# ---- design 1 ----
Figure 1. Cell classes on the final placement (design 1).
(6 px per µm)
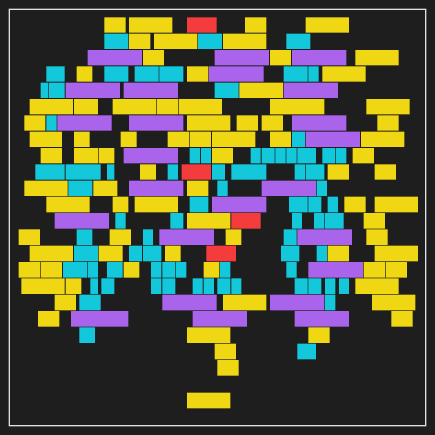
`src/rtl/rot_arb_ctrl_8.sv`:
```
// rtl/rot_arb_ctrl_8.sv - two-requester round-robin front end for an external 8-bit rotator
// Optional 16-bit handshake counter op_count enabled by ROT_ARB_CNT_EN.
module rot_arb_ctrl_8 (
   input  logic       clk,
   input  logic       rst,
   input  logic       req0_valid,
   output logic       req0_ready,
   input  logic [7:0] req0_data,
   input  logic [2:0] req0_sel,
   input  logic       req0_left,
   input  logic       req1_valid,
   output logic       req1_ready,
   input  logic [7:0] req1_data,
   input  logic [2:0] req1_sel,
   input  logic       req1_left,
   output logic [7:0] rot_data,
   output logic [2:0] rot_sel,
   output logic       rot_left,
   input  logic [7:0] rot_out,
   output logic       rsp_valid,
   input  logic       rsp_ready,
   output logic [7:0] rsp_data,
   output logic       rsp_id,
   output logic       busy
`ifdef ROT_ARB_CNT_EN
   ,
   output logic [15:0] op_count
`endif
);

   typedef enum logic [1:0] {S_IDLE = 2'd0, S_ROT = 2'd1, S_RESP = 2'd2} state_t;

   state_t     state_q, state_d;
   logic       last_grant_q;
   logic [7:0] rot_data_q;
   logic [2:0] rot_sel_q;
   logic       rot_left_q;
   logic [7:0] rsp_data_q;
   logic       rsp_id_q;
   logic       gnt0, gnt1, accept;

   // Grants are masked during reset so no ready leaks out while rst is high.
   always_comb begin
      gnt0 = 1'b0;
      gnt1 = 1'b0;
      if (state_q == S_IDLE && !rst) begin
         if (req0_valid && req1_valid) begin
            gnt0 = last_grant_q;
            gnt1 = !last_grant_q;
         end else begin
            gnt0 = req0_valid;
            gnt1 = req1_valid;
         end
      end
   end

   assign accept = gnt0 | gnt1;

   always_ff @(posedge clk or posedge rst) begin
      if (rst) begin
         state_q <= S_IDLE;
      end else begin
         state_q <= state_d;
      end
   end

   always_comb begin
      state_d = state_q;
      case (state_q)
         S_IDLE:  if (accept) state_d = S_ROT;
         S_ROT:   state_d = S_RESP;
         S_RESP:  if (rsp_ready) state_d = S_IDLE;
         default: state_d = S_IDLE;
      endcase
   end

   always_comb begin
      req0_ready = gnt0;
      req1_ready = gnt1;
      rsp_valid  = (state_q == S_RESP);
      busy       = (state_q != S_IDLE);
   end

   // Rotator drive registers load only on acceptance, so they hold steady outside ROT.
   always_ff @(posedge clk or posedge rst) begin
      if (rst) begin
         last_grant_q <= 1'b1;
         rot_data_q   <= 8'h00;
         rot_sel_q    <= 3'd0;
         rot_left_q   <= 1'b0;
         rsp_id_q     <= 1'b0;
         rsp_data_q   <= 8'h00;
      end else begin
         if (accept) begin
            last_grant_q <= gnt1;
            rsp_id_q     <= gnt1;
            rot_data_q   <= gnt1 ? req1_data : req0_data;
            rot_sel_q    <= gnt1 ? req1_sel  : req0_sel;
            rot_left_q   <= gnt1 ? req1_left : req0_left;
         end
         if (state_q == S_ROT) begin
            rsp_data_q <= rot_out;
         end
      end
   end

   assign rot_data = rot_data_q;
   assign rot_sel  = rot_sel_q;
   assign rot_left = rot_left_q;
   assign rsp_data = rsp_data_q;
   assign rsp_id   = rsp_id_q;

`ifdef ROT_ARB_CNT_EN
   logic [15:0] op_count_q;

   always_ff @(posedge clk or posedge rst) begin
      if (rst) begin
         op_count_q <= 16'h0000;
      end else if (rsp_valid && rsp_ready) begin
         op_count_q <= op_count_q + 16'd1;
      end
   end

   assign op_count = op_count_q;
`endif

endmodule

```
`config.mk`:
```
export PLATFORM = sky130hd
export DESIGN_NAME = rot_arb_ctrl_8
export DESIGN_NICKNAME = d
export VERILOG_FILES = /design/src/rtl/rot_arb_ctrl_8.sv
export SDC_FILE = /design/constraint.sdc
export NUM_CORES = 1
export LEC_CHECK = 0
export CAP_MARGIN = 40
export CELL_PAD_IN_SITES_DETAIL_PLACEMENT = 0
export CELL_PAD_IN_SITES_GLOBAL_PLACEMENT = 1
export CORE_UTILIZATION = 25
export DETAILED_ROUTE_END_ITERATION = 6
export PLACE_DENSITY = 0.74
export SLEW_MARGIN = 0
export SYNTH_ARGS = -nofsm -noshare
export SYNTH_HDL_FRONTEND = slang
export SYNTH_SLANG_ARGS = --single-unit
export TNS_END_PERCENT = 30
```
`constraint.sdc`:
```
create_clock -name clk -period 1.2 [get_ports clk]
set_input_delay 0.24 -clock clk [delete_from_list [all_inputs] [get_ports clk]]
set_output_delay 0.24 -clock clk [all_outputs]
set_load 0.05 [all_outputs]
```
==> impl_metrics.env <==
# yosys + openroad results
export IMPL_top_logic_kind="AND-OR/OR-AND gates"
export IMPL_setup_violations=26
export IMPL_violations="setup timing"
export IMPL_first_iter_violations=82
export IMPL_status="finished, violations left"
export IMPL_switching_share=0.4301
export IMPL_relSlewSlack=0.8475
export IMPL_ios=62
export IMPL_path_class="register to output port"
export IMPL_finalCritPeriodShare=1.344
export IMPL_clk_latency_ns=0.27
export IMPL_cts_max_level=1
export IMPL_setup_ws_ns=-0.4124
export IMPL_maxPowerGroup="combinational cells"
export IMPL_layout_cells_non_filler=235
export IMPL_fin_crit_ns=1.612
export IMPL_via_per_inst=4.932
export IMPL_clock_path_buffers=2
export IMPL_logic_area_um2=518.0
export IMPL_worst_pin_slew_ns=0.2281
export IMPL_largest_class="non-clock buffers"
export IMPL_core_um2=4354
About Figure 1:
[red] clock drivers and dummy loads | cells: 4 | share of their area: 2.4%
[purple] registers | cells: 24 | share of their area: 27%
[yellow] remaining buffers and delay cells | cells: 80 | share of their area: 47%
[cyan] remaining logic cells | cells: 75 | share of their area: 24%

[flip-flops by register name (all words and copies together), names as in the netlist]
signal,cells
last_grant_q,1
rot_data,8
rot_left,1
rot_sel,3
rsp_data,8
rsp_id,1
state_q,2
[worst max-delay path by stage]
stage / cells after the start / end / start / slack (ns)
finish: 3 / req1_ready / state_q[1] / -0.41
detailed placement: 5 / rot_left / rst / -0.46
global placement: 4 / req1_ready / rst / -0.44
global route: 3 / req1_ready / state_q[1] / -0.45
CTS: 3 / req1_ready / state_q[1] / -0.41
floorplan: 3 / req0_ready / state_q[0] / -0.27

# ---- design 2 ----
File: config.mk
export PLATFORM = sky130hd
export DESIGN_NAME = bin_scan_scheduler
export DESIGN_NICKNAME = d
export VERILOG_FILES = /design/src/rtl/bin_scan_scheduler.sv
export SDC_FILE = /design/constraint.sdc
export NUM_CORES = 1
export LEC_CHECK = 0
export ABC_AREA = 1
export CELL_PAD_IN_SITES_DETAIL_PLACEMENT = 1
export CELL_PAD_IN_SITES_GLOBAL_PLACEMENT = 2
export CORE_ASPECT_RATIO = 1.4
export CORE_MARGIN = 10
export CORE_UTILIZATION = 33
export CTS_CLUSTER_SIZE = 8
export DETAILED_ROUTE_END_ITERATION = 8
export GPL_TIMING_DRIVEN = 1
export HOLD_SLACK_MARGIN = 0.05
export PLACE_DENSITY_LB_ADDON = 0.1
export SLEW_MARGIN = 15
export SYNTH_ARGS = -nofsm -noshare
export SYNTH_HDL_FRONTEND = slang
export SYNTH_SLANG_ARGS = --single-unit
export TNS_END_PERCENT = 10
File: constraint.sdc
create_clock -name i_clk -period 2.8 [get_ports i_clk]
set_clock_uncertainty 0.05 [all_clocks]
set_input_delay 0.42 -clock i_clk [delete_from_list [all_inputs] [get_ports i_clk]]
set_output_delay 0.42 -clock i_clk [all_outputs]
set_load 0.02 [all_outputs]
File: src/rtl/bin_scan_scheduler.sv
// bin_scan_scheduler: round-robin bin display scan with edge-triggered full-bin alert preemption.
// Optional `ALERT_TIMEOUT_EN auto-acknowledges an alert after ALERT_DWELLS dwell ticks.
module bin_scan_scheduler #(
    parameter int DWELL_CYCLES = 50_000_000,
    parameter int FULL_THRESH  = 230,
    parameter int ALERT_DWELLS = 8
) (
    input  logic       i_clk,
    input  logic       i_rst_n,
    input  logic [7:0] i_bin1_cap,
    input  logic [7:0] i_bin2_cap,
    input  logic [7:0] i_bin3_cap,
    input  logic       i_hold,
    input  logic       i_ack,
    output logic       o_sel1,
    output logic       o_sel2,
    output logic       o_sel3,
    output logic [1:0] o_cur_bin,
    output logic       o_alert_active,
    output logic [2:0] o_pending,
    output logic       o_dwell_tick
);
    localparam int CW = $clog2(DWELL_CYCLES);
    localparam logic [CW-1:0] TC = CW'(DWELL_CYCLES - 1);

    if (DWELL_CYCLES < 2 || ALERT_DWELLS < 1) begin : g_bad_param
        $error("bin_scan_scheduler: DWELL_CYCLES must be >= 2 and ALERT_DWELLS >= 1");
    end

    typedef enum logic {SCAN, ALERT} state_t;

    state_t        r_state, w_state;
    logic [CW-1:0] r_cnt, w_cnt;
    logic [1:0]    r_cur, w_cur;
    logic [2:0]    r_sel, r_pending, r_full_q;
    logic [2:0]    w_full, w_clr, w_pending;
    logic          w_tick, w_timeout, w_ack;

    function automatic logic [1:0] lowest(input logic [2:0] p);
        return p[0] ? 2'd0 : p[1] ? 2'd1 : 2'd2;
    endfunction

    function automatic logic [1:0] next_bin(input logic [1:0] b);
        return (b == 2'd2) ? 2'd0 : b + 2'd1;
    endfunction

    assign w_full    = {i_bin3_cap >= 8'(FULL_THRESH), i_bin2_cap >= 8'(FULL_THRESH), i_bin1_cap >= 8'(FULL_THRESH)};
    assign w_tick    = (r_cnt == TC) && (r_state == ALERT || !i_hold);
    assign w_ack     = (r_state == ALERT) && (i_ack || w_timeout);
    assign w_clr     = w_ack ? (3'b001 << r_cur) : 3'b000;
    // a new rising edge outranks a clear of the same bit
    assign w_pending = (r_pending & ~w_clr) | (w_full & ~r_full_q);

`ifdef ALERT_TIMEOUT_EN
    localparam int TW = $clog2(ALERT_DWELLS + 1);
    logic [TW-1:0] r_to;

    assign w_timeout = w_tick && (r_to == TW'(ALERT_DWELLS - 1));

    // restarts on alert entry and whenever an (auto-)ack moves the display
    always_ff @(posedge i_clk or negedge i_rst_n) begin
        if (!i_rst_n) r_to <= '0;
        else          r_to <= (r_state == SCAN || w_ack) ? '0 : r_to + TW'(w_tick);
    end
`else
    assign w_timeout = 1'b0;
`endif

    always_comb begin
        w_state = r_state;
        w_cur   = r_cur;
        w_cnt   = r_cnt;
        if (r_state == SCAN) begin
            if (|r_pending) begin
                w_state = ALERT;
                w_cur   = lowest(r_pending);
                w_cnt   = '0;
            end else if (!i_hold) begin
                w_cnt = w_tick ? '0 : r_cnt + 1'b1;
                w_cur = w_tick ? next_bin(r_cur) : r_cur;
            end
        end else begin
            w_cnt = w_tick ? '0 : r_cnt + 1'b1;
            if (w_ack && |w_pending) begin
                w_cur = lowest(w_pending);
            end else if (w_ack) begin
                w_state = SCAN;
                w_cur   = next_bin(r_cur);
                w_cnt   = '0;
            end
        end
    end

    always_ff @(posedge i_clk or negedge i_rst_n) begin
        if (!i_rst_n) begin
            r_state   <= SCAN;
            r_cnt     <= '0;
            r_cur     <= 2'd0;
            r_sel     <= 3'b001;
            r_pending <= 3'b000;
            r_full_q  <= 3'b000;
        end else begin
            r_state   <= w_state;
            r_cnt     <= w_cnt;
            r_cur     <= w_cur;
            r_sel     <= 3'b001 << w_cur;
            r_pending <= w_pending;
            r_full_q  <= w_full;
        end
    end

    assign o_sel1         = r_sel[0];
    assign o_sel2         = r_sel[1];
    assign o_sel3         = r_sel[2];
    assign o_cur_bin      = r_cur;
    assign o_alert_active = (r_state == ALERT);
    assign o_pending      = r_pending;
    assign o_dwell_tick   = w_tick;
endmodule

Figure 2. Cell classes on the final placement (design 2).
(3 px per µm)
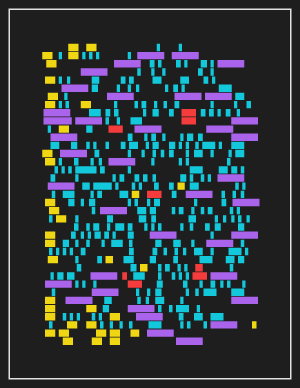
[purple] registers | cells: 38 | share of their area: 33%
[red] clock drivers and dummy loads | cells: 8 | share of their area: 3.3%
[yellow] remaining buffers and delay cells | cells: 38 | share of their area: 13%
[cyan] remaining logic cells | cells: 290 | share of their area: 52%

kinds of logic after synthesis:
kind of cell    Yosys count  share of synthesized area
compound gates           36                     0.1088
xor+xnor                 14                    0.04937
fa+ha+maj                 1                   0.005037
buf+inv                  53                    0.08816
flops                    38                     0.3834
simple gates            189                     0.3652
synthesized netlist by cell type, drive strengths merged:
cell type  instances
ha                 1
nand2             89
clkinv             1
nand4             10
nor3              12
o22ai             14
dfstp              1
xor2              13
inv               49
and2               3
xnor2              1
o211ai             1
o21ai             14
buf                3
or2                1
nor2              47
nor3b              1
dfrtp             37
a21oi              7
nand3b             5
nand3             21
==> impl_metrics.env <==
# yosys + openroad results
export IMPL_min_path_type="input port to async pin"
export IMPL_synthTopCellsByArea="dfrtp_1, nand2_1, inv_1"
export IMPL_io_buffers=34
export IMPL_setup_ws_ns=0.3251
export IMPL_buffers=38
export IMPL_top_register="r_cnt"
export IMPL_via_per_inst=4.900
export IMPL_cp_data_required_time_ns=2.33
export IMPL_postRouteWirelength_um=7727
export IMPL_status="finished clean"
export IMPL_critPathSlowestCell="dfrtp_1"
export IMPL_place_inst=463
export IMPL_wl_met2_um=4319
export IMPL_rsz0062_at_grt="false"
export IMPL_lay_top_count="nand2_1"
export IMPL_cts_resized=1
export IMPL_clock_path_buffers=2
export IMPL_ys_seq_frac=0.3834
export IMPL_power_leakage_nw=1.266
export IMPL_finalCritPeriodShare=0.8839
export IMPL_powerSeq_mw=0.729
export IMPL_syn_mean_instance_area_um2=7.503
export IMPL_antenna_found_initial=0
export IMPL_seq_share=0.3138
export IMPL_grtUsageMet2=0.2814
export IMPL_cts_num_sinks=38
export IMPL_comb_area_share=0.4326
export IMPL_switching_share=0.4142
export IMPL_grt_max_degree=39
export IMPL_seqCellArea_um2=952.2

# ---- design 3 ----
Figure 3. M1 wires (design 3).
(4 px per µm)
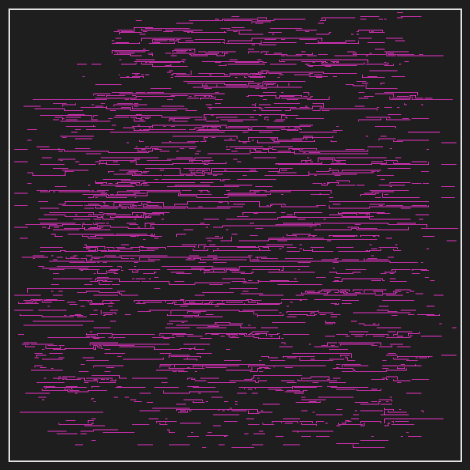
File: config.mk
export PLATFORM = sky130hd
export DESIGN_NAME = m_imem_loader
export DESIGN_NICKNAME = d
export VERILOG_FILES = /design/src/rtl/m_imem_loader_pkg.sv /design/src/rtl/m_word_assembler.sv /design/src/rtl/m_imem_loader.sv
export SDC_FILE = /design/constraint.sdc
export NUM_CORES = 1
export LEC_CHECK = 0
export CELL_PAD_IN_SITES_DETAIL_PLACEMENT = 1
export CELL_PAD_IN_SITES_GLOBAL_PLACEMENT = 1
export CORE_UTILIZATION = 43
export CTS_CLUSTER_DIAMETER = 40
export DETAILED_ROUTE_END_ITERATION = 12
export GPL_ROUTABILITY_DRIVEN = 0
export GPL_TIMING_DRIVEN = 0
export PLACE_DENSITY = 0.77
export SETUP_SLACK_MARGIN = 0.05
export SYNTH_ARGS = -nofsm -noshare
export SYNTH_HDL_FRONTEND = slang
export SYNTH_SLANG_ARGS = --single-unit
File: constraint.sdc
create_clock -name w_clk -period 4.4 [get_ports w_clk]
set_input_delay 0.66 -clock w_clk [delete_from_list [all_inputs] [get_ports w_clk]]
set_output_delay 0.66 -clock w_clk [all_outputs]
set_load 0.005 [all_outputs]
File: src/rtl/m_imem_loader_pkg.sv
`default_nettype none
// ============================================================================
// Module   : m_imem_loader_pkg
// Brief    : Shared definitions for the instruction-memory program loader:
//            FSM state encodings and the default frame start byte.
// Revision : 1.0 - initial release
// ============================================================================
package m_imem_loader_pkg;

  // Loader FSM states
  typedef enum logic [2:0] {
    S_IDLE   = 3'd0,
    S_CNT_LO = 3'd1,
    S_CNT_HI = 3'd2,
    S_DATA   = 3'd3,
    S_WRITE  = 3'd4,
    S_CSUM   = 3'd5,
    S_DONE   = 3'd6,
    S_ERR    = 3'd7
  } state_t;

  // Default frame start byte
  localparam logic [7:0] HDR_DEFAULT = 8'hA5;

endpackage
`default_nettype wire

File: src/rtl/m_word_assembler.sv
`default_nettype none
// ============================================================================
// Module   : m_word_assembler
// Brief    : Collects four bytes into a little-endian 32-bit word. The word
//            output already includes the byte being strobed, so the loader
//            can capture the complete word on the 4th byte's accept cycle.
// Revision : 1.0 - initial release
// ============================================================================
module m_word_assembler (
  input  logic        w_clk,
  input  logic        w_rst,
  input  logic        strobe_i,
  input  logic        clear_i,
  input  logic [7:0]  data_i,
  output logic [31:0] word_o,
  output logic        word_done_o
);

  logic [1:0]  lane_q;
  logic [31:0] shift_q;

  // Bytes enter at the top and move down, so the first byte ends in [7:0]
  assign word_o      = {data_i, shift_q[31:8]};
  assign word_done_o = strobe_i && (lane_q == 2'd3);

  // Lane counter and shift register; clear has priority over a byte strobe
  always_ff @(posedge w_clk or posedge w_rst) begin
    if (w_rst) begin
      lane_q  <= 2'd0;
      shift_q <= 32'd0;
    end else if (clear_i) begin
      lane_q  <= 2'd0;
      shift_q <= 32'd0;
    end else if (strobe_i) begin
      lane_q  <= lane_q + 2'd1;
      shift_q <= {data_i, shift_q[31:8]};
    end
  end

endmodule
`default_nettype wire

File: src/rtl/m_imem_loader.sv
`default_nettype none
// ============================================================================
// Module   : m_imem_loader
// Brief    : Host-side program loader. Parses framed byte stream
//            (HDR, count lo/hi, 4*N data bytes, checksum), writes the
//            instruction memory and releases processor halt on a good frame.
// Revision : 1.0 - initial release
// ============================================================================
module m_imem_loader
  import m_imem_loader_pkg::*;
#(
  parameter int unsigned ADDR_W = 11,
  parameter logic [7:0]  HDR    = HDR_DEFAULT
) (
  input  logic              w_clk,
  input  logic              w_rst,
  input  logic              w_rx_valid,
  input  logic [7:0]        w_rx_data,
  output logic              w_rx_ready,
  output logic              r_we,
  output logic [ADDR_W-1:0] r_addr,
  output logic [31:0]       r_wdata,
  output logic              r_halt,
  output logic              r_done,
  output logic              r_err
);

  localparam int unsigned IDX_W     = ADDR_W + 1;
  localparam logic [16:0] MAX_WORDS = 17'(2 ** ADDR_W);

  state_t           state_q;
  logic [15:0]      cnt_q;
  logic [IDX_W-1:0] idx_q;
  logic [7:0]       sum_q;

  logic             w_accept;
  logic             w_strobe;
  logic             w_clear;
  logic [15:0]      w_count;
  logic [IDX_W-1:0] w_idx_d;
  logic             w_last;
  logic [7:0]       w_sum_d;
  logic [31:0]      w_word;
  logic             w_word_done;

  // Byte acceptance is blocked only while writing or in the one-cycle exits
  assign w_rx_ready = (state_q != S_WRITE) && (state_q != S_DONE) && (state_q != S_ERR);
  assign w_accept   = w_rx_valid && w_rx_ready;
  assign w_strobe   = w_accept && (state_q == S_DATA);
  assign w_clear    = w_accept && (state_q == S_CNT_HI);
  assign w_count    = {w_rx_data, cnt_q[7:0]};
  assign w_idx_d    = idx_q + 1'b1;
  assign w_last     = (16'(w_idx_d) == cnt_q);
  assign w_sum_d    = sum_q + w_rx_data;

  m_word_assembler u_asm (
    .w_clk       (w_clk),
    .w_rst       (w_rst),
    .strobe_i    (w_strobe),
    .clear_i     (w_clear),
    .data_i      (w_rx_data),
    .word_o      (w_word),
    .word_done_o (w_word_done)
  );

  // Frame parser FSM with registered memory-port and status outputs
  always_ff @(posedge w_clk or posedge w_rst) begin
    if (w_rst) begin
      state_q <= S_IDLE;
      cnt_q   <= 16'd0;
      idx_q   <= '0;
      sum_q   <= 8'd0;
      r_we    <= 1'b0;
      r_addr  <= '0;
      r_wdata <= 32'd0;
      r_halt  <= 1'b1;
      r_done  <= 1'b0;
      r_err   <= 1'b0;
    end else begin
      r_we   <= 1'b0;
      r_done <= 1'b0;
      unique case (state_q)
        S_IDLE: begin
          if (w_accept && (w_rx_data == HDR)) begin
            state_q <= S_CNT_LO;
            r_halt  <= 1'b1;
            r_err   <= 1'b0;
            sum_q   <= 8'd0;
          end
        end
        S_CNT_LO: begin
          if (w_accept) begin
            cnt_q[7:0] <= w_rx_data;
            sum_q      <= w_sum_d;
            state_q    <= S_CNT_HI;
          end
        end
        S_CNT_HI: begin
          if (w_accept) begin
            cnt_q <= w_count;
            sum_q <= w_sum_d;
            idx_q <= '0;
            if ({1'b0, w_count} > MAX_WORDS) begin
              state_q <= S_ERR;
              r_err   <= 1'b1;
            end else if (w_count == 16'd0) begin
              state_q <= S_CSUM;
            end else begin
              state_q <= S_DATA;
            end
          end
        end
        S_DATA: begin
          if (w_strobe) begin
            sum_q <= w_sum_d;
            if (w_word_done) begin
              r_we    <= 1'b1;
              r_addr  <= idx_q[ADDR_W-1:0];
              r_wdata <= w_word;
              state_q <= S_WRITE;
            end
          end
        end
        S_WRITE: begin
          idx_q   <= w_idx_d;
          state_q <= w_last ? S_CSUM : S_DATA;
        end
        S_CSUM: begin
          if (w_accept) begin
            if (w_sum_d == 8'd0) begin
              state_q <= S_DONE;
              r_done  <= 1'b1;
              r_halt  <= 1'b0;
            end else begin
              state_q <= S_ERR;
              r_err   <= 1'b1;
            end
          end
        end
        S_DONE:  state_q <= S_IDLE;
        S_ERR:   state_q <= S_IDLE;
        default: state_q <= S_IDLE;
      endcase
    end
  end

endmodule
`default_nettype wire

==> impl_metrics.env <==
# yosys + openroad results
export IMPL_endpoint_kind="register"
export IMPL_fin_skew_ns=0.01150
export IMPL_setup_ws_ns=1.110
export IMPL_crit_chain="clkdlybuf4s50_1, ha_1, fa_1, a21o_1, a311o_1, a21oi_1, xnor2_1, or2_2, o31a_1"
export IMPL_cp_endpoint="state_q[0]"
export IMPL_core_um2=11960
export IMPL_top_layer_used="met4"
export IMPL_startpoint_type="input port"
export IMPL_seqPwrFrac=0.420
export IMPL_cts_made_buffers=9
export IMPL_fmax_mhz=304.0
export IMPL_fillers=1374
export IMPL_comb_power_share=0.362
export IMPL_drive_above_1_share=0.07309
export IMPL_status="finished clean"
export IMPL_yosysTopAreaCell="dfrtp_1"
export IMPL_yosysCellCount=568
export IMPL_cts_resized=0
export IMPL_first_iter_violations=185
export IMPL_dieArea_um2=12680
## Picture notes: Figure 3
longest straight run: 35.0 µm
wire length on this layer: 6530 µm
nets with wire on the layer: 612
met1 Resource Use GR: 0.3231
Via Count: 4324
final wirelength: 14370 µm

## worst register-to-register path, delay by kind of cell (launching register included)
kind,cells,cell delay (ns)
flops,1,0.38
fa+ha+maj,2,0.61
simple gates,1,0.32
xor+xnor,1,0.13
compound gates,4,1.05
## registers in the layout (all words and copies together), names as in the netlist
| name | count |
|---|---|
| r_wdata | 32 |
| u_asm.shift_q | 24 |
| r_we | 1 |
| state_q | 3 |
| cnt_q | 16 |
| r_halt | 1 |
| r_addr | 11 |
| idx_q | 12 |
| r_err | 1 |
| r_done | 1 |
| u_asm.lane_q | 2 |
| sum_q | 8 |

# ---- design 4 ----
Figure 4. Cell classes on the final placement (design 4).
(4 px per µm)
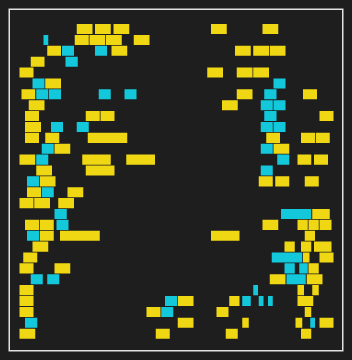
Figure 5. M1 wires (design 4).
(6 px per µm)
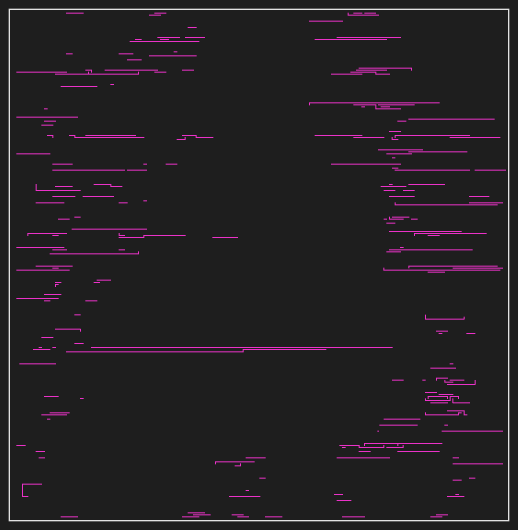
==> config.mk <==
export PLATFORM = sky130hd
export DESIGN_NAME = dmem_access_seq
export DESIGN_NICKNAME = d
export VERILOG_FILES = /design/src/rtl/dmem_access_seq.sv
export SDC_FILE = /design/constraint.sdc
export NUM_CORES = 1
export LEC_CHECK = 0
export CORE_AREA = 2 2 81 83
export DETAILED_ROUTE_END_ITERATION = 8
export DIE_AREA = 0 0 83 85
export PLACE_DENSITY_LB_ADDON = 0.12
export SYNTH_ARGS = -nofsm -noshare
export SYNTH_HDL_FRONTEND = slang
export SYNTH_SLANG_ARGS = --single-unit
==> constraint.sdc <==
create_clock -name clk -period 1.2 [get_ports clk]
set_input_delay 0.24 -clock clk [delete_from_list [all_inputs] [get_ports clk]]
set_output_delay 0.24 -clock clk [all_outputs]
set_load 0.005 [all_outputs]
==> src/rtl/dmem_access_seq.sv <==
// Load/store access sequencer: aligned accesses pass straight through, misaligned H/W accesses are split into byte
// accesses. The split path is built only when DMEM_MISALIGN_SPLIT_EN is defined; otherwise misaligned requests fault.
module dmem_access_seq #(
    parameter int WIDTH = 32
) (
    input  logic             clk,
    input  logic             reset_n,
    input  logic             req_valid,
    input  logic             req_write,
    input  logic [WIDTH-1:0] req_addr,
    input  logic [WIDTH-1:0] req_wdata,
    input  logic [2:0]       req_fun3,
    output logic             req_ready,
    output logic             stall,
    output logic             rsp_valid,
    output logic [WIDTH-1:0] rsp_rdata,
    output logic             rsp_err,
    output logic             mem_write,
    output logic [WIDTH-1:0] mem_addr,
    output logic [WIDTH-1:0] mem_wdata,
    output logic [2:0]       mem_fun3,
    input  logic [WIDTH-1:0] mem_rdata
);

    localparam logic [1:0] ST_IDLE  = 2'd0;
`ifdef DMEM_MISALIGN_SPLIT_EN
    localparam logic [1:0] ST_SPLIT = 2'd1;
    localparam logic [1:0] ST_DONE  = 2'd2;
`endif

    // Byte loads/stores and reserved encodings are never treated as misaligned.
    function automatic logic f_misaligned(input logic [2:0] fun3, input logic [1:0] addr_lo);
        logic res;
        case (fun3)
            3'b001, 3'b101: res = addr_lo[0];
            3'b010:         res = (addr_lo != 2'b00);
            default:        res = 1'b0;
        endcase
        return res;
    endfunction

    logic [1:0] r_state;
    logic [1:0] w_state_nxt;
    logic       w_misaligned;

    assign w_misaligned = f_misaligned(req_fun3, req_addr[1:0]);

    always_ff @(posedge clk or negedge reset_n) begin
        if (!reset_n) begin
            r_state <= ST_IDLE;
        end else begin
            r_state <= w_state_nxt;
        end
    end

`ifdef DMEM_MISALIGN_SPLIT_EN
    logic [WIDTH-1:0] r_addr;
    logic [WIDTH-1:0] r_wdata;
    logic [2:0]       r_fun3;
    logic             r_write;
    logic [1:0]       r_cnt;
    logic [1:0]       r_last;
    logic [WIDTH-1:0] r_asm;
    logic [7:0]       w_wbyte;

    always_comb begin
        w_state_nxt = r_state;
        case (r_state)
            ST_IDLE: begin
                if (req_valid && w_misaligned) begin
                    w_state_nxt = ST_SPLIT;
                end else begin
                    w_state_nxt = ST_IDLE;
                end
            end
            ST_SPLIT: begin
                if (r_cnt == r_last) begin
                    w_state_nxt = ST_DONE;
                end else begin
                    w_state_nxt = ST_SPLIT;
                end
            end
            ST_DONE: w_state_nxt = ST_IDLE;
            default: w_state_nxt = ST_IDLE;
        endcase
    end

    // Request capture, byte counter and load-assembly register.
    always_ff @(posedge clk or negedge reset_n) begin
        if (!reset_n) begin
            r_addr  <= {WIDTH{1'b0}};
            r_wdata <= {WIDTH{1'b0}};
            r_fun3  <= 3'b000;
            r_write <= 1'b0;
            r_cnt   <= 2'd0;
            r_last  <= 2'd0;
            r_asm   <= {WIDTH{1'b0}};
        end else begin
            case (r_state)
                ST_IDLE: begin
                    if (req_valid && w_misaligned) begin
                        r_addr  <= req_addr;
                        r_wdata <= req_wdata;
                        r_fun3  <= req_fun3;
                        r_write <= req_write;
                        r_cnt   <= 2'd0;
                        r_last  <= (req_fun3 == 3'b010) ? 2'd3 : 2'd1;
                    end
                end
                ST_SPLIT: begin
                    if (!r_write) begin
                        case (r_cnt)
                            2'd0:    r_asm[7:0]   <= mem_rdata[7:0];
                            2'd1:    r_asm[15:8]  <= mem_rdata[7:0];
                            2'd2:    r_asm[23:16] <= mem_rdata[7:0];
                            default: r_asm[31:24] <= mem_rdata[7:0];
                        endcase
                    end
                    r_cnt <= r_cnt + 2'd1;
                end
                default: begin
                end
            endcase
        end
    end

    always_comb begin
        case (r_cnt)
            2'd0:    w_wbyte = r_wdata[7:0];
            2'd1:    w_wbyte = r_wdata[15:8];
            2'd2:    w_wbyte = r_wdata[23:16];
            default: w_wbyte = r_wdata[31:24];
        endcase
    end

    always_comb begin
        req_ready = 1'b0;
        stall     = 1'b0;
        rsp_valid = 1'b0;
        rsp_rdata = {WIDTH{1'b0}};
        rsp_err   = 1'b0;
        mem_write = 1'b0;
        mem_addr  = req_addr;
        mem_wdata = req_wdata;
        mem_fun3  = req_fun3;
        case (r_state)
            ST_IDLE: begin
                req_ready = 1'b1;
                if (w_misaligned) begin
                    stall = req_valid;
                end else begin
                    mem_write = req_valid & req_write;
                    rsp_valid = req_valid;
                    rsp_rdata = req_write ? {WIDTH{1'b0}} : mem_rdata;
                end
            end
            ST_SPLIT: begin
                stall     = 1'b1;
                mem_addr  = r_addr + {{(WIDTH-2){1'b0}}, r_cnt};
                mem_fun3  = r_write ? 3'b000 : 3'b100;
                mem_write = r_write;
                mem_wdata = {{(WIDTH-8){1'b0}}, w_wbyte};
            end
            ST_DONE: begin
                rsp_valid = 1'b1;
                if (r_write) begin
                    rsp_rdata = {WIDTH{1'b0}};
                end else begin
                    case (r_fun3)
                        3'b001:  rsp_rdata = {{(WIDTH-16){r_asm[15]}}, r_asm[15:0]};
                        3'b101:  rsp_rdata = {{(WIDTH-16){1'b0}}, r_asm[15:0]};
                        default: rsp_rdata = r_asm;
                    endcase
                end
            end
            default: begin
                req_ready = 1'b0;
            end
        endcase
    end

`else
    always_comb begin
        case (r_state)
            ST_IDLE: w_state_nxt = ST_IDLE;
            default: w_state_nxt = ST_IDLE;
        endcase
    end

    // Misaligned requests are answered at once with a fault and never touch memory.
    always_comb begin
        req_ready = 1'b0;
        stall     = 1'b0;
        rsp_valid = 1'b0;
        rsp_rdata = {WIDTH{1'b0}};
        rsp_err   = 1'b0;
        mem_write = 1'b0;
        mem_addr  = req_addr;
        mem_wdata = req_wdata;
        mem_fun3  = req_fun3;
        case (r_state)
            ST_IDLE: begin
                req_ready = 1'b1;
                if (w_misaligned) begin
                    rsp_valid = req_valid;
                    rsp_err   = req_valid;
                end else begin
                    mem_write = req_valid & req_write;
                    rsp_valid = req_valid;
                    rsp_rdata = req_write ? {WIDTH{1'b0}} : mem_rdata;
                end
            end
            default: begin
                req_ready = 1'b0;
            end
        endcase
    end
`endif

endmodule

==> impl_metrics.env <==
# yosys + openroad results
export IMPL_n_all_inverters=1
export IMPL_dpl_worst_slack_ns=-1.046
export IMPL_p_per_area_nw_per_um2=375.9
export IMPL_wl_met3_um=458
export IMPL_syn_instance_count=116
export IMPL_yosys_warnings=0
export IMPL_violations="setup timing"
export IMPL_p_total_mw=0.5659
export IMPL_setup_violations=34
export IMPL_ys_chip_area_um2=895.9
export IMPL_critPathSlowestCell="o311a_4"
export IMPL_rsz0062_at_grt="true"
export IMPL_nClkBuffers=0
export IMPL_dp_hpwl_um=2436
export IMPL_met3_usage=0.03891
export IMPL_cts_resized=210
export IMPL_status="finished, violations left"
export IMPL_layout_cells_non_filler=216
export IMPL_top_logic_kind="buffers and inverters"
export IMPL_setup_ws_ns=-0.4370
export IMPL_startpoint_type="input port"
export IMPL_clock_area_frac=0
export IMPL_m1WireLength_um=951
## Picture notes: Figure 4
[cyan] remaining logic cells | cells: 43 | share of their area: 27%
[yellow] remaining buffers and delay cells | cells: 96 | share of their area: 73%
cell row count: 29
Seq area share: 0
Util after Layout: 0.2426
post-route cell area: 1505 µm²

## Picture notes: Figure 5
main direction: horizontal
wire length on this layer: 951 µm
longest straight run: 50.1 µm
share of all routed wire: 30%
nets with wire on the layer: 149
met1 Resource Use GR: 0.07459
Via Count: 769
final wirelength: 3190 µm

## report_power, final
part	total (mW)	internal (mW)	switching, mW
logic	0.566	0.406	0.160
clock network	0	0	0
registers	0	0	0
total	0.566	0.406	0.160
## cell usage in the layout (no fill, tap or decap), drive strengths merged
| master | count |
|---|---|
| buf | 55 |
| clkdlybuf4s50 | 34 |
| and2 | 33 |
| dlygate4sd2 | 3 |
| conb | 2 |
| dlymetal6s2s | 2 |
| nor2 | 2 |
| nand2b | 1 |
| nand3b | 1 |
| inv | 1 |
| o311a | 1 |
| o31ai | 1 |
| nand2 | 1 |
| clkbuf | 1 |
| clkdlybuf4s15 | 1 |

# ---- design 5 ----
Figure 6. Routing congestion (design 5).
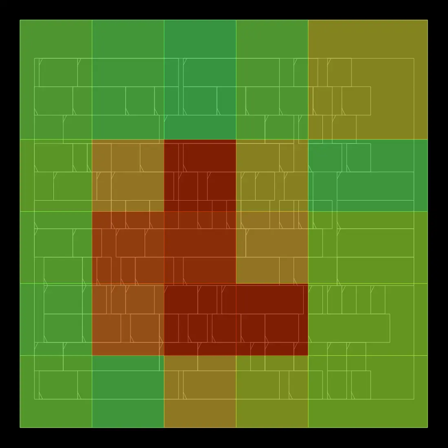
Figure 7. Drive-strength map (design 5).
(10 px per µm)
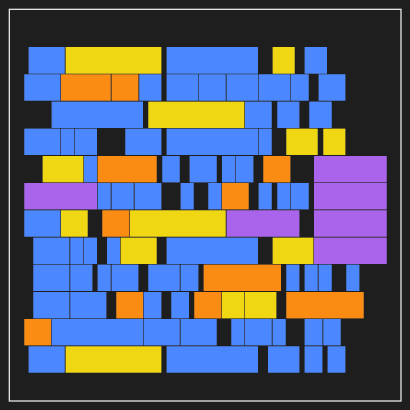
Figure 8. A small window of the routed layout (design 5).
Window x 0 to 25, y 14 to 39 µm. Cells in grey, sequential cells in the stronger grey; small squares are vias.
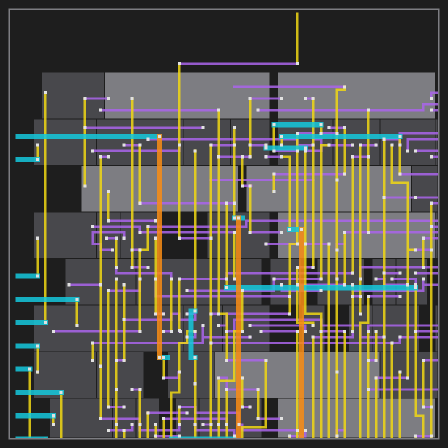
==> src/rtl/enc_pkg.sv <==
// enc_pkg: shared FSM state type and width/pointer helpers for the sequential priority encoder.
package enc_pkg;

   typedef enum logic {IDLE, DRAIN} state_t;

   function automatic int clog2(input int v);
      int r;
      r = 0;
      while ((1 << r) < v) r++;
      return r;
   endfunction

   function automatic int inc_mod(input int v, input int n);
      return (v + 1 >= n) ? 0 : v + 1;
   endfunction

endpackage

==> src/rtl/rr_find_first.sv <==
// rr_find_first: first set bit of vec scanning circularly from start, plus a one-hot flag.
module rr_find_first
   import enc_pkg::*;
#(
   parameter int N = 8,
   localparam int IDX_W = clog2(N)
) (
   input  logic [N-1:0]     vec,
   input  logic [IDX_W-1:0] start,
   output logic [IDX_W-1:0] idx,
   output logic             found,
   output logic             single
);

   logic [2*N-1:0] masked;

   // The doubled copy lets a plain lowest-first scan wrap past N-1 back to 0.
   assign masked = {vec, vec} & ({(2*N){1'b1}} << start);

   always_comb begin
      idx = '0;
      found = 1'b0;
      for (int j = 2*N-1; j >= 0; j--)
         if (masked[j]) begin
            idx = IDX_W'(j >= N ? j - N : j);
            found = 1'b1;
         end
   end

   assign single = (vec != '0) && ((vec & (vec - 1'b1)) == '0);

endmodule

==> src/rtl/seq_priority_encoder.sv <==
// seq_priority_encoder: accepts a request vector and serially emits the index of every set bit.
module seq_priority_encoder
   import enc_pkg::*;
#(
   parameter int N = 8,
   parameter bit RR = 1'b0,
   localparam int IDX_W = clog2(N)
) (
   input  logic             clk,
   input  logic             rst_n,
   input  logic [N-1:0]     in_vec,
   input  logic             in_valid,
   output logic             in_ready,
   output logic [IDX_W-1:0] out_idx,
   output logic             out_last,
   output logic             out_valid,
   input  logic             out_ready,
   output logic             zero_seen
);

   state_t           state;
   logic [N-1:0]     pending;
   logic [IDX_W-1:0] ptr;
   logic             found;

   rr_find_first #(.N(N)) u_find (
      .vec   (pending),
      .start (RR ? ptr : '0),
      .idx   (out_idx),
      .found (found),
      .single(out_last)
   );

   assign in_ready  = (state == IDLE);
   assign out_valid = (state == DRAIN) && found;

   always_ff @(posedge clk or negedge rst_n)
      if (!rst_n) begin
         state     <= IDLE;
         pending   <= '0;
         ptr       <= '0;
         zero_seen <= 1'b0;
      end else begin
         zero_seen <= 1'b0;
         if (state == IDLE) begin
            if (in_valid) begin
               if (in_vec == '0) zero_seen <= 1'b1;
               else begin
                  pending <= in_vec;
                  state   <= DRAIN;
               end
            end
         end else if (out_ready) begin
            pending <= pending & ~(N'(1) << out_idx);
            if (RR) ptr <= IDX_W'(inc_mod(int'(out_idx), N));
            if (out_last) state <= IDLE;
         end
      end

endmodule
==> config.mk <==
export PLATFORM = sky130hd
export DESIGN_NAME = seq_priority_encoder
export DESIGN_NICKNAME = d
export VERILOG_FILES = /design/src/rtl/enc_pkg.sv /design/src/rtl/rr_find_first.sv /design/src/rtl/seq_priority_encoder.sv
export SDC_FILE = /design/constraint.sdc
export NUM_CORES = 1
export LEC_CHECK = 0
export ABC_AREA = 0
export CORE_UTILIZATION = 49
export CTS_CLUSTER_SIZE = 40
export DETAILED_ROUTE_END_ITERATION = 7
export MAX_ROUTING_LAYER = met4
export PLACE_DENSITY_LB_ADDON = 0.25
export SLEW_MARGIN = 20
export SYNTH_ARGS = -nofsm -noshare
export SYNTH_HDL_FRONTEND = slang
export SYNTH_SLANG_ARGS = --single-unit
==> constraint.sdc <==
create_clock -name clk -period 2.2 [get_ports clk]
set_input_delay 0.55 -clock clk [delete_from_list [all_inputs] [get_ports clk]]
set_output_delay 0.55 -clock clk [all_outputs]
set_load 0.1 [all_outputs]
==> impl_metrics.env <==
# yosys + openroad results
export IMPL_status="finished clean"
export IMPL_min_path_type="register to register"
export IMPL_ant_nets=0
export IMPL_crit_start="pending[0]"
export IMPL_clock_path_buffers=2
export IMPL_place_area_um2=932.1
export IMPL_hold_viol_final=0
export IMPL_ys_ff=10
export IMPL_cts_num_sinks=10
export IMPL_critPathTopFamily="simple AND/OR/NAND/NOR gates"
export IMPL_wl_met3_um=101
export IMPL_dpl_worst_slack_ns=0.1205
export IMPL_lay_top_count="clkdlybuf4s50_1"
export IMPL_slew_viol_final=0
export IMPL_drt_first_pass_iters=4
export IMPL_fin_setup_tns_ns=0
export IMPL_worstPathArrival_ns=1.64
export IMPL_worst_pin_slew_ns=0.4579
export IMPL_top_regs="pending (8), state (1), zero_seen (1)"
export IMPL_max_stage_delay_ns=0.45
export IMPL_largest_reg_flops=8
export IMPL_critical_path_depth=5
export IMPL_crit_buf_inv=1
export IMPL_min_from="pending[6]"
export IMPL_core_um2=1186
export IMPL_top_register="pending"
export IMPL_gp_congestion=0.8144
export IMPL_cts_hold_buf=0
export IMPL_die_w_um=39.03
export IMPL_fin_crit_ns=2.194
export IMPL_fin_skew_ns=0.004247
export IMPL_grt_overflow_total=0
export IMPL_vias=687
export IMPL_ys_chip_area_um2=671.9
export IMPL_wl_met2_um=931
export IMPL_cts_root_buf="clkbuf_4"
export IMPL_cp_data_required_time_ns=1.65
export IMPL_fp_util=0.5665
export IMPL_antennaDiodeCount=0
export IMPL_antenna_found_initial=0
export IMPL_grt_use_met1=0.3431
About Figure 6:
routing usage on met2: 0.5167
grt peak-use layer: met2
WL/cell: 16.19 µm
GRT met3 Usage: 0.02890

About Figure 7:
[purple] x6 and larger | cells: 6 | share: 6.2% | most used: buf_12
[yellow] x2 | cells: 13 | share: 13% | most used: dfrtp_2
[blue] x1 and smaller | cells: 67 | share: 69% | most used: clkdlybuf4s50_1
[orange] x3 and x4 | cells: 11 | share: 11% | most used: buf_4
Setup WS post-layout: 0.006206 ns
Area Overhead vs Synth: 46.00%
Buffers, non-clock: 21

About Figure 8:
[purple] M1
[yellow] M2
[orange] M4
[cyan] M3
netlist names of flops here include: pending (6), state (1)
cells with their middle in the window: 42
sequential cells in the window: 7
most frequent: nand2_1 (7), clkdlybuf4s50_1 (6), dfrtp_1 (4)

[kinds of logic (layout without fill, tap and decap cells)]
group,after synthesis,count (layout),share of synthesized area
AOI/OAI and AO/OA,27,27,0.2905
DFF,10,10,0.3724
and+or+nand+nor,32,32,0.2663
buffers and inverters,6,27,0.05772
xor gates and xnor gates,1,1,0.01304
[layout make-up]
type                            count  area, µm²
Tap cell                           14      17.52
Multi-Input combinational cell     60      414.1
Timing Repair Buffer               21      260.3
Clock buffer                        3      22.52
Fill cell                          73      205.2
Inverter                            3      11.26
Sequential cell                    10      255.2

# ---- design 6 ----
Figure 9. A small window of the routed layout (design 6).
Window x 23 to 48, y 93 to 118 µm. Cells in grey, sequential cells in the stronger grey; small squares are vias.
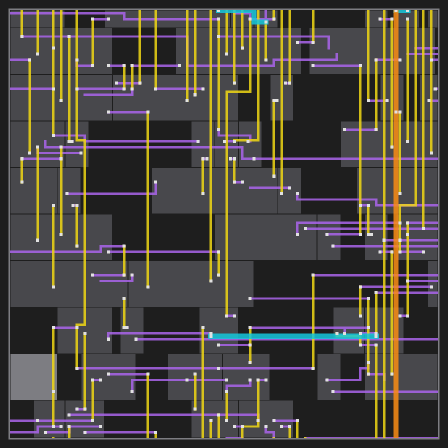
Figure 10. Drive-strength map (design 6).
(3 px per µm)
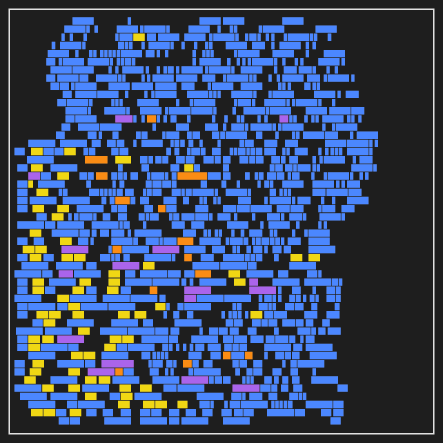
Figure 11. Cell classes on the final placement (design 6).
(3 px per µm)
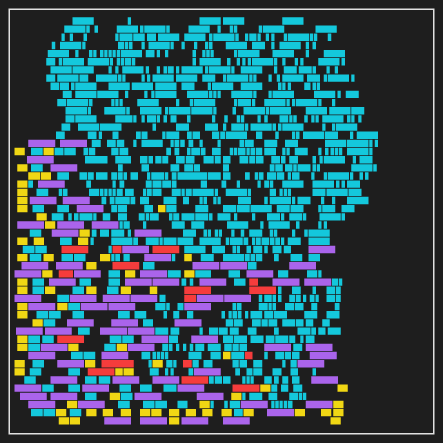
<file path="config.mk">
export PLATFORM = sky130hd
export DESIGN_NAME = conv_result_reader
export DESIGN_NICKNAME = d
export VERILOG_FILES = /design/src/rtl/conv_result_reader_pkg.sv /design/src/rtl/conv_skid_fifo.sv /design/src/rtl/conv_result_reader.sv
export SDC_FILE = /design/constraint.sdc
export NUM_CORES = 1
export LEC_CHECK = 0
export CORE_UTILIZATION = 45
export CTS_CLUSTER_SIZE = 12
export DETAILED_ROUTE_END_ITERATION = 12
export PLACE_DENSITY = 0.66
export SLEW_MARGIN = 25
export SYNTH_ARGS = -nofsm -noshare
export SYNTH_HDL_FRONTEND = slang
export SYNTH_SLANG_ARGS = --single-unit
</file>
<file path="constraint.sdc">
create_clock -name clk -period 23.1 [get_ports clk]
set_clock_uncertainty 0.05 [all_clocks]
set_input_delay 4.62 -clock clk [delete_from_list [all_inputs] [get_ports clk]]
set_output_delay 4.62 -clock clk [all_outputs]
set_load 0.02 [all_outputs]
</file>
<file path="src/rtl/conv_result_reader_pkg.sv">
// rtl/conv_result_reader_pkg.sv - shared state encoding and sizing constants for the conv result path
package conv_result_reader_pkg;

  typedef enum logic [1:0] {
    ST_IDLE,
    ST_CHECK,
    ST_STREAM,
    ST_FINISH
  } state_e;

  localparam int DATA_W_DEF = 16;
  localparam int ADDR_W_DEF = 10;
  localparam int MAX_OUT    = 1024;

endpackage

</file>
<file path="src/rtl/conv_skid_fifo.sv">
// rtl/conv_skid_fifo.sv - two-entry valid/ready FIFO between the memory read port and the result stream
module conv_skid_fifo #(
  parameter int W = 17
) (
  input  logic         clk_i,
  input  logic         reset_i,
  input  logic [W-1:0] s_tdata_i,
  input  logic         s_tvalid_i,
  output logic [W-1:0] m_tdata_o,
  output logic         m_tvalid_o,
  input  logic         m_tready_i,
  output logic         full_o,
  output logic         empty_o
);

  logic [W-1:0] mem_q [2];
  logic         wr_ptr_q;
  logic         rd_ptr_q;
  logic [1:0]   count_q;
  logic         push;
  logic         pop;

  assign pop  = m_tvalid_o && m_tready_i;
  // A full FIFO may still accept a word in the same cycle its head leaves.
  assign push = s_tvalid_i && (!full_o || pop);

  always_ff @(posedge clk_i or posedge reset_i) begin
    if (reset_i) begin
      mem_q[0] <= '0;
      mem_q[1] <= '0;
      wr_ptr_q <= 1'b0;
      rd_ptr_q <= 1'b0;
      count_q  <= 2'd0;
    end else begin
      if (push) begin
        mem_q[wr_ptr_q] <= s_tdata_i;
        wr_ptr_q        <= !wr_ptr_q;
      end
      if (pop) begin
        rd_ptr_q <= !rd_ptr_q;
      end
      count_q <= count_q + {1'b0, push} - {1'b0, pop};
    end
  end

  assign m_tdata_o  = mem_q[rd_ptr_q];
  assign m_tvalid_o = (count_q != 2'd0);
  assign full_o     = (count_q == 2'd2);
  assign empty_o    = (count_q == 2'd0);

endmodule

</file>
<file path="src/rtl/conv_result_reader.sv">
// rtl/conv_result_reader.sv - streams N=(I-K+1)^2 result words from output memory once the conv unit reports done
module conv_result_reader #(
  parameter int DATA_W = conv_result_reader_pkg::DATA_W_DEF,
  parameter int ADDR_W = conv_result_reader_pkg::ADDR_W_DEF
) (
  input  logic              clk,
  input  logic              reset,
  input  logic [9:0]        I,
  input  logic [2:0]        K,
  input  logic              done,
  output logic              rd_en,
  output logic [ADDR_W-1:0] rd_addr,
  input  logic [DATA_W-1:0] rd_data,
  output logic [DATA_W-1:0] out_data,
  output logic              out_valid,
  input  logic              out_ready,
  output logic              out_last,
  output logic              busy,
  output logic              stream_done,
  output logic              err
);

  import conv_result_reader_pkg::*;

  localparam logic [ADDR_W:0] ONE = {{ADDR_W{1'b0}}, 1'b1};

  state_e          state_q;
  logic            done_q;
  logic [9:0]      i_q;
  logic [2:0]      k_q;
  logic [ADDR_W:0] cnt_q;
  logic [ADDR_W:0] n_q;
  logic            pending_q;
  logic            pending_last_q;
  logic            busy_q;
  logic            stream_done_q;
  logic            err_q;

  logic [19:0]     m_calc;
  logic [19:0]     n_calc;
  logic            geom_bad;
  logic            fifo_full;
  logic            fifo_empty;
  logic [DATA_W:0] fifo_head;
  logic            pop;
  logic            issue;
  logic [1:0]      occ_raw;
  logic [1:0]      occ;

  assign m_calc   = 20'(i_q) - 20'(k_q) + 20'd1;
  assign n_calc   = m_calc * m_calc;
  assign geom_bad = (k_q == 3'd0) || ({7'd0, k_q} > i_q) || (n_calc > 20'(MAX_OUT));

  assign pop     = out_valid && out_ready;
  assign occ_raw = fifo_full ? 2'd2 : (fifo_empty ? 2'd0 : 2'd1);
  assign occ     = occ_raw - {1'b0, pop};
  // Counting the slot freed this cycle lets a new read go out every cycle while the sink keeps up.
  assign issue   = (state_q == ST_STREAM) && (cnt_q < n_q) &&
                   ((occ + {1'b0, pending_q}) < 2'd2);

  always_ff @(posedge clk or posedge reset) begin
    if (reset) begin
      state_q        <= ST_IDLE;
      done_q         <= 1'b0;
      i_q            <= '0;
      k_q            <= '0;
      cnt_q          <= '0;
      n_q            <= '0;
      pending_q      <= 1'b0;
      pending_last_q <= 1'b0;
      busy_q         <= 1'b0;
      stream_done_q  <= 1'b0;
      err_q          <= 1'b0;
    end else begin
      done_q         <= done;
      pending_q      <= issue;
      pending_last_q <= issue && (cnt_q == n_q - ONE);
      stream_done_q  <= 1'b0;
      if (issue) begin
        cnt_q <= cnt_q + ONE;
      end
      case (state_q)
        ST_IDLE: begin
          if (done && !done_q) begin
            i_q     <= I;
            k_q     <= K;
            state_q <= ST_CHECK;
          end
        end
        ST_CHECK: begin
          if (geom_bad) begin
            err_q   <= 1'b1;
            state_q <= ST_IDLE;
          end else begin
            err_q   <= 1'b0;
            n_q     <= n_calc[ADDR_W:0];
            cnt_q   <= '0;
            busy_q  <= 1'b1;
            state_q <= ST_STREAM;
          end
        end
        ST_STREAM: begin
          if (pop && out_last) begin
            busy_q        <= 1'b0;
            stream_done_q <= 1'b1;
            state_q       <= ST_FINISH;
          end
        end
        ST_FINISH: state_q <= ST_IDLE;
        default:   state_q <= ST_IDLE;
      endcase
    end
  end

  conv_skid_fifo #(.W(DATA_W + 1)) u_fifo (
    .clk_i      (clk),
    .reset_i    (reset),
    .s_tdata_i  ({pending_last_q, rd_data}),
    .s_tvalid_i (pending_q),
    .m_tdata_o  (fifo_head),
    .m_tvalid_o (out_valid),
    .m_tready_i (out_ready),
    .full_o     (fifo_full),
    .empty_o    (fifo_empty)
  );

  assign rd_en       = issue;
  assign rd_addr     = cnt_q[ADDR_W-1:0];
  assign out_data    = fifo_head[DATA_W-1:0];
  assign out_last    = out_valid && fifo_head[DATA_W];
  assign busy        = busy_q;
  assign stream_done = stream_done_q;
  assign err         = err_q;

endmodule
</file>
==> impl_metrics.env <==
# yosys + openroad results
export IMPL_lay_top_count="inv_1"
export IMPL_min_from="u_fifo.wr_ptr_q"
export IMPL_whs_endpoint="u_fifo.wr_ptr_q"
export IMPL_crit_start="out_ready"
export IMPL_clock_path_buffers=2
export IMPL_cp_data_required_time_ns=18.43
export IMPL_wl_met3_um=796
export IMPL_syn2layout_area_growth_pct=13.44
export IMPL_m1WireLength_um=8001
export IMPL_startpoint_type="input port"
export IMPL_worstPathArrival_ns=7.52
export IMPL_clock_area_frac=0.03183
export IMPL_synthAoiAreaFrac=0.07021
export IMPL_layout_nonclk_buf_frac=0.06988
export IMPL_synthArstFlopShare=1.000
export IMPL_common_cells="inv_1, fa_1, dfrtp_1"
export IMPL_grt_overflow_total=0
export IMPL_cts_tree="yes"
export IMPL_mostFrequentLayoutCells="inv_1, fa_1, dfrtp_1"
export IMPL_dieArea_um2=19890
export IMPL_place_area_um2=9548
export IMPL_status="finished clean"
export IMPL_reg2reg_depth=30
export IMPL_yosys_area_share_simple=0.1036
export IMPL_io_buffers=64
export IMPL_cts_root_buf="clkbuf_16"
## Picture notes: Figure 9
[orange] M4
[yellow] M2
[cyan] M3
[purple] M1
cells with their middle in the window: 38
most frequent: inv_1 (12), fa_1 (12), xnor2_1 (3)
sequential cells in the window: 0

## Picture notes: Figure 10
[blue] x1 and smaller | cells: 842 | share: 89% | most used: inv_1
[purple] x6 and larger | cells: 16 | share: 1.7% | most used: clkbuf_16
[orange] x3 and x4 | cells: 15 | share: 1.6% | most used: buf_4
[yellow] x2 | cells: 69 | share: 7.3% | most used: mux2_2
Buffers, non-clock: 70
Setup WS post-layout: 10.91 ns
post-route cell area: 9866 µm²

## Picture notes: Figure 11
[yellow] remaining buffers and delay cells | cells: 70 | share of their area: 7.2%
[cyan] remaining logic cells | cells: 776 | share of their area: 68%
[red] clock drivers and dummy loads | cells: 16 | share of their area: 3.3%
[purple] registers | cells: 80 | share of their area: 21%

## worst max-delay path, stage by stage
cell and delay [ns]:
clkdlybuf4s50_1 0.49, nand2_1 0.10, inv_1 0.12, ha_1 0.23, nand2b_1 0.15, xnor2_1 0.14, xnor2_1 0.12, a2111oi_1 0.36
buf_4 0.23, o21ai_1 0.19, inv_1 0.13, clkdlybuf4s50_1 0.62
## metrics by stage
step	hold slack, ns	utilization	std cells
floorplan	0.3897	-	881
global placement	0.4309	0.5070	1186
detailed placement	0.4371	0.5070	1186
CTS	0.4503	0.5237	1202
global route	0.4609	0.5239	1202
finish	0.4460	0.5239	1202

# ---- design 7 ----
File: src/rtl/cr_zigzag_rle.sv
// Zigzag scan and run-length coder for one quantized 8x8 Cr block.
// It emits a DC difference symbol, then AC (run, size, amp) symbols, and ends with EOB or the final coefficient.
module cr_zigzag_rle #(
    parameter int INPUT_WIDTH = 11
) (
    input  logic                                  clk,
    input  logic                                  rst,
    input  logic                                  in_valid,
    output logic                                  in_ready,
    input  logic [7:0][7:0][INPUT_WIDTH-1:0]      q_block,
    input  logic                                  dc_clear,
    output logic                                  sym_valid,
    input  logic                                  sym_ready,
    output logic [3:0]                            sym_run,
    output logic [3:0]                            sym_size,
    output logic [INPUT_WIDTH-1:0]                sym_amp,
    output logic                                  sym_is_dc,
    output logic                                  sym_last
);

    localparam int DW = INPUT_WIDTH + 1;

    typedef enum logic [1:0] {IDLE, DC, AC, LAST} state_t;

    typedef struct packed {
        logic                   valid;
        logic [3:0]             run;
        logic [3:0]             size;
        logic [INPUT_WIDTH-1:0] amp;
        logic                   is_dc;
        logic                   last;
    } sym_t;

    state_t                             state_q, state_d;
    logic [7:0][7:0][INPUT_WIDTH-1:0]   buf_q, buf_d;
    logic [INPUT_WIDTH-1:0]             prev_dc_q, prev_dc_d;
    logic [5:0]                         run_q, run_d;
    logic [2:0]                         row_q, row_d, col_q, col_d;
    logic                               alive_q;
    sym_t                               sym_q, sym_d;

    logic                               capture;
    logic                               load_ok;
    logic                               at_end;
    logic signed [DW-1:0]               dc_diff;
    logic signed [DW-1:0]               ac_val;
    logic [2:0]                         next_row, next_col;

    function automatic logic [3:0] mag_size(input logic signed [DW-1:0] v);
        logic [DW-1:0] mag;
        logic [3:0]    s;
        mag = v[DW-1] ? DW'(-v) : DW'(v);
        s   = '0;
        for (int i = 0; i < DW; i++) begin
            if (mag[i]) s = 4'(i + 1);
        end
        return s;
    endfunction

    // Negative values use the ones'-complement form (value - 1), truncated to size bits.
    function automatic logic [INPUT_WIDTH-1:0] amp_bits(input logic signed [DW-1:0] v,
                                                        input logic [3:0]           size);
        logic [DW-1:0] raw;
        logic [DW-1:0] mask;
        raw  = v[DW-1] ? DW'(v - DW'(1)) : DW'(v);
        mask = (DW'(1) << size) - DW'(1);
        return INPUT_WIDTH'(raw & mask);
    endfunction

    assign capture  = in_valid && in_ready;
    assign in_ready = (state_q == IDLE) && alive_q;
    assign load_ok  = !sym_q.valid || sym_ready;
    assign at_end   = (row_q == 3'd7) && (col_q == 3'd7);
    assign ac_val   = $signed({buf_q[row_q][col_q][INPUT_WIDTH-1], buf_q[row_q][col_q]});
    assign dc_diff  = $signed({q_block[0][0][INPUT_WIDTH-1], q_block[0][0]})
                    - (dc_clear ? DW'(0) : $signed({prev_dc_q[INPUT_WIDTH-1], prev_dc_q}));

    // Zigzag walker: even diagonals move up-right, odd diagonals move down-left.
    always_comb begin
        next_row = row_q;
        next_col = col_q;
        if ((row_q[0] ^ col_q[0]) == 1'b0) begin
            if (col_q == 3'd7) begin
                next_row = row_q + 3'd1;
            end else if (row_q == 3'd0) begin
                next_col = col_q + 3'd1;
            end else begin
                next_row = row_q - 3'd1;
                next_col = col_q + 3'd1;
            end
        end else begin
            if (row_q == 3'd7) begin
                next_col = col_q + 3'd1;
            end else if (col_q == 3'd0) begin
                next_row = row_q + 3'd1;
            end else begin
                next_row = row_q + 3'd1;
                next_col = col_q - 3'd1;
            end
        end
    end

    always_comb begin
        state_d   = state_q;
        buf_d     = buf_q;
        prev_dc_d = prev_dc_q;
        run_d     = run_q;
        row_d     = row_q;
        col_d     = col_q;
        sym_d     = sym_q;

        if (dc_clear) prev_dc_d = '0;

        case (state_q)
            IDLE: begin
                if (capture) begin
                    buf_d       = q_block;
                    prev_dc_d   = q_block[0][0];
                    sym_d       = '0;
                    sym_d.valid = 1'b1;
                    sym_d.size  = mag_size(dc_diff);
                    sym_d.amp   = amp_bits(dc_diff, mag_size(dc_diff));
                    sym_d.is_dc = 1'b1;
                    run_d       = '0;
                    row_d       = 3'd0;
                    col_d       = 3'd1;
                    state_d     = DC;
                end
            end
            DC: begin
                if (sym_ready) begin
                    sym_d   = '0;
                    state_d = AC;
                end
            end
            AC: begin
                if (load_ok) begin
                    sym_d = '0;
                    if (ac_val == '0) begin
                        // A run still pending at the last index is dropped in favour of EOB.
                        if (at_end) begin
                            sym_d.valid = 1'b1;
                            sym_d.last  = 1'b1;
                            state_d     = LAST;
                        end else begin
                            run_d = run_q + 6'd1;
                            row_d = next_row;
                            col_d = next_col;
                        end
                    end else if (run_q >= 6'd16) begin
                        sym_d.valid = 1'b1;
                        sym_d.run   = 4'd15;
                        run_d       = run_q - 6'd16;
                    end else begin
                        sym_d.valid = 1'b1;
                        sym_d.run   = run_q[3:0];
                        sym_d.size  = mag_size(ac_val);
                        sym_d.amp   = amp_bits(ac_val, mag_size(ac_val));
                        sym_d.last  = at_end;
                        run_d       = '0;
                        if (at_end) begin
                            state_d = LAST;
                        end else begin
                            row_d = next_row;
                            col_d = next_col;
                        end
                    end
                end
            end
            LAST: begin
                if (sym_ready) begin
                    sym_d   = '0;
                    state_d = IDLE;
                end
            end
            default: state_d = IDLE;
        endcase
    end

    always_ff @(posedge clk or posedge rst) begin
        if (rst) begin
            state_q   <= IDLE;
            buf_q     <= '0;
            prev_dc_q <= '0;
            run_q     <= '0;
            row_q     <= '0;
            col_q     <= '0;
            alive_q   <= 1'b0;
            sym_q     <= '0;
        end else begin
            state_q   <= state_d;
            buf_q     <= buf_d;
            prev_dc_q <= prev_dc_d;
            run_q     <= run_d;
            row_q     <= row_d;
            col_q     <= col_d;
            alive_q   <= 1'b1;
            sym_q     <= sym_d;
        end
    end

    assign sym_valid = sym_q.valid;
    assign sym_run   = sym_q.run;
    assign sym_size  = sym_q.size;
    assign sym_amp   = sym_q.amp;
    assign sym_is_dc = sym_q.is_dc;
    assign sym_last  = sym_q.last;

endmodule

File: config.mk
export PLATFORM = sky130hd
export DESIGN_NAME = cr_zigzag_rle
export DESIGN_NICKNAME = d
export VERILOG_FILES = /design/src/rtl/cr_zigzag_rle.sv
export SDC_FILE = /design/constraint.sdc
export NUM_CORES = 2
export LEC_CHECK = 0
export CORE_MARGIN = 1.5
export CORE_UTILIZATION = 45
export CTS_BUF_LIST = sky130_fd_sc_hd__clkbuf_2 sky130_fd_sc_hd__clkbuf_4 sky130_fd_sc_hd__clkbuf_8
export CTS_CLUSTER_DIAMETER = 40
export DETAILED_ROUTE_END_ITERATION = 16
export PLACE_DENSITY_LB_ADDON = 0.08
export SLEW_MARGIN = 20
export SYNTH_ARGS = -nofsm -noshare
export SYNTH_HDL_FRONTEND = slang
export SYNTH_SLANG_ARGS = --single-unit
File: constraint.sdc
create_clock -name clk -period 33 [get_ports clk]
set_input_delay 6.6 -clock clk [delete_from_list [all_inputs] [get_ports clk]]
set_output_delay 6.6 -clock clk [all_outputs]
set_load 0.1 [all_outputs]
Figure 12. Routing congestion (design 7).
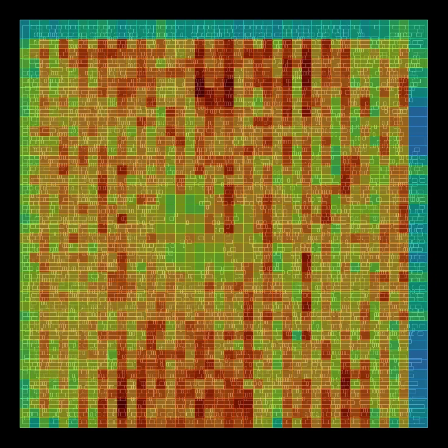
met1 Resource Use GR: 0.4270
routing usage on met2: 0.5146
GRT Total Usage: 0.3210
WL/cell: 22.63 µm

==> impl_metrics.env <==
# yosys + openroad results
export IMPL_clock_path_buffers=3
export IMPL_mappedNetlistArea_um2=36900
export IMPL_startpoint_type="input port"
export IMPL_p_per_area_nw_per_um2=96.08
export IMPL_status="finished clean"
export IMPL_dp_hpwl_um=98300
export IMPL_min_path_type="register to register"
export IMPL_ys_seq_frac=0.5100
export IMPL_critPathTopFamily="AND-OR/OR-AND gates"
export IMPL_first_iter_violations=2477
export IMPL_crit_chain="clkdlybuf4s50_1, nor2b_1, ha_1, inv_1, fa_1, a21o_1, a21oi_1, xnor2_1, a211oi_1, and2_1, a31oi_1, o31ai_1, a21boi_1, nand2_1, or3_1, inv_1, nand2_1, ha_1, or3_1, a211o_1, a211o_1, nand3_1"
export IMPL_synthFlopType="dfrtp_1"
export IMPL_synthAdderAreaFrac=0.01072
export IMPL_critical_path_depth=22
export IMPL_postRouteWirelength_um=134900
export IMPL_critPathSlowestCell="a211oi_1"
export IMPL_mostFrequentLayoutCells="nand2_1, dfrtp_1, clkdlybuf4s50_1"
export IMPL_die_w_um=289.4
export IMPL_cts_num_sinks=752
export IMPL_cts_tree="yes"
-- per-layer routing --
layer  GRT usage  wire length, µm
met5           0              110
met4      0.1397             5212
met3     0.05992             8196
met2      0.5146            65560
met1      0.4270            55860
-- layout make-up --
type / instances / area (µm²)
sequential: 752 / 18830
clock buffer: 205 / 2590
multi-input combinational: 3059 / 16860
clock inverter: 41 / 513.0
tap: 1060 / 1326
antenna: 40 / 100.1
inverter: 31 / 125.1
timing repair buffer: 775 / 7730
fill: 7234 / 32740
-- power breakdown --
group / internal, mW / switching, mW
clock network: 0.573 / 0.423
registers: 1.34 / 0.239
logic: 0.822 / 1.22

# ---- design 8 ----
Figure 13. A small window of the routed layout (design 8).
Window x 27 to 52, y 107 to 132 µm. Cells in grey, sequential cells in the stronger grey; small squares are vias.
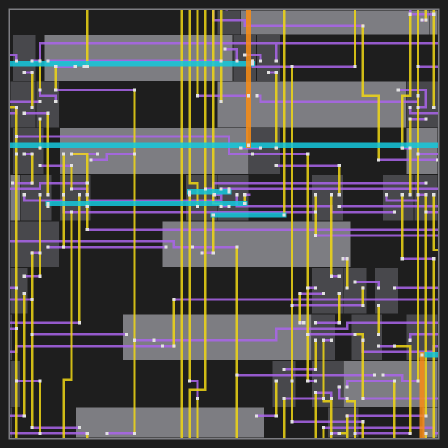
Figure 14. Drive-strength map (design 8).
(2 px per µm)
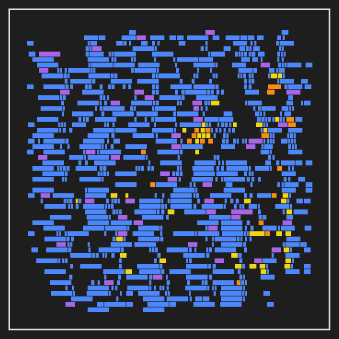
--- config.mk ---
export PLATFORM = sky130hd
export DESIGN_NAME = fifo_receptor
export DESIGN_NICKNAME = d
export VERILOG_FILES = /design/src/rtl/fifo_receptor_pkg.sv /design/src/rtl/fifo_receptor_memoria_fifo.sv /design/src/rtl/fifo_receptor.sv
export SDC_FILE = /design/constraint.sdc
export NUM_CORES = 1
export LEC_CHECK = 0
export ABC_AREA = 1
export CAP_MARGIN = 20
export CELL_PAD_IN_SITES_DETAIL_PLACEMENT = 0
export CELL_PAD_IN_SITES_GLOBAL_PLACEMENT = 1
export CORE_MARGIN = 8
export CORE_UTILIZATION = 40
export CTS_BUF_LIST = sky130_fd_sc_hd__clkbuf_8
export DETAILED_ROUTE_END_ITERATION = 7
export PLACE_DENSITY_LB_ADDON = 0.1
export SLEW_MARGIN = 20
export SYNTH_ARGS = -nofsm -noshare
export SYNTH_HDL_FRONTEND = slang
export SYNTH_SLANG_ARGS = --single-unit
--- constraint.sdc ---
create_clock -name clk -period 5.7 [get_ports clk]
set_input_delay 1.71 -clock clk [delete_from_list [all_inputs] [get_ports clk]]
set_output_delay 1.71 -clock clk [all_outputs]
set_load 0.02 [all_outputs]
--- src/rtl/fifo_receptor_pkg.sv ---
// Shared bus geometry for the receptor FIFO and the upstream state machine,
// plus the per-cycle FIFO operation encoding.
package fifo_receptor_pkg;

  localparam int BUS_SIZE    = 16;
  localparam int WORD_SIZE   = 4;
  localparam int WORD_NUM    = BUS_SIZE / WORD_SIZE;
  localparam int DEPTH       = 8;
  localparam int ALMOST_FULL = 6;

  typedef enum logic [1:0] {
    OP_IDLE = 2'b00,
    OP_PUSH = 2'b01,
    OP_POP  = 2'b10,
    OP_BOTH = 2'b11
  } fifo_op_e;

  function automatic fifo_op_e encode_op(input logic push, input logic pop);
    return fifo_op_e'({pop, push});
  endfunction

endpackage

--- src/rtl/fifo_receptor_memoria_fifo.sv ---
// Storage array for the receptor FIFO: one write port, one registered read port.
// Only the read register is reset so data_out starts at zero; the array is not.
module memoria_fifo
  import fifo_receptor_pkg::*;
#(
  parameter int Width  = WORD_NUM + BUS_SIZE,
  parameter int Depth  = DEPTH,
  parameter int Addr_W = $clog2(Depth)
) (
  input  logic              clk,
  input  logic              reset,
  input  logic              wr_en,
  input  logic [Addr_W-1:0] wr_addr,
  input  logic [Width-1:0]  wr_data,
  input  logic              rd_en,
  input  logic [Addr_W-1:0] rd_addr,
  output logic [Width-1:0]  rd_data
);

  logic [Width-1:0] mem_r [Depth];
  logic [Width-1:0] rd_data_r;

  // Array write port; contents are deliberately left unreset.
  always_ff @(posedge clk) begin
    if (wr_en) begin
      mem_r[wr_addr] <= wr_data;
    end
  end

  // Registered read port; reads the pre-write value when addresses collide.
  always_ff @(posedge clk) begin
    if (reset) begin
      rd_data_r <= {Width{1'b0}};
    end else if (rd_en) begin
      rd_data_r <= mem_r[rd_addr];
    end
  end

  assign rd_data = rd_data_r;

endmodule

--- src/rtl/fifo_receptor.sv ---
// Receptor FIFO: buffers masked words from the upstream state machine, drops
// words flagged in error (counting them), and hands them to a consumer on rd_en.
module fifo_receptor
  import fifo_receptor_pkg::*;
#(
  parameter int Bus_Size    = BUS_SIZE,
  parameter int Word_Size   = WORD_SIZE,
  parameter int Depth       = DEPTH,
  parameter int Almost_Full = ALMOST_FULL,
  localparam int Word_Num   = Bus_Size / Word_Size
) (
  input  logic                clk,
  input  logic                reset,
  input  logic [Bus_Size-1:0] bus_in,
  input  logic [Word_Num-1:0] control_in,
  input  logic                error_in,
  input  logic                rd_en,
  output logic [Bus_Size-1:0] data_out,
  output logic [Word_Num-1:0] mask_out,
  output logic                valid_out,
  output logic                empty,
  output logic                full,
  output logic                almost_full,
  output logic                overflow,
  output logic                underflow,
  output logic [7:0]          err_count
);

  localparam int Ptr_W   = $clog2(Depth);
  localparam int Entry_W = Word_Num + Bus_Size;

  logic [Ptr_W-1:0]   wr_ptr_r;
  logic [Ptr_W-1:0]   rd_ptr_r;
  logic [Ptr_W:0]     count_r;
  logic               valid_r;
  logic               overflow_r;
  logic               underflow_r;
  logic [7:0]         err_count_r;

  logic               present_s;
  logic               push_req_s;
  logic               reject_s;
  logic               empty_s;
  logic               full_s;
  logic               pop_s;
  logic               push_s;
  fifo_op_e           op_s;
  logic [Entry_W-1:0] rd_entry_s;

  assign empty_s    = (count_r == (Ptr_W+1)'(0));
  assign full_s     = (count_r == (Ptr_W+1)'(Depth));
  assign present_s  = |control_in;
  assign push_req_s = present_s & ~error_in;
  assign reject_s   = present_s & error_in;
  assign pop_s      = rd_en & ~empty_s;
  // A full FIFO still accepts a word when a pop frees its slot this cycle.
  assign push_s     = push_req_s & (~full_s | pop_s);
  assign op_s       = encode_op(push_s, pop_s);

  // Pointer, occupancy, sticky flag, error counter and valid pulse state.
  always_ff @(posedge clk) begin
    if (reset) begin
      wr_ptr_r    <= {Ptr_W{1'b0}};
      rd_ptr_r    <= {Ptr_W{1'b0}};
      count_r     <= {(Ptr_W+1){1'b0}};
      valid_r     <= 1'b0;
      overflow_r  <= 1'b0;
      underflow_r <= 1'b0;
      err_count_r <= 8'h00;
    end else begin
      case (op_s)
        OP_PUSH: begin
          wr_ptr_r <= wr_ptr_r + Ptr_W'(1);
          count_r  <= count_r + (Ptr_W+1)'(1);
        end
        OP_POP: begin
          rd_ptr_r <= rd_ptr_r + Ptr_W'(1);
          count_r  <= count_r - (Ptr_W+1)'(1);
        end
        OP_BOTH: begin
          wr_ptr_r <= wr_ptr_r + Ptr_W'(1);
          rd_ptr_r <= rd_ptr_r + Ptr_W'(1);
        end
        default: begin
          count_r <= count_r;
        end
      endcase
      valid_r <= pop_s;
      if (push_req_s && full_s && !rd_en) begin
        overflow_r <= 1'b1;
      end
      if (rd_en && empty_s) begin
        underflow_r <= 1'b1;
      end
      if (reject_s && (err_count_r != 8'hFF)) begin
        err_count_r <= err_count_r + 8'h01;
      end
    end
  end

  memoria_fifo #(
    .Width (Entry_W),
    .Depth (Depth),
    .Addr_W(Ptr_W)
  ) u_memoria_fifo (
    .clk    (clk),
    .reset  (reset),
    .wr_en  (push_s),
    .wr_addr(wr_ptr_r),
    .wr_data({control_in, bus_in}),
    .rd_en  (pop_s),
    .rd_addr(rd_ptr_r),
    .rd_data(rd_entry_s)
  );

  assign data_out    = rd_entry_s[Bus_Size-1:0];
  assign mask_out    = rd_entry_s[Entry_W-1:Bus_Size];
  assign valid_out   = valid_r;
  assign empty       = empty_s;
  assign full        = full_s;
  assign almost_full = (count_r >= (Ptr_W+1)'(Almost_Full));
  assign overflow    = overflow_r;
  assign underflow   = underflow_r;
  assign err_count   = err_count_r;

endmodule
==> impl_metrics.env <==
# yosys + openroad results
export IMPL_whs_endpoint="u_memoria_fifo.rd_data[17]"
export IMPL_nFlopsAndLatches=201
export IMPL_place_area_um2=9026
export IMPL_taps=270
export IMPL_synth_dominant_cell_count="nor2_1"
export IMPL_nMultiInputCombCells=460
export IMPL_synth_distinct_cells=37
export IMPL_fin_skew_ns=0.02174
export IMPL_post_route_cell_area_um2=9723
export IMPL_cap_violations=0
export IMPL_critPathTopFamily="buffers and inverters"
export IMPL_cts_made_buffers=36
export IMPL_largest_reg_flops=160
export IMPL_comb_power_share=0.233
export IMPL_gp_congestion=0.7818
export IMPL_synth_nets=757
export IMPL_dieArea_um2=25410
export IMPL_clock_path_buffers=3
export IMPL_ant_nets=0
export IMPL_min_from="u_memoria_fifo.rd_data[17]"
export IMPL_tool_warnings=26
export IMPL_first_iter_violations=322
export IMPL_r2r_start="rd_ptr_r[0]"
export IMPL_p_total_mw=3.941
export IMPL_logic_area_um2=2286
export IMPL_postRouteWirelength_um=19400
export IMPL_powerSeq_mw=1.73
export IMPL_status="finished clean"
export IMPL_slew_viol_final=0
export IMPL_yosysTopAreaCell="edfxtp_1"
export IMPL_cp_common_cell="nor2_1"
export IMPL_p_comb_mw=0.920
export IMPL_mux_area_frac=0
export IMPL_grt_max_degree=83
export IMPL_cp_data_required_time_ns=5.89
export IMPL_edf_count=160
export IMPL_critical_path_depth=8
export IMPL_mappedNetlistArea_um2=8225
export IMPL_nClkBuffers=39
export IMPL_p_per_area_nw_per_um2=405.3
export IMPL_vdd_drop_max_mv=0.2091
export IMPL_worstPathArrival_ns=4.13
export IMPL_top_logic_kind="simple AND/OR/NAND/NOR gates"
Notes on Figure 13 above:
[yellow] M2
[cyan] M3
[purple] M1
[orange] M4
sequential cells in the window: 8
netlist names of flops here include: u_memoria_fifo.mem_r (8)
most frequent: nor2_1 (8), nand3_1 (8), edfxtp_1 (8)
cells with their middle in the window: 34

Notes on Figure 14 above:
[blue] x1 and smaller | cells: 723 | share: 88% | most used: nor2_1
[yellow] x2 | cells: 38 | share: 4.6% | most used: nand3_2
[orange] x3 and x4 | cells: 18 | share: 2.2% | most used: buf_4
[purple] x6 and larger | cells: 45 | share: 5.5% | most used: clkbuf_8
Area Overhead vs Synth: 18.21%
Buffers, non-clock: 69

-- metal layers --
| layer | GRT usage | share of wire | wire, µm | vias up |
|---|---|---|---|---|
| li1 | - | - | - | 2665 |
| met1 | 0.1938 | 0.46 | 8837 | 2660 |
| met2 | 0.2483 | 0.47 | 9213 | 134 |
| met3 | 0.03826 | 0.055 | 1076 | 29 |
| met4 | 0.04245 | 0.014 | 276 | 0 |
| met5 | 0 | 0 | 0 | - |
-- through the flow --
step                  util  worst slack [ns]
global route        0.4805             1.605
detailed placement  0.4461             1.213
floorplan                -             2.105
finish              0.4805             1.756
CTS                 0.4805             1.733
global placement    0.4461             1.268

# ---- design 9 ----
Figure 15. Drive-strength map (design 9).
(6 px per µm)
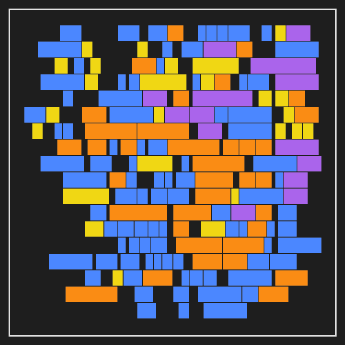
Figure 16. A small window of the routed layout (design 9).
Window x 1 to 26, y 28 to 53 µm. Cells in grey, sequential cells in the stronger grey; small squares are vias.
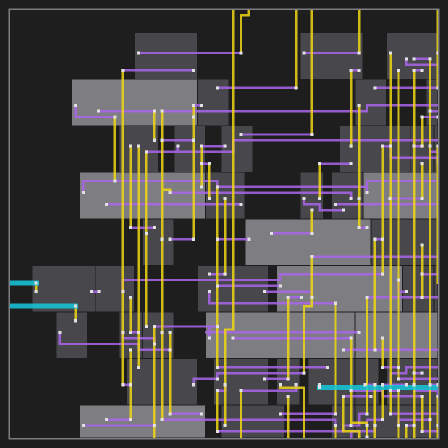
--- config.mk ---
export PLATFORM = sky130hd
export DESIGN_NAME = afifo_rd_arbiter
export DESIGN_NICKNAME = d
export VERILOG_FILES = /design/src/rtl/afifo_rd_arbiter.sv
export SDC_FILE = /design/constraint.sdc
export NUM_CORES = 1
export LEC_CHECK = 0
export ABC_CLOCK_PERIOD_IN_PS = 1200
export CAP_MARGIN = 0
export CORE_MARGIN = 2
export CORE_UTILIZATION = 40
export DETAILED_ROUTE_END_ITERATION = 8
export GPL_ROUTABILITY_DRIVEN = 0
export GPL_TIMING_DRIVEN = 0
export PLACE_DENSITY = 0.74
export SETUP_SLACK_MARGIN = 0.02
export SYNTH_ARGS = -nofsm -noshare
export SYNTH_HDL_FRONTEND = slang
export SYNTH_SLANG_ARGS = --single-unit
--- constraint.sdc ---
create_clock -name clk -period 1.2 [get_ports clk]
set_input_delay 0.24 -clock clk [delete_from_list [all_inputs] [get_ports clk]]
set_output_delay 0.24 -clock clk [all_outputs]
set_load 0.03 [all_outputs]
--- src/rtl/afifo_rd_arbiter.sv ---
// afifo_rd_arbiter: round-robin burst arbiter sharing one async FIFO read port among N consumers
module afifo_rd_arbiter #(
  parameter int N = 4,
  parameter int DW = 8,
  parameter int BURST = 4
) (
  input  logic          clk,
  input  logic          rst_n,
  input  logic [N-1:0]  req,
  input  logic          rempty,
  input  logic [DW-1:0] rdata,
  output logic          rinc,
  output logic [N-1:0]  gnt,
  output logic [DW-1:0] dout,
  output logic [N-1:0]  dout_vld,
  output logic          busy
);
  localparam int CW = BURST > 1 ? $clog2(BURST) : 1;
  localparam int IW = $clog2(N);
  typedef enum logic {IDLE, GRANT} state_t;
  state_t state;
  logic [CW-1:0] beat_cnt;
  logic [IW-1:0] last, owner, pick, idx;
  logic own_req, last_beat;
  // gnt is zero outside GRANT, so owner request alone qualifies the pop
  assign own_req = |(gnt & req);
  assign rinc = rst_n & own_req & ~rempty;
  assign last_beat = beat_cnt == CW'(BURST - 1);
  // descending scan so the requester nearest after last is assigned last and wins
  always_comb begin
    pick = last;
    idx = last;
    for (int i = N; i >= 1; i--) begin
      idx = IW'((int'(last) + i) % N);
      if (req[idx]) pick = idx;
    end
  end
  always_ff @(posedge clk) begin
    if (!rst_n) begin
      state <= IDLE;
      gnt <= '0;
      dout <= '0;
      dout_vld <= '0;
      busy <= 1'b0;
      beat_cnt <= '0;
      last <= IW'(N - 1);
      owner <= '0;
    end else begin
      dout_vld <= rinc ? gnt : '0;
      if (rinc) dout <= rdata;
      case (state)
        IDLE: if (|req) begin
          state <= GRANT;
          busy <= 1'b1;
          gnt <= N'(1) << pick;
          owner <= pick;
          beat_cnt <= '0;
        end
        GRANT: if (!own_req || (rinc && last_beat)) begin
          state <= IDLE;
          busy <= 1'b0;
          gnt <= '0;
          last <= owner;
        end else if (rinc) beat_cnt <= beat_cnt + CW'(1);
        default: state <= IDLE;
      endcase
    end
  end
endmodule
==> impl_metrics.env <==
# yosys + openroad results
export IMPL_taps=30
export IMPL_ant_nets=0
export IMPL_setup_violations=24
export IMPL_max_stage_delay_ns=0.37
export IMPL_p_total_mw=2.091
export IMPL_setup_ws_ns=-0.4673
export IMPL_status="finished, violations left"
export IMPL_cp_max_fo=2
export IMPL_worst_pin_slew_ns=0.5103
export IMPL_io_buffers=32
export IMPL_violations="setup timing"
export IMPL_dp_hpwl_um=1797
export IMPL_antenna_found_initial=0
export IMPL_common_cells="dfxtp_1, nand2_1, nand3_1"
export IMPL_rrSetupSlack_ns=-0.36
About Figure 15:
[purple] x6 and larger | cells: 14 | share: 8.6% | most used: buf_6
[blue] x1 and smaller | cells: 88 | share: 54% | most used: dfxtp_1
[yellow] x2 | cells: 25 | share: 15% | most used: buf_2
[orange] x3 and x4 | cells: 36 | share: 22% | most used: buf_4

About Figure 16:
[yellow] M2
[cyan] M3
[purple] M1
sequential cells in the window: 8
most frequent: dfxtp_1 (5), buf_2 (5)
netlist names of flops here include: dout (5), gnt (2)
cells with their middle in the window: 39

==> per-layer routing <==
layer | GRT usage | share of wire
met1 | 0.2325 | 0.41
met2 | 0.3414 | 0.54
met3 | 0.04722 | 0.038
met4 | 0.09583 | 0.015
met5 | 0 | 0
==> worst max-delay path by stage <==
stage	from	end	slack, ns	cells after the start
finish	gnt[1]	rinc	-0.47	5
global route	gnt[1]	rinc	-0.52	5
floorplan	gnt[0]	beat_cnt[1]	-0.21	4
CTS	gnt[1]	rinc	-0.46	5
detailed placement	req[0]	rinc	-1.27	6
global placement	req[0]	rinc	-1.24	6

# ---- design 10 ----
Figure 17. Cell classes on the final placement (design 10).
(1 px per µm)
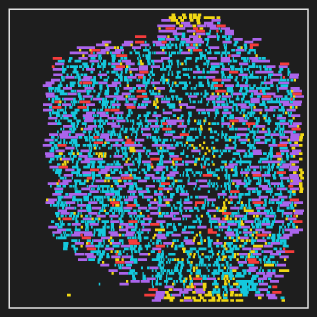
Figure 18. M1 wires (design 10).
(1.5 px per µm)
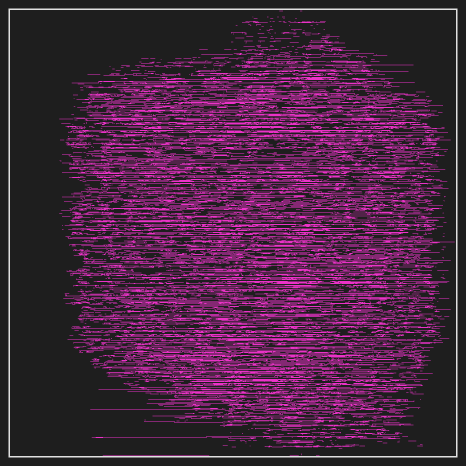
### src/rtl/hpm_counter_unit.sv
// Machine/user performance counter block: mcycle, minstret and NUM_HPM event counters
// with a single-cycle registered CSR access port and sticky overflow interrupts.
module hpm_counter_unit #(
    parameter int NUM_HPM    = 4,
    parameter int COUNTER_W  = 64,
    parameter int NUM_EVENTS = 8
) (
    input  logic                  clk,
    input  logic                  rst,
    input  logic                  csr_valid,
    input  logic [11:0]           csr_addr,
    input  logic [1:0]            csr_op,
    input  logic [31:0]           csr_wdata,
    input  logic [1:0]            priv,
    input  logic                  instret_inc,
    input  logic [NUM_EVENTS-1:0] events,
    output logic                  csr_done,
    output logic [31:0]           csr_rdata,
    output logic                  csr_illegal,
    output logic                  overflow_irq
);

    // Counter slots are indexed by CSR number: 0 mcycle, 1 unused (time), 2 minstret, 3+ hpm.
    localparam int NUM_CNT = NUM_HPM + 3;
    localparam int SEL_W   = (NUM_EVENTS > 1) ? $clog2(NUM_EVENTS) : 1;
    localparam logic [31:0] INH_MASK = ((32'h1 << NUM_CNT) - 32'h1) & ~32'h2;

    function automatic logic [31:0] csr_alu(input logic [1:0] op, input logic [31:0] old_v,
                                            input logic [31:0] wd);
        case (op)
            2'b01:   csr_alu = wd;
            2'b10:   csr_alu = old_v | wd;
            2'b11:   csr_alu = old_v & ~wd;
            default: csr_alu = old_v;
        endcase
    endfunction

    logic [COUNTER_W-1:0] r_cnt [NUM_CNT];
    logic [31:0]          r_inhibit;
    logic [SEL_W-1:0]     r_evsel [NUM_HPM];
    logic [NUM_HPM-1:0]   r_of;
    logic [NUM_HPM-1:0]   r_ofie;
    logic                 r_armed;
    logic                 r_done;
    logic                 r_illegal;
    logic [31:0]          r_rdata;

    logic [4:0]           w_idx;
    logic                 w_hi;
    logic                 w_is_cnt;
    logic                 w_is_inh;
    logic                 w_is_evt;
    logic                 w_illegal;
    logic                 w_req;
    logic                 w_wr;
    logic [63:0]          w_cnt_sel;
    logic [63:0]          w_cnt_wdata;
    logic [31:0]          w_evt_sel;
    logic [31:0]          w_rdata;
    logic [31:0]          w_new;
    logic [NUM_CNT-1:0]   w_inc;
    logic [NUM_CNT-1:0]   w_cnt_wr;
    logic [NUM_HPM-1:0]   w_ovf;

    // Address decode and legality of the current request.
    always_comb begin
        w_idx    = csr_addr[4:0];
        w_hi     = csr_addr[7];
        w_is_cnt = ((csr_addr[11:8] == 4'hB) || (csr_addr[11:8] == 4'hC)) &&
                   (csr_addr[6:5] == 2'b00) &&
                   ((w_idx == 5'd0) || (w_idx == 5'd2) ||
                    ((w_idx >= 5'd3) && (32'(w_idx) < NUM_CNT)));
        w_is_inh = (csr_addr == 12'h320);
        w_is_evt = (csr_addr[11:5] == 7'h19) && (w_idx >= 5'd3) && (32'(w_idx) < NUM_CNT);
        w_illegal = ~(w_is_cnt | w_is_inh | w_is_evt) ||
                    (csr_addr[9:8] > priv) ||
                    ((csr_addr[11:10] == 2'b11) &&
                     ((csr_op == 2'b01) || (csr_op[1] && (csr_wdata != 32'h0))));
        w_req = csr_valid & r_armed;
        // Read-only space never writes, so a zero set/clear there cannot steal an increment.
        w_wr  = w_req & ~w_illegal & (csr_op != 2'b00) & (csr_addr[11:10] != 2'b11);
    end

    // Read mux and read-modify-write operand.
    always_comb begin
        w_cnt_sel = 64'h0;
        for (int k = 0; k < NUM_CNT; k++) begin
            w_cnt_sel = w_cnt_sel | ((w_idx == 5'(k)) ? 64'(r_cnt[k]) : 64'h0);
        end
        w_evt_sel = 32'h0;
        for (int j = 0; j < NUM_HPM; j++) begin
            w_evt_sel = w_evt_sel |
                        ((w_idx == 5'(j + 3)) ? {r_of[j], r_ofie[j], 30'(r_evsel[j])} : 32'h0);
        end
        if (w_is_cnt) begin
            w_rdata = w_hi ? w_cnt_sel[63:32] : w_cnt_sel[31:0];
        end else if (w_is_inh) begin
            w_rdata = r_inhibit;
        end else if (w_is_evt) begin
            w_rdata = w_evt_sel;
        end else begin
            w_rdata = 32'h0;
        end
        w_new       = csr_alu(csr_op, w_rdata, csr_wdata);
        w_cnt_wdata = w_cnt_sel;
        if (w_hi) begin
            w_cnt_wdata[63:32] = w_new;
        end else begin
            w_cnt_wdata[31:0] = w_new;
        end
    end

    // Per-counter increment, CSR-write and overflow qualifiers.
    always_comb begin
        w_inc    = '0;
        w_inc[0] = ~r_inhibit[0];
        w_inc[2] = instret_inc & ~r_inhibit[2];
        for (int j = 0; j < NUM_HPM; j++) begin
            w_inc[j + 3] = (32'(r_evsel[j]) < NUM_EVENTS) ?
                           (events[r_evsel[j]] & ~r_inhibit[j + 3]) : 1'b0;
        end
        for (int k = 0; k < NUM_CNT; k++) begin
            w_cnt_wr[k] = w_wr & w_is_cnt & (w_idx == 5'(k));
        end
        for (int j = 0; j < NUM_HPM; j++) begin
            w_ovf[j] = w_inc[j + 3] & ~w_cnt_wr[j + 3] & (&r_cnt[j + 3]);
        end
    end

    // Counter, inhibit and event-configuration state.
    always_ff @(posedge clk or posedge rst) begin
        if (rst) begin
            for (int k = 0; k < NUM_CNT; k++) begin
                r_cnt[k] <= '0;
            end
            for (int j = 0; j < NUM_HPM; j++) begin
                r_evsel[j] <= '0;
            end
            r_inhibit <= 32'h0;
            r_of      <= '0;
            r_ofie    <= '0;
        end else begin
            for (int k = 0; k < NUM_CNT; k++) begin
                if (w_cnt_wr[k]) begin
                    r_cnt[k] <= w_cnt_wdata[COUNTER_W-1:0];
                end else if (w_inc[k]) begin
                    r_cnt[k] <= r_cnt[k] + COUNTER_W'(1);
                end else begin
                    r_cnt[k] <= r_cnt[k];
                end
            end
            // A wrap in the same cycle wins over a CSR clear of OF.
            for (int j = 0; j < NUM_HPM; j++) begin
                if (w_wr && w_is_evt && (w_idx == 5'(j + 3))) begin
                    r_evsel[j] <= w_new[SEL_W-1:0];
                    r_ofie[j]  <= w_new[30];
                    r_of[j]    <= w_new[31] | w_ovf[j];
                end else begin
                    r_of[j] <= r_of[j] | w_ovf[j];
                end
            end
            if (w_wr && w_is_inh) begin
                r_inhibit <= w_new & INH_MASK;
            end else begin
                r_inhibit <= r_inhibit;
            end
        end
    end

    // Registered response; r_armed drops any request seen on the first edge after reset.
    always_ff @(posedge clk or posedge rst) begin
        if (rst) begin
            r_armed   <= 1'b0;
            r_done    <= 1'b0;
            r_illegal <= 1'b0;
            r_rdata   <= 32'h0;
        end else begin
            r_armed   <= 1'b1;
            r_done    <= w_req;
            r_illegal <= w_req & w_illegal;
            r_rdata   <= (w_req && !w_illegal) ? w_rdata : 32'h0;
        end
    end

    assign csr_done     = r_done;
    assign csr_illegal  = r_illegal;
    assign csr_rdata    = r_rdata;
    assign overflow_irq = |(r_of & r_ofie);

endmodule

### config.mk
export PLATFORM = sky130hd
export DESIGN_NAME = hpm_counter_unit
export DESIGN_NICKNAME = d
export VERILOG_FILES = /design/src/rtl/hpm_counter_unit.sv
export SDC_FILE = /design/constraint.sdc
export NUM_CORES = 2
export LEC_CHECK = 0
export CORE_MARGIN = 3
export CORE_UTILIZATION = 35
export CTS_CLUSTER_DIAMETER = 100
export DETAILED_ROUTE_END_ITERATION = 8
export GPL_TIMING_DRIVEN = 0
export MAX_ROUTING_LAYER = met4
export PLACE_DENSITY = 0.61
export SLEW_MARGIN = 20
export SYNTH_ARGS = -nofsm -noshare
export SYNTH_HDL_FRONTEND = slang
export SYNTH_SLANG_ARGS = --single-unit
### constraint.sdc
create_clock -name clk -period 25.1 [get_ports clk]
set_input_delay 5.02 -clock clk [delete_from_list [all_inputs] [get_ports clk]]
set_output_delay 5.02 -clock clk [all_outputs]
set_load 0.02 [all_outputs]
==> impl_metrics.env <==
# yosys + openroad results
export IMPL_mappedNetlistArea_um2=29700
export IMPL_setup_violations=0
export IMPL_mostFrequentLayoutCells="dfrtp_1, nand2_1, o21ai_0"
export IMPL_row_count=106
export IMPL_edf_count=0
export IMPL_setup_ws_ns=15.43
export IMPL_cp_common_cell="clkbuf_1"
export IMPL_path_class="input port to register"
export IMPL_p_switching_mw=0.5903
export IMPL_fp_util=0.3543
export IMPL_relSlewSlack=0.1296
export IMPL_mux_area_frac=0.04205
export IMPL_place_inst=4609
export IMPL_grt_use_met1=0.4270
export IMPL_fin_skew_ns=0.02319
export IMPL_p_comb_mw=0.219
export IMPL_p_int_mw=1.501
export IMPL_min_path_type="register to register"
export IMPL_powerSeq_mw=0.895
export IMPL_top_logic_kind="simple AND/OR/NAND/NOR gates"
export IMPL_grt_max_degree=100
export IMPL_ys_sh_xor=0.1127
export IMPL_endpoint_kind="register"
export IMPL_grtUsageTotal=0.3438
export IMPL_status="finished clean"
export IMPL_nMultiInputCombCells=2564
export IMPL_wl_met3_um=20120
export IMPL_clock_power_share=0.468
export IMPL_synth_nets=3435
export IMPL_clock_area_frac=0.06282
export IMPL_die_w_um=297.3
export IMPL_fin_crit_ns=9.669
export IMPL_layout_nonclk_buf_frac=0.06354
export IMPL_drc=0
export IMPL_cap_violations=0
export IMPL_p_per_area_nw_per_um2=60.38
export IMPL_post_route_cell_area_um2=34640
export IMPL_ys_chip_area_um2=29700
export IMPL_fin_setup_tns_ns=0
export IMPL_syn_instance_count=3367
export IMPL_startpoint_type="input port"
export IMPL_ios=95
export IMPL_cts_tree="yes"
export IMPL_cts_hold_buf=0
export IMPL_hold_worst_slack_ns=0.4590
About Figure 17:
[red] clock drivers and dummy loads | cells: 116 | share of their area: 6.6%
[cyan] remaining logic cells | cells: 2599 | share of their area: 48%
[yellow] remaining buffers and delay cells | cells: 367 | share of their area: 6.6%
[purple] registers | cells: 509 | share of their area: 38%

About Figure 18:
longest straight run: 108 µm
nets with wire on the layer: 3402

## worst paths after layout
kind,end,cells after the start,startpoint
worst max register to register,r_cnt[319],8,r_inhibit[2]
worst min register to register,r_cnt[367],1,r_cnt[367]
min in group asynchronous,r_evsel[7],2,rst
worst max-delay path,r_cnt[307],8,csr_addr[0]
max in group asynchronous,r_cnt[204],5,rst
worst min-delay path,r_cnt[367],1,r_cnt[367]
## flip-flops by register name (all words and copies together) (netlist names)
signal,cells
r_inhibit,6
r_of,4
csr_illegal,1
csr_done,1
r_ofie,4
csr_rdata,32
r_cnt,448
r_armed,1
r_evsel,12

# ---- design 11 ----
Figure 19. A small window of the routed layout (design 11).
Window x 6 to 31, y 42 to 67 µm. Cells in grey, sequential cells in the stronger grey; small squares are vias.
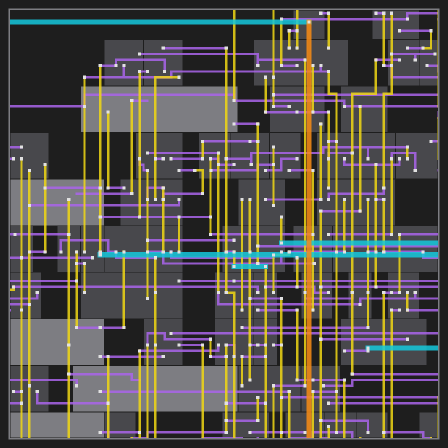
Figure 20. M1 wires (design 11).
(6 px per µm)
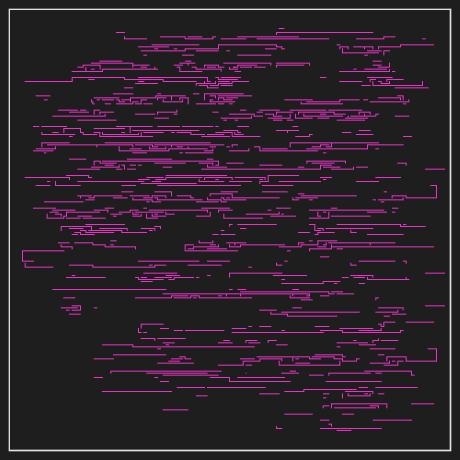
Figure 21. Cell classes on the final placement (design 11).
(4 px per µm)
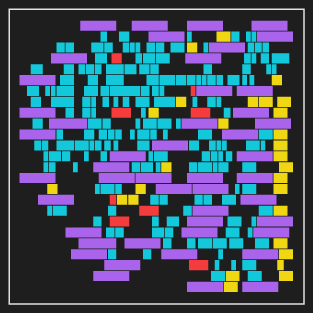
**config.mk**
```make
export PLATFORM = sky130hd
export DESIGN_NAME = hs_lane_rx
export DESIGN_NICKNAME = d
export VERILOG_FILES = /design/src/rtl/hs_lane_rx.sv
export SDC_FILE = /design/constraint.sdc
export NUM_CORES = 1
export LEC_CHECK = 0
export CAP_MARGIN = 0
export CORE_MARGIN = 2
export CORE_UTILIZATION = 50
export DETAILED_ROUTE_END_ITERATION = 12
export GPL_ROUTABILITY_DRIVEN = 0
export PLACE_DENSITY = 0.7
export SLEW_MARGIN = 25
export SYNTH_ARGS = -nofsm -noshare
export SYNTH_HDL_FRONTEND = slang
export SYNTH_SLANG_ARGS = --single-unit
```
**constraint.sdc**
```tcl
create_clock -name bit_clk -period 2.1 [get_ports bit_clk]
set_input_delay 0.21 -clock bit_clk [delete_from_list [all_inputs] [get_ports bit_clk]]
set_output_delay 0.21 -clock bit_clk [all_outputs]
set_load 0.02 [all_outputs]
```
**src/rtl/hs_lane_rx.sv**
```systemverilog
// Receive-side DDR lane deserializer: hunts for the HS sync byte at either bit
// offset, then emits aligned bytes every 4 bit_clk edges with SoT/EoT framing.
module hs_lane_rx #(
    parameter logic [7:0]  SYNC    = 8'hB8,
    parameter int unsigned TIMEOUT = 64
) (
    input  logic       bit_clk,
    input  logic       rst_n,
    input  logic       en,
    input  logic [1:0] d,
    output logic [7:0] data,
    output logic       valid,
    output logic       sot,
    output logic       eot,
    output logic       err
);

    typedef enum logic [1:0] {
        IDLE   = 2'd0,
        HUNT   = 2'd1,
        ACTIVE = 2'd2,
        FAIL   = 2'd3
    } state_t;

    localparam logic [15:0] TIMEOUT_W = 16'(TIMEOUT);

    state_t      state_reg, state_next;
    logic [15:0] w_reg, w_next;
    logic [1:0]  phase_reg, phase_next;
    logic        offset_reg, offset_next;
    logic [15:0] cnt_reg, cnt_next;
    logic [15:0] cnt_sat;
    logic [7:0]  data_next;
    logic        valid_next, sot_next, eot_next, err_next;
    logic [15:0] shifted;
    logic        lock0, lock1;

    // Matching on the post-shift window lets sot leave on the very edge that
    // completes the sync byte instead of one edge later.
    assign shifted = {d[1], d[0], w_reg[15:2]};
    assign lock0   = (shifted[15:8] == SYNC) && (shifted[7:0] == 8'd0);
    assign lock1   = (shifted[14:7] == SYNC) && (shifted[6:0] == 7'd0);
    assign cnt_sat = (cnt_reg == 16'hFFFF) ? cnt_reg : cnt_reg + 16'd1;

    always_comb begin
        state_next  = state_reg;
        w_next      = shifted;
        phase_next  = phase_reg;
        offset_next = offset_reg;
        cnt_next    = cnt_reg;
        data_next   = data;
        valid_next  = 1'b0;
        sot_next    = 1'b0;
        eot_next    = 1'b0;
        err_next    = 1'b0;

        case (state_reg)
            IDLE: begin
                w_next     = 16'd0;
                cnt_next   = 16'd0;
                phase_next = 2'd0;
                if (en) begin
                    state_next = HUNT;
                end
            end
            HUNT: begin
                if (!en) begin
                    state_next = IDLE;
                end else begin
                    cnt_next = cnt_sat;
                    if (lock0 || lock1) begin
                        state_next  = ACTIVE;
                        phase_next  = 2'd0;
                        offset_next = !lock0;
                        sot_next    = 1'b1;
                    end else if (cnt_sat >= TIMEOUT_W) begin
                        state_next = FAIL;
                        err_next   = 1'b1;
                    end
                end
            end
            ACTIVE: begin
                if (!en) begin
                    state_next = IDLE;
                    eot_next   = 1'b1;
                end else begin
                    phase_next = phase_reg + 2'd1;
                    if (phase_reg == 2'd3) begin
                        data_next  = offset_reg ? shifted[14:7] : shifted[15:8];
                        valid_next = 1'b1;
                    end
                end
            end
            FAIL: begin
                if (!en) begin
                    state_next = IDLE;
                end
            end
            default: state_next = IDLE;
        endcase

        if (state_next == IDLE) begin
            data_next = 8'd0;
        end
    end

    always_ff @(posedge bit_clk or negedge rst_n) begin
        if (!rst_n) begin
            state_reg  <= IDLE;
            w_reg      <= 16'd0;
            phase_reg  <= 2'd0;
            offset_reg <= 1'b0;
            cnt_reg    <= 16'd0;
            data       <= 8'd0;
            valid      <= 1'b0;
            sot        <= 1'b0;
            eot        <= 1'b0;
            err        <= 1'b0;
        end else begin
            state_reg  <= state_next;
            w_reg      <= w_next;
            phase_reg  <= phase_next;
            offset_reg <= offset_next;
            cnt_reg    <= cnt_next;
            data       <= data_next;
            valid      <= valid_next;
            sot        <= sot_next;
            eot        <= eot_next;
            err        <= err_next;
        end
    end

endmodule

```
==> impl_metrics.env <==
# yosys + openroad results
export IMPL_logic_area_um2=1172
export IMPL_yosysCellCount=236
export IMPL_drive_above_1_share=0.1192
export IMPL_lay_top_count="dfrtp_1"
export IMPL_fmax_mhz=515.6
export IMPL_ys_seq_frac=0.4898
export IMPL_comb_area_share=0.4249
export IMPL_cp_data_required_time_ns=2.27
export IMPL_vdd_drop_max_mv=0.2705
export IMPL_setup_ws_ns=0.1606
export IMPL_fillers=414
export IMPL_cts_resized=0
export IMPL_grtUsageTotal=0.2037
export IMPL_status="finished clean"
export IMPL_finalCritPeriodShare=0.9235
export IMPL_synthTopCellsByArea="dfrtp_1, mux2i_1, nand2_1"
export IMPL_nClkBuffers=6
export IMPL_synthFlopType="dfrtp_1"
About Figure 19:
[purple] M1
[cyan] M3
[orange] M4
[yellow] M2
cells with their middle in the window: 51
netlist names of flops here include: cnt_reg (5)
sequential cells in the window: 5

About Figure 20:
share of all routed wire: 47%
wire length on this layer: 2290 µm
nets with wire on the layer: 235
Via Count: 1835
final wirelength: 4887 µm

About Figure 21:
[yellow] remaining buffers and delay cells | cells: 28 | share of their area: 9.2%
[red] clock drivers and dummy loads | cells: 8 | share of their area: 3.2%
[purple] registers | cells: 47 | share of their area: 44%
[cyan] remaining logic cells | cells: 177 | share of their area: 44%
post-route cell area: 2759 µm²
core area: 4661 µm²
Util after Layout: 0.5919

-- cells by family after synthesis --
logic type / count (synthesis) / share of synthesized area
xor gates and xnor gates: 2 / 0.007297
and+or+nand+nor: 110 / 0.2632
DFF: 47 / 0.4898
muxes: 17 / 0.07139
adders and majority gates: 2 / 0.01042
buffers and inverters: 14 / 0.02397
AOI/OAI and AO/OA: 44 / 0.1339
-- power by group --
group          switching [mW]  internal (mW)
Sequential             0.0153          0.918
Combinational          0.0604         0.0356
Clock                   0.300          0.233
Total                   0.376           1.19

# ---- design 12 ----
## src/rtl/zlib_bs_pkg.sv

```systemverilog
// Shared definitions for the bit-stream packer.
//   bs_state_e  : packer FSM encoding (RUN, FLSH)
//   clog2       : ceiling log2, used to derive widths from parameters
//   ceil_bytes  : number of bytes needed to hold a given number of bits
package zlib_bs_pkg;

    typedef enum logic {
        ST_RUN  = 1'b0,
        ST_FLSH = 1'b1
    } bs_state_e;

    function automatic int clog2(input int v);
        int r;
        r = 0;
        for (int i = 0; i < 31; i++) begin
            if ((1 << i) < v) r = i + 1;
        end
        return r;
    endfunction

    // Result is wider than any caller needs; callers truncate to their own width.
    function automatic logic [15:0] ceil_bytes(input logic [15:0] bits);
        return (bits + 16'd7) >> 3;
    endfunction

endpackage

```

## src/rtl/bs_pack_fifo.sv

```systemverilog
// Output FIFO for the bit-stream packer. Synchronous, first-word-fall-through:
// the head entry is presented on rdat_o whenever empty_o is low.
// Ports:
//   clk, rstn        clock, asynchronous active-low reset (empties the FIFO)
//   push_i, wdat_i   write strobe and payload (ignored while full)
//   pop_i            remove the head entry (ignored while empty)
//   rdat_o           head payload, valid only while empty_o is low
//   full_o, empty_o  occupancy flags
module bs_pack_fifo
    import zlib_bs_pkg::*;
#(
    parameter int WD    = 36,
    parameter int DEPTH = 4
) (
    input  logic          clk,
    input  logic          rstn,
    input  logic          push_i,
    input  logic [WD-1:0] wdat_i,
    input  logic          pop_i,
    output logic [WD-1:0] rdat_o,
    output logic          full_o,
    output logic          empty_o
);

    localparam int AW = clog2(DEPTH);

    logic [WD-1:0] mem_q [DEPTH];
    logic [AW:0]   wr_ptr_q, wr_ptr_d;
    logic [AW:0]   rd_ptr_q, rd_ptr_d;
    logic          push_ok;
    logic          pop_ok;

    // Pointers carry one extra wrap bit so full and empty can be told apart.
    assign empty_o = (wr_ptr_q == rd_ptr_q);
    assign full_o  = (wr_ptr_q[AW] != rd_ptr_q[AW]) &&
                     (wr_ptr_q[AW-1:0] == rd_ptr_q[AW-1:0]);

    assign push_ok  = push_i & ~full_o;
    assign pop_ok   = pop_i & ~empty_o;
    assign wr_ptr_d = wr_ptr_q + {{AW{1'b0}}, push_ok};
    assign rd_ptr_d = rd_ptr_q + {{AW{1'b0}}, pop_ok};

    always_ff @(posedge clk or negedge rstn) begin
        if (!rstn) begin
            wr_ptr_q <= '0;
            rd_ptr_q <= '0;
        end else begin
            wr_ptr_q <= wr_ptr_d;
            rd_ptr_q <= rd_ptr_d;
        end
    end

    always_ff @(posedge clk) begin
        if (push_ok) mem_q[wr_ptr_q[AW-1:0]] <= wdat_i;
    end

    assign rdat_o = mem_q[rd_ptr_q[AW-1:0]];

endmodule

```

## src/rtl/bs_packer.sv

```systemverilog
// Bit-stream packer: appends 1..IN_WD LSBs per input beat, LSB-first, into
// OUT_WD-bit words and queues them in an output FIFO. A flush beat closes the
// stream with a zero-padded final word tagged with its byte count.
// Ports:
//   clk, rstn                  clock, asynchronous active-low reset
//   in_vld_i / in_rdy_o        input handshake
//   in_dat_i, in_numb_i        bits to append, count of valid LSBs minus 1
//   in_flush_i                 beat is the last of the stream
//   out_vld_o / out_rdy_i      output handshake (FIFO head)
//   out_dat_o, out_last_o      packed word, final-word tag
//   out_bytes_o                valid bytes in the head word
//
// state   | meaning
// --------+-----------------------------------------------------------
// ST_RUN  | accepting beats; full words are pushed as they fill
// ST_FLSH | flush straddled a word; waiting to push the remainder word
module bs_packer
    import zlib_bs_pkg::*;
#(
    parameter  int IN_WD      = 32,
    parameter  int OUT_WD     = 32,
    parameter  int FIFO_DEPTH = 4,
    localparam int NUMB_WD    = clog2(IN_WD),
    localparam int BYTE_WD    = clog2(OUT_WD / 8) + 1
) (
    input  logic               clk,
    input  logic               rstn,
    input  logic               in_vld_i,
    output logic               in_rdy_o,
    input  logic [IN_WD-1:0]   in_dat_i,
    input  logic [NUMB_WD-1:0] in_numb_i,
    input  logic               in_flush_i,
    output logic               out_vld_o,
    input  logic               out_rdy_i,
    output logic [OUT_WD-1:0]  out_dat_o,
    output logic               out_last_o,
    output logic [BYTE_WD-1:0] out_bytes_o
);

    localparam int ACC_WD = OUT_WD + IN_WD - 1;
    localparam int TOT_WD = clog2(OUT_WD) + 2;
    localparam int PL_WD  = 1 + BYTE_WD + OUT_WD;

    localparam logic [TOT_WD-1:0]  OUT_BITS   = TOT_WD'(OUT_WD);
    localparam logic [BYTE_WD-1:0] FULL_BYTES = BYTE_WD'(OUT_WD / 8);

    bs_state_e          state_q, state_d;
    logic [ACC_WD-1:0]  acc_q, acc_d;
    logic [TOT_WD-1:0]  cnt_q, cnt_d;

    logic               accept;
    logic [TOT_WD-1:0]  n_bits;
    logic [TOT_WD-1:0]  tot;
    logic [IN_WD-1:0]   in_mask;
    logic [ACC_WD-1:0]  acc_app;
    logic [OUT_WD-1:0]  tail_mask;
    logic [15:0]        tot_bytes16;
    logic [15:0]        cnt_bytes16;

    logic               push;
    logic [OUT_WD-1:0]  push_dat;
    logic               push_last;
    logic [BYTE_WD-1:0] push_bytes;

    logic               fifo_full;
    logic               fifo_empty;
    logic [PL_WD-1:0]   head;

    assign in_rdy_o = (state_q == ST_RUN) & ~fifo_full;
    assign accept   = in_vld_i & in_rdy_o;

    assign n_bits  = TOT_WD'(in_numb_i) + TOT_WD'(1);
    assign tot     = cnt_q + n_bits;
    // Shift by n == IN_WD yields zero, so the mask becomes all ones.
    assign in_mask = ~({IN_WD{1'b1}} << n_bits);
    // Bits of acc_q at and above cnt_q are always zero, so OR is an append.
    assign acc_app = acc_q | (ACC_WD'(in_dat_i & in_mask) << cnt_q);

    assign tail_mask   = ~({OUT_WD{1'b1}} << tot);
    assign tot_bytes16 = ceil_bytes(16'(tot));
    assign cnt_bytes16 = ceil_bytes(16'(cnt_q));

    always_comb begin
        state_d    = state_q;
        acc_d      = acc_q;
        cnt_d      = cnt_q;
        push       = 1'b0;
        push_dat   = acc_app[OUT_WD-1:0];
        push_last  = 1'b0;
        push_bytes = FULL_BYTES;
        case (state_q)
            ST_RUN: begin
                if (accept) begin
                    if (tot >= OUT_BITS) begin
                        push  = 1'b1;
                        acc_d = acc_app >> OUT_WD;
                        cnt_d = tot - OUT_BITS;
                        if (in_flush_i) begin
                            if (tot == OUT_BITS) begin
                                push_last = 1'b1;
                                acc_d     = '0;
                                cnt_d     = '0;
                            end else begin
                                state_d = ST_FLSH;
                            end
                        end
                    end else if (in_flush_i) begin
                        push       = 1'b1;
                        push_last  = 1'b1;
                        push_dat   = acc_app[OUT_WD-1:0] & tail_mask;
                        push_bytes = BYTE_WD'(tot_bytes16);
                        acc_d      = '0;
                        cnt_d      = '0;
                    end else begin
                        acc_d = acc_app;
                        cnt_d = tot;
                    end
                end
            end
            ST_FLSH: begin
                if (!fifo_full) begin
                    push       = 1'b1;
                    push_last  = 1'b1;
                    push_dat   = acc_q[OUT_WD-1:0];
                    push_bytes = BYTE_WD'(cnt_bytes16);
                    acc_d      = '0;
                    cnt_d      = '0;
                    state_d    = ST_RUN;
                end
            end
            default: state_d = ST_RUN;
        endcase
    end

    always_ff @(posedge clk or negedge rstn) begin
        if (!rstn) begin
            state_q <= ST_RUN;
            acc_q   <= '0;
            cnt_q   <= '0;
        end else begin
            state_q <= state_d;
            acc_q   <= acc_d;
            cnt_q   <= cnt_d;
        end
    end

    bs_pack_fifo #(
        .WD    (PL_WD),
        .DEPTH (FIFO_DEPTH)
    ) u_fifo (
        .clk     (clk),
        .rstn    (rstn),
        .push_i  (push),
        .wdat_i  ({push_last, push_bytes, push_dat}),
        .pop_i   (out_rdy_i),
        .rdat_o  (head),
        .full_o  (fifo_full),
        .empty_o (fifo_empty)
    );

    // FIFO storage is not reset; outputs are forced to zero while empty.
    assign out_vld_o   = ~fifo_empty;
    assign out_dat_o   = out_vld_o ? head[OUT_WD-1:0] : '0;
    assign out_bytes_o = out_vld_o ? head[OUT_WD +: BYTE_WD] : '0;
    assign out_last_o  = out_vld_o & head[PL_WD-1];

endmodule

```

## config.mk

```make
export PLATFORM = sky130hd
export DESIGN_NAME = bs_packer
export DESIGN_NICKNAME = d
export VERILOG_FILES = /design/src/rtl/zlib_bs_pkg.sv /design/src/rtl/bs_pack_fifo.sv /design/src/rtl/bs_packer.sv
export SDC_FILE = /design/constraint.sdc
export NUM_CORES = 1
export LEC_CHECK = 0
export CAP_MARGIN = 20
export CORE_ASPECT_RATIO = 1.25
export CORE_MARGIN = 3
export CORE_UTILIZATION = 28
export DETAILED_ROUTE_END_ITERATION = 10
export PLACE_DENSITY = 0.5
export SYNTH_ARGS = -nofsm -noshare
export SYNTH_HDL_FRONTEND = slang
export SYNTH_SLANG_ARGS = --single-unit
```

## constraint.sdc

```tcl
create_clock -name clk -period 8.8 [get_ports clk]
set_input_delay 2.2 -clock clk [delete_from_list [all_inputs] [get_ports clk]]
set_output_delay 2.2 -clock clk [all_outputs]
set_load 0.05 [all_outputs]
```

==> impl_metrics.env <==
# yosys + openroad results
export IMPL_yosys_warnings=0
export IMPL_p_per_area_nw_per_um2=456.2
export IMPL_grtUsageTotal=0.1921
export IMPL_cp_data_required_time_ns=8.99
export IMPL_yosysTopAreaCell="edfxtp_1"
export IMPL_synthArstFlopShare=0.3484
export IMPL_largest_class="logic gates"
export IMPL_cp_max_fo=55
export IMPL_rr_endpoint="u_fifo.mem_q[0][10]"
export IMPL_drt_first_pass_iters=6
export IMPL_fillers=5265
export IMPL_comb_area_share=0.4637
export IMPL_status="finished clean"
export IMPL_cts_num_sinks=221
export IMPL_power_leakage_nw=5.696
export IMPL_fin_setup_tns_ns=0
==> cell families (layout without fill, tap and decap cells) <==
group,count (synthesis),count (layout),synth area share
AOI/OAI and AO/OA,513,513,0.2658
and+or+nand+nor,459,459,0.1569
DFF,221,221,0.4295
buffers and inverters,142,180,0.04514
muxes,64,64,0.07652
adders and majority gates,19,19,0.01651
xor gates and xnor gates,13,13,0.009631
==> stage by stage <==
step	instances	hold slack (ns)
6_report	2127	0.4837
4_1_cts	2127	0.4820
2_1_floorplan	1431	0.4469
3_3_place_gp	2087	0.4579
5_1_grt	2127	0.5033
3_5_place_dp	2087	0.4671
Figure 22. Drive-strength map (design 12).
(1.5 px per µm)
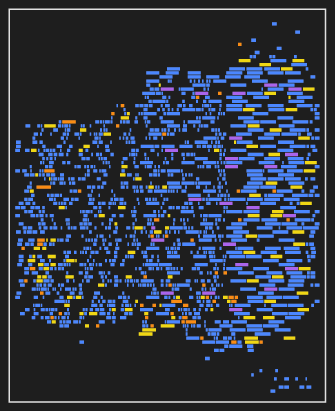
[yellow] x2 | cells: 107 | share: 7.3% | most used: mux4_2
[purple] x6 and larger | cells: 24 | share: 1.6% | most used: clkbuf_16
[blue] x1 and smaller | cells: 1287 | share: 88% | most used: edfxtp_1
[orange] x3 and x4 | cells: 51 | share: 3.5% | most used: buf_4
Buffers, non-clock: 112
Setup WS post-layout: 1.287 ns
post-route cell area: 16550 µm²
Area Overhead vs Synth: 13.76%

Figure 23. Cell classes on the final placement (design 12).
(1.5 px per µm)
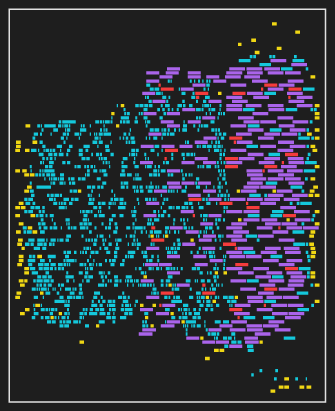
[purple] registers | cells: 221 | share of their area: 40%
[red] clock drivers and dummy loads | cells: 40 | share of their area: 4.2%
[cyan] remaining logic cells | cells: 1096 | share of their area: 49%
[yellow] remaining buffers and delay cells | cells: 112 | share of their area: 6.6%

Figure 24. M1 wires (design 12).
(2 px per µm)
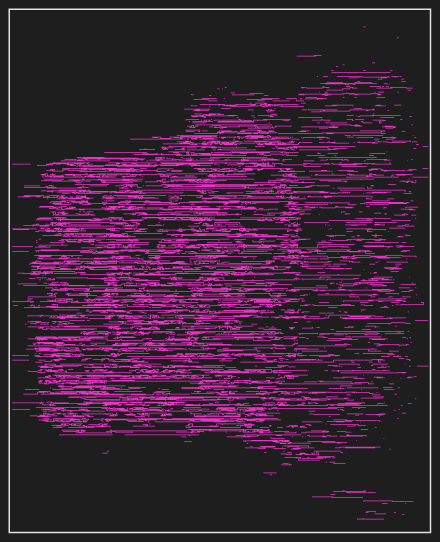
longest straight run: 57.0 µm
nets with wire on the layer: 1414
share of all routed wire: 42%


# ---- design 13 ----
## config.mk

```make
export PLATFORM = sky130hd
export DESIGN_NAME = grn_attractor_ctrl
export DESIGN_NICKNAME = d
export VERILOG_FILES = /design/src/rtl/grn_attractor_ctrl.sv
export SDC_FILE = /design/constraint.sdc
export NUM_CORES = 1
export LEC_CHECK = 0
export CORE_MARGIN = 3
export CORE_UTILIZATION = 57
export DETAILED_ROUTE_END_ITERATION = 16
export PLACE_DENSITY = 0.85
export SYNTH_ARGS = -nofsm -noshare
export SYNTH_HDL_FRONTEND = slang
export SYNTH_SLANG_ARGS = --single-unit
```

## constraint.sdc

```tcl
create_clock -name clk -period 5.28 [get_ports clk]
set_clock_uncertainty 0.1 [all_clocks]
set_input_delay 1.584 -clock clk [delete_from_list [all_inputs] [get_ports clk]]
set_output_delay 1.584 -clock clk [all_outputs]
set_load 0.01 [all_outputs]
```

## src/rtl/grn_attractor_ctrl.sv

```systemverilog
// Tortoise/hare attractor sequencer for a bank of GRN node cells; one result record per initial state.
// Optional step limit: define GRN_ATTRACTOR_TIMEOUT_EN to bound each run at MAX_STEPS.
module grn_attractor_ctrl #(
  parameter int N_NODES   = 16,
  parameter int CNT_W     = 32,
  parameter int MAX_STEPS = 65535
) (
  input  logic               clk,
  input  logic               rst,
  input  logic               start,
  input  logic [N_NODES-1:0] first_state,
  input  logic [N_NODES-1:0] last_state,
  output logic               reset_nos,
  output logic [N_NODES-1:0] init_state,
  output logic               start_s0,
  output logic               start_s1,
  input  logic [N_NODES-1:0] s0_in,
  input  logic [N_NODES-1:0] s1_in,
  output logic               res_valid,
  input  logic               res_ready,
  output logic [N_NODES-1:0] res_init,
  output logic [CNT_W-1:0]   res_meet,
  output logic [CNT_W-1:0]   res_period,
  output logic               res_timeout,
  output logic               busy,
  output logic               done
);

  typedef enum logic [2:0] {
    S_IDLE, S_LOAD, S_STEP, S_CHECK, S_PSTEP, S_PCHECK, S_EMIT
  } state_e;

  state_e             state_q, state_d;
  logic [N_NODES-1:0] cur_q, cur_d, last_q, last_d;
  logic [CNT_W-1:0]   k_q, k_d, per_q, per_d, meet_q, meet_d;
  logic               tmo_q, tmo_d;
  logic               k_lim, per_lim;

  logic               reset_nos_q, reset_nos_d;
  logic [N_NODES-1:0] init_state_q, init_state_d;
  logic               start_s0_q, start_s0_d;
  logic               start_s1_q, start_s1_d;
  logic               res_valid_q, res_valid_d;
  logic [N_NODES-1:0] res_init_q, res_init_d;
  logic [CNT_W-1:0]   res_meet_q, res_meet_d;
  logic [CNT_W-1:0]   res_period_q, res_period_d;
  logic               res_timeout_q, res_timeout_d;
  logic               busy_q, busy_d;
  logic               done_q, done_d;

  if (N_NODES < 1 || CNT_W < 1 || MAX_STEPS < 1) begin : g_bad_params
    $error("grn_attractor_ctrl: N_NODES, CNT_W and MAX_STEPS must be positive");
  end

  function automatic logic [CNT_W-1:0] sat_inc(input logic [CNT_W-1:0] v);
    return (&v) ? v : v + CNT_W'(1);
  endfunction

`ifdef GRN_ATTRACTOR_TIMEOUT_EN
  localparam logic [CNT_W-1:0] STEP_LIMIT = CNT_W'(MAX_STEPS);
  assign k_lim   = (k_q == STEP_LIMIT);
  assign per_lim = (per_q == STEP_LIMIT);
`else
  assign k_lim   = 1'b0;
  assign per_lim = 1'b0;
`endif

  always_ff @(posedge clk) begin
    if (rst) begin
      state_q       <= S_IDLE;
      cur_q         <= '0;
      last_q        <= '0;
      k_q           <= '0;
      per_q         <= '0;
      meet_q        <= '0;
      tmo_q         <= 1'b0;
      reset_nos_q   <= 1'b0;
      init_state_q  <= '0;
      start_s0_q    <= 1'b0;
      start_s1_q    <= 1'b0;
      res_valid_q   <= 1'b0;
      res_init_q    <= '0;
      res_meet_q    <= '0;
      res_period_q  <= '0;
      res_timeout_q <= 1'b0;
      busy_q        <= 1'b0;
      done_q        <= 1'b0;
    end else begin
      state_q       <= state_d;
      cur_q         <= cur_d;
      last_q        <= last_d;
      k_q           <= k_d;
      per_q         <= per_d;
      meet_q        <= meet_d;
      tmo_q         <= tmo_d;
      reset_nos_q   <= reset_nos_d;
      init_state_q  <= init_state_d;
      start_s0_q    <= start_s0_d;
      start_s1_q    <= start_s1_d;
      res_valid_q   <= res_valid_d;
      res_init_q    <= res_init_d;
      res_meet_q    <= res_meet_d;
      res_period_q  <= res_period_d;
      res_timeout_q <= res_timeout_d;
      busy_q        <= busy_d;
      done_q        <= done_d;
    end
  end

  always_comb begin
    state_d = state_q;
    cur_d   = cur_q;
    last_d  = last_q;
    k_d     = k_q;
    per_d   = per_q;
    meet_d  = meet_q;
    tmo_d   = tmo_q;
    unique case (state_q)
      S_IDLE: begin
        if (start) begin
          cur_d   = first_state;
          last_d  = last_state;
          state_d = S_LOAD;
        end
      end
      S_LOAD: begin
        k_d     = '0;
        per_d   = '0;
        meet_d  = '0;
        tmo_d   = 1'b0;
        state_d = S_STEP;
      end
      S_STEP: begin
        k_d     = sat_inc(k_q);
        state_d = S_CHECK;
      end
      // s0 == s1 trivially at k = 1, so only even step counts may declare a meet
      S_CHECK: begin
        if (!k_q[0] && (s0_in == s1_in)) begin
          meet_d  = k_q;
          state_d = S_PSTEP;
        end else if (k_lim) begin
          meet_d  = k_q;
          tmo_d   = 1'b1;
          state_d = S_EMIT;
        end else begin
          state_d = S_STEP;
        end
      end
      S_PSTEP: begin
        per_d   = sat_inc(per_q);
        state_d = S_PCHECK;
      end
      S_PCHECK: begin
        if (s1_in == s0_in) begin
          state_d = S_EMIT;
        end else if (per_lim) begin
          tmo_d   = 1'b1;
          state_d = S_EMIT;
        end else begin
          state_d = S_PSTEP;
        end
      end
      S_EMIT: begin
        if (res_ready) begin
          if (cur_q == last_q) begin
            state_d = S_IDLE;
          end else begin
            cur_d   = cur_q + 1'b1;
            state_d = S_LOAD;
          end
        end
      end
      default: state_d = S_IDLE;
    endcase
  end

  // Outputs are decoded from the next state so the registered copies line up with state_q
  always_comb begin
    reset_nos_d   = (state_d == S_LOAD);
    start_s0_d    = (state_d == S_STEP);
    start_s1_d    = (state_d == S_STEP) || (state_d == S_PSTEP);
    busy_d        = (state_d != S_IDLE);
    init_state_d  = (state_d != S_IDLE) ? cur_d : '0;
    res_valid_d   = (state_d == S_EMIT);
    res_init_d    = (state_d == S_EMIT) ? cur_d : '0;
    res_meet_d    = (state_d == S_EMIT) ? meet_d : '0;
    res_period_d  = (state_d == S_EMIT) ? per_d : '0;
    res_timeout_d = (state_d == S_EMIT) && tmo_d;
    done_d        = (state_q == S_EMIT) && res_ready && (cur_q == last_q);
  end

  assign reset_nos   = reset_nos_q;
  assign init_state  = init_state_q;
  assign start_s0    = start_s0_q;
  assign start_s1    = start_s1_q;
  assign res_valid   = res_valid_q;
  assign res_init    = res_init_q;
  assign res_meet    = res_meet_q;
  assign res_period  = res_period_q;
  assign res_timeout = res_timeout_q;
  assign busy        = busy_q;
  assign done        = done_q;

endmodule

```

==> impl_metrics.env <==
# yosys + openroad results
export IMPL_setup_ws_ns=1.153
export IMPL_yosysCellCount=1141
export IMPL_critical_path_depth=8
export IMPL_grt_overflow_total=0
export IMPL_vdd_drop_max_mv=0.2647
export IMPL_setup_violations=0
export IMPL_place_inst=1474
export IMPL_synthAdderAreaFrac=0.003849
export IMPL_cap_violations=0
export IMPL_power_leakage_nw=4.409
export IMPL_powerSeq_mw=1.84
export IMPL_synthFlopType="dfxtp_1"
export IMPL_dp_hpwl_um=16560
export IMPL_busiest_layer="met2"
export IMPL_mux_area_frac=0.02553
export IMPL_yosys_area_share_simple=0.2811
export IMPL_mappedNetlistArea_um2=9752
export IMPL_ant_nets=0
export IMPL_grtUsageTotal=0.2592
export IMPL_ys_chip_area_um2=9752
export IMPL_seqCellArea_um2=4706
export IMPL_r2r_start="state_q[2]"
export IMPL_seqPwrFrac=0.457
export IMPL_via_per_inst=5.782
export IMPL_status="finished clean"
export IMPL_antennaDiodeCount=0
export IMPL_edf_count=0
export IMPL_ys_sh_xor=0.05209
export IMPL_crit_chain="clkdlybuf4s50_1, xor2_1, nor4_1, nand4_1, o22ai_1, nand3_2, buf_4, nor2b_1"
export IMPL_cts_max_level=1
export IMPL_synth_nets=1212
export IMPL_syn_instance_count=1141
export IMPL_met3_usage=0.05221
## state kept, by name (all words and copies together) (netlist names), 3 cells and up
signal,count
cur_q,16
init_state,16
k_q,32
last_q,16
meet_q,32
per_q,32
res_init,16
res_meet,32
res_period,32
state_q,3
## area by class of cell
type / instances / area share
Multi-Input combinational cell: 824 / 0.3795
Sequential cell: 235 / 0.3769
Timing Repair Buffer: 184 / 0.1443
Clock buffer: 34 / 0.05922
Tap cell: 220 / 0.02205
Clock inverter: 10 / 0.01473
Inverter: 11 / 0.003307
Figure 25. Cell classes on the final placement (design 13).
(3 px per µm)
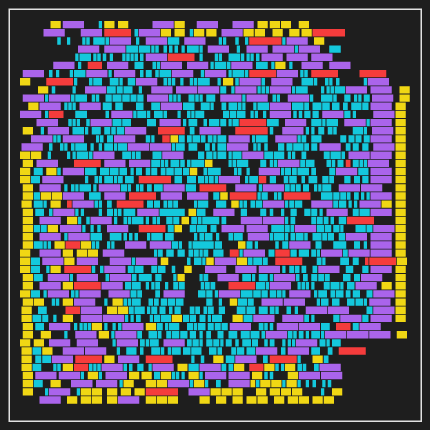
[red] clock drivers and dummy loads | cells: 44 | share of their area: 7.6%
[yellow] remaining buffers and delay cells | cells: 184 | share of their area: 15%
[cyan] remaining logic cells | cells: 835 | share of their area: 39%
[purple] registers | cells: 235 | share of their area: 39%



==> layout pictures side by side <==
Routing congestion.
image #1
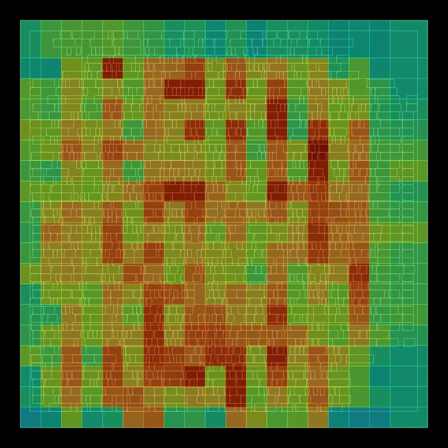
image #2
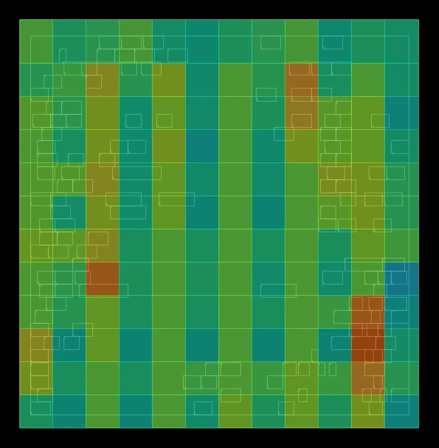
image #3
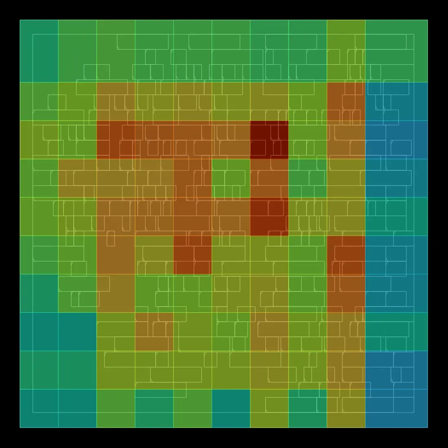
image #4
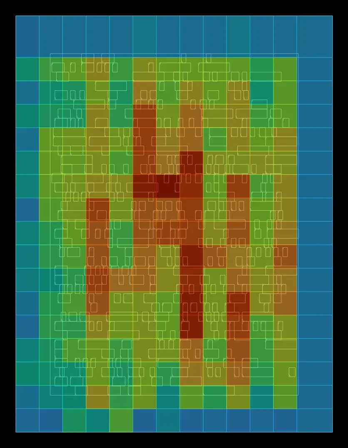
image #5
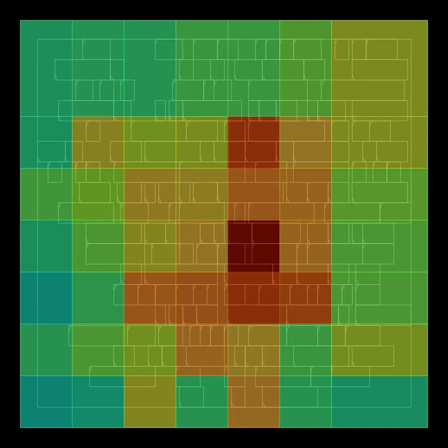
image #6
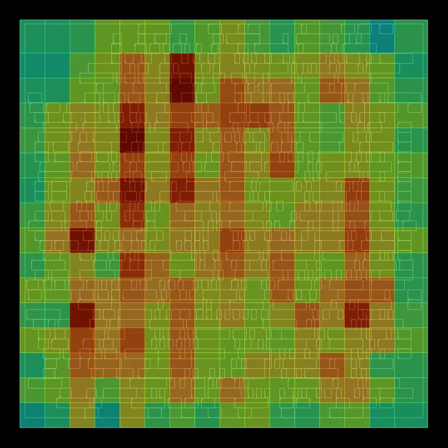
Design 11 is image #3.
Design 13 is image #1.
Design 2 is image #4.
Design 3 is image #6.
Design 4 is image #2.
Design 9 is image #5.


## Gallery

Drive-strength map.
(a)
(3 px per µm)
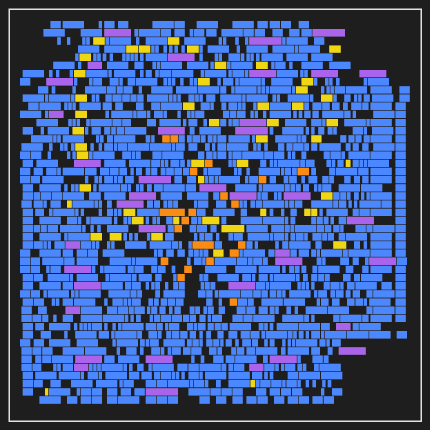
(b)
(4 px per µm)
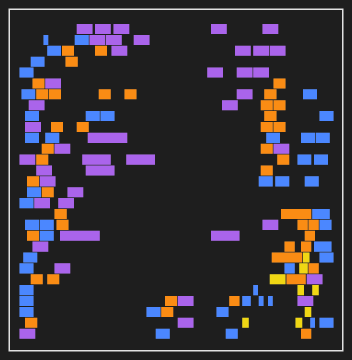
(c)
(4 px per µm)
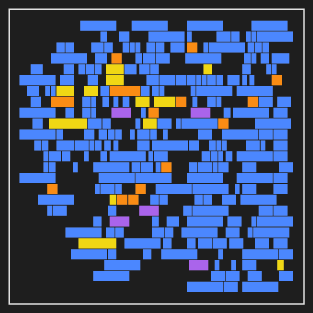
(d)
(6 px per µm)
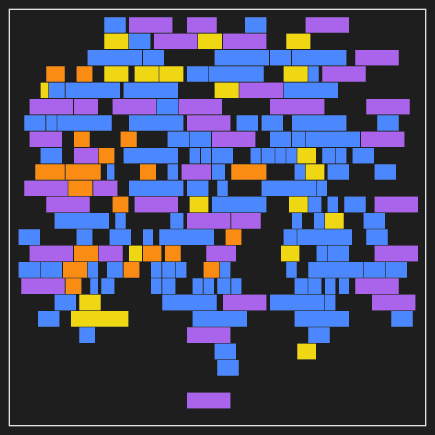
(e)
(3 px per µm)
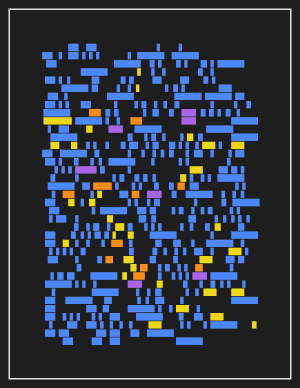
(f)
(3 px per µm)
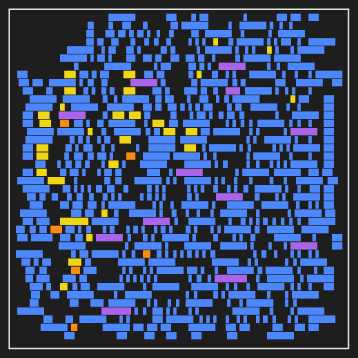
(b) is design 4.
(c) is design 11.
(a) is design 13.
(e) is design 2.
(f) is design 3.
(d) is design 1.
Of these, most cells: (a)

Key to (a):
[yellow] x2 | cells: 49 | share: 3.8% | most used: o221a_2
[orange] x3 and x4 | cells: 20 | share: 1.5% | most used: buf_4
[blue] x1 and smaller | cells: 1191 | share: 92% | most used: dfxtp_1
[purple] x6 and larger | cells: 38 | share: 2.9% | most used: clkbuf_16

Power figures rest on the tool's default switching activity, not on a simulated workload.
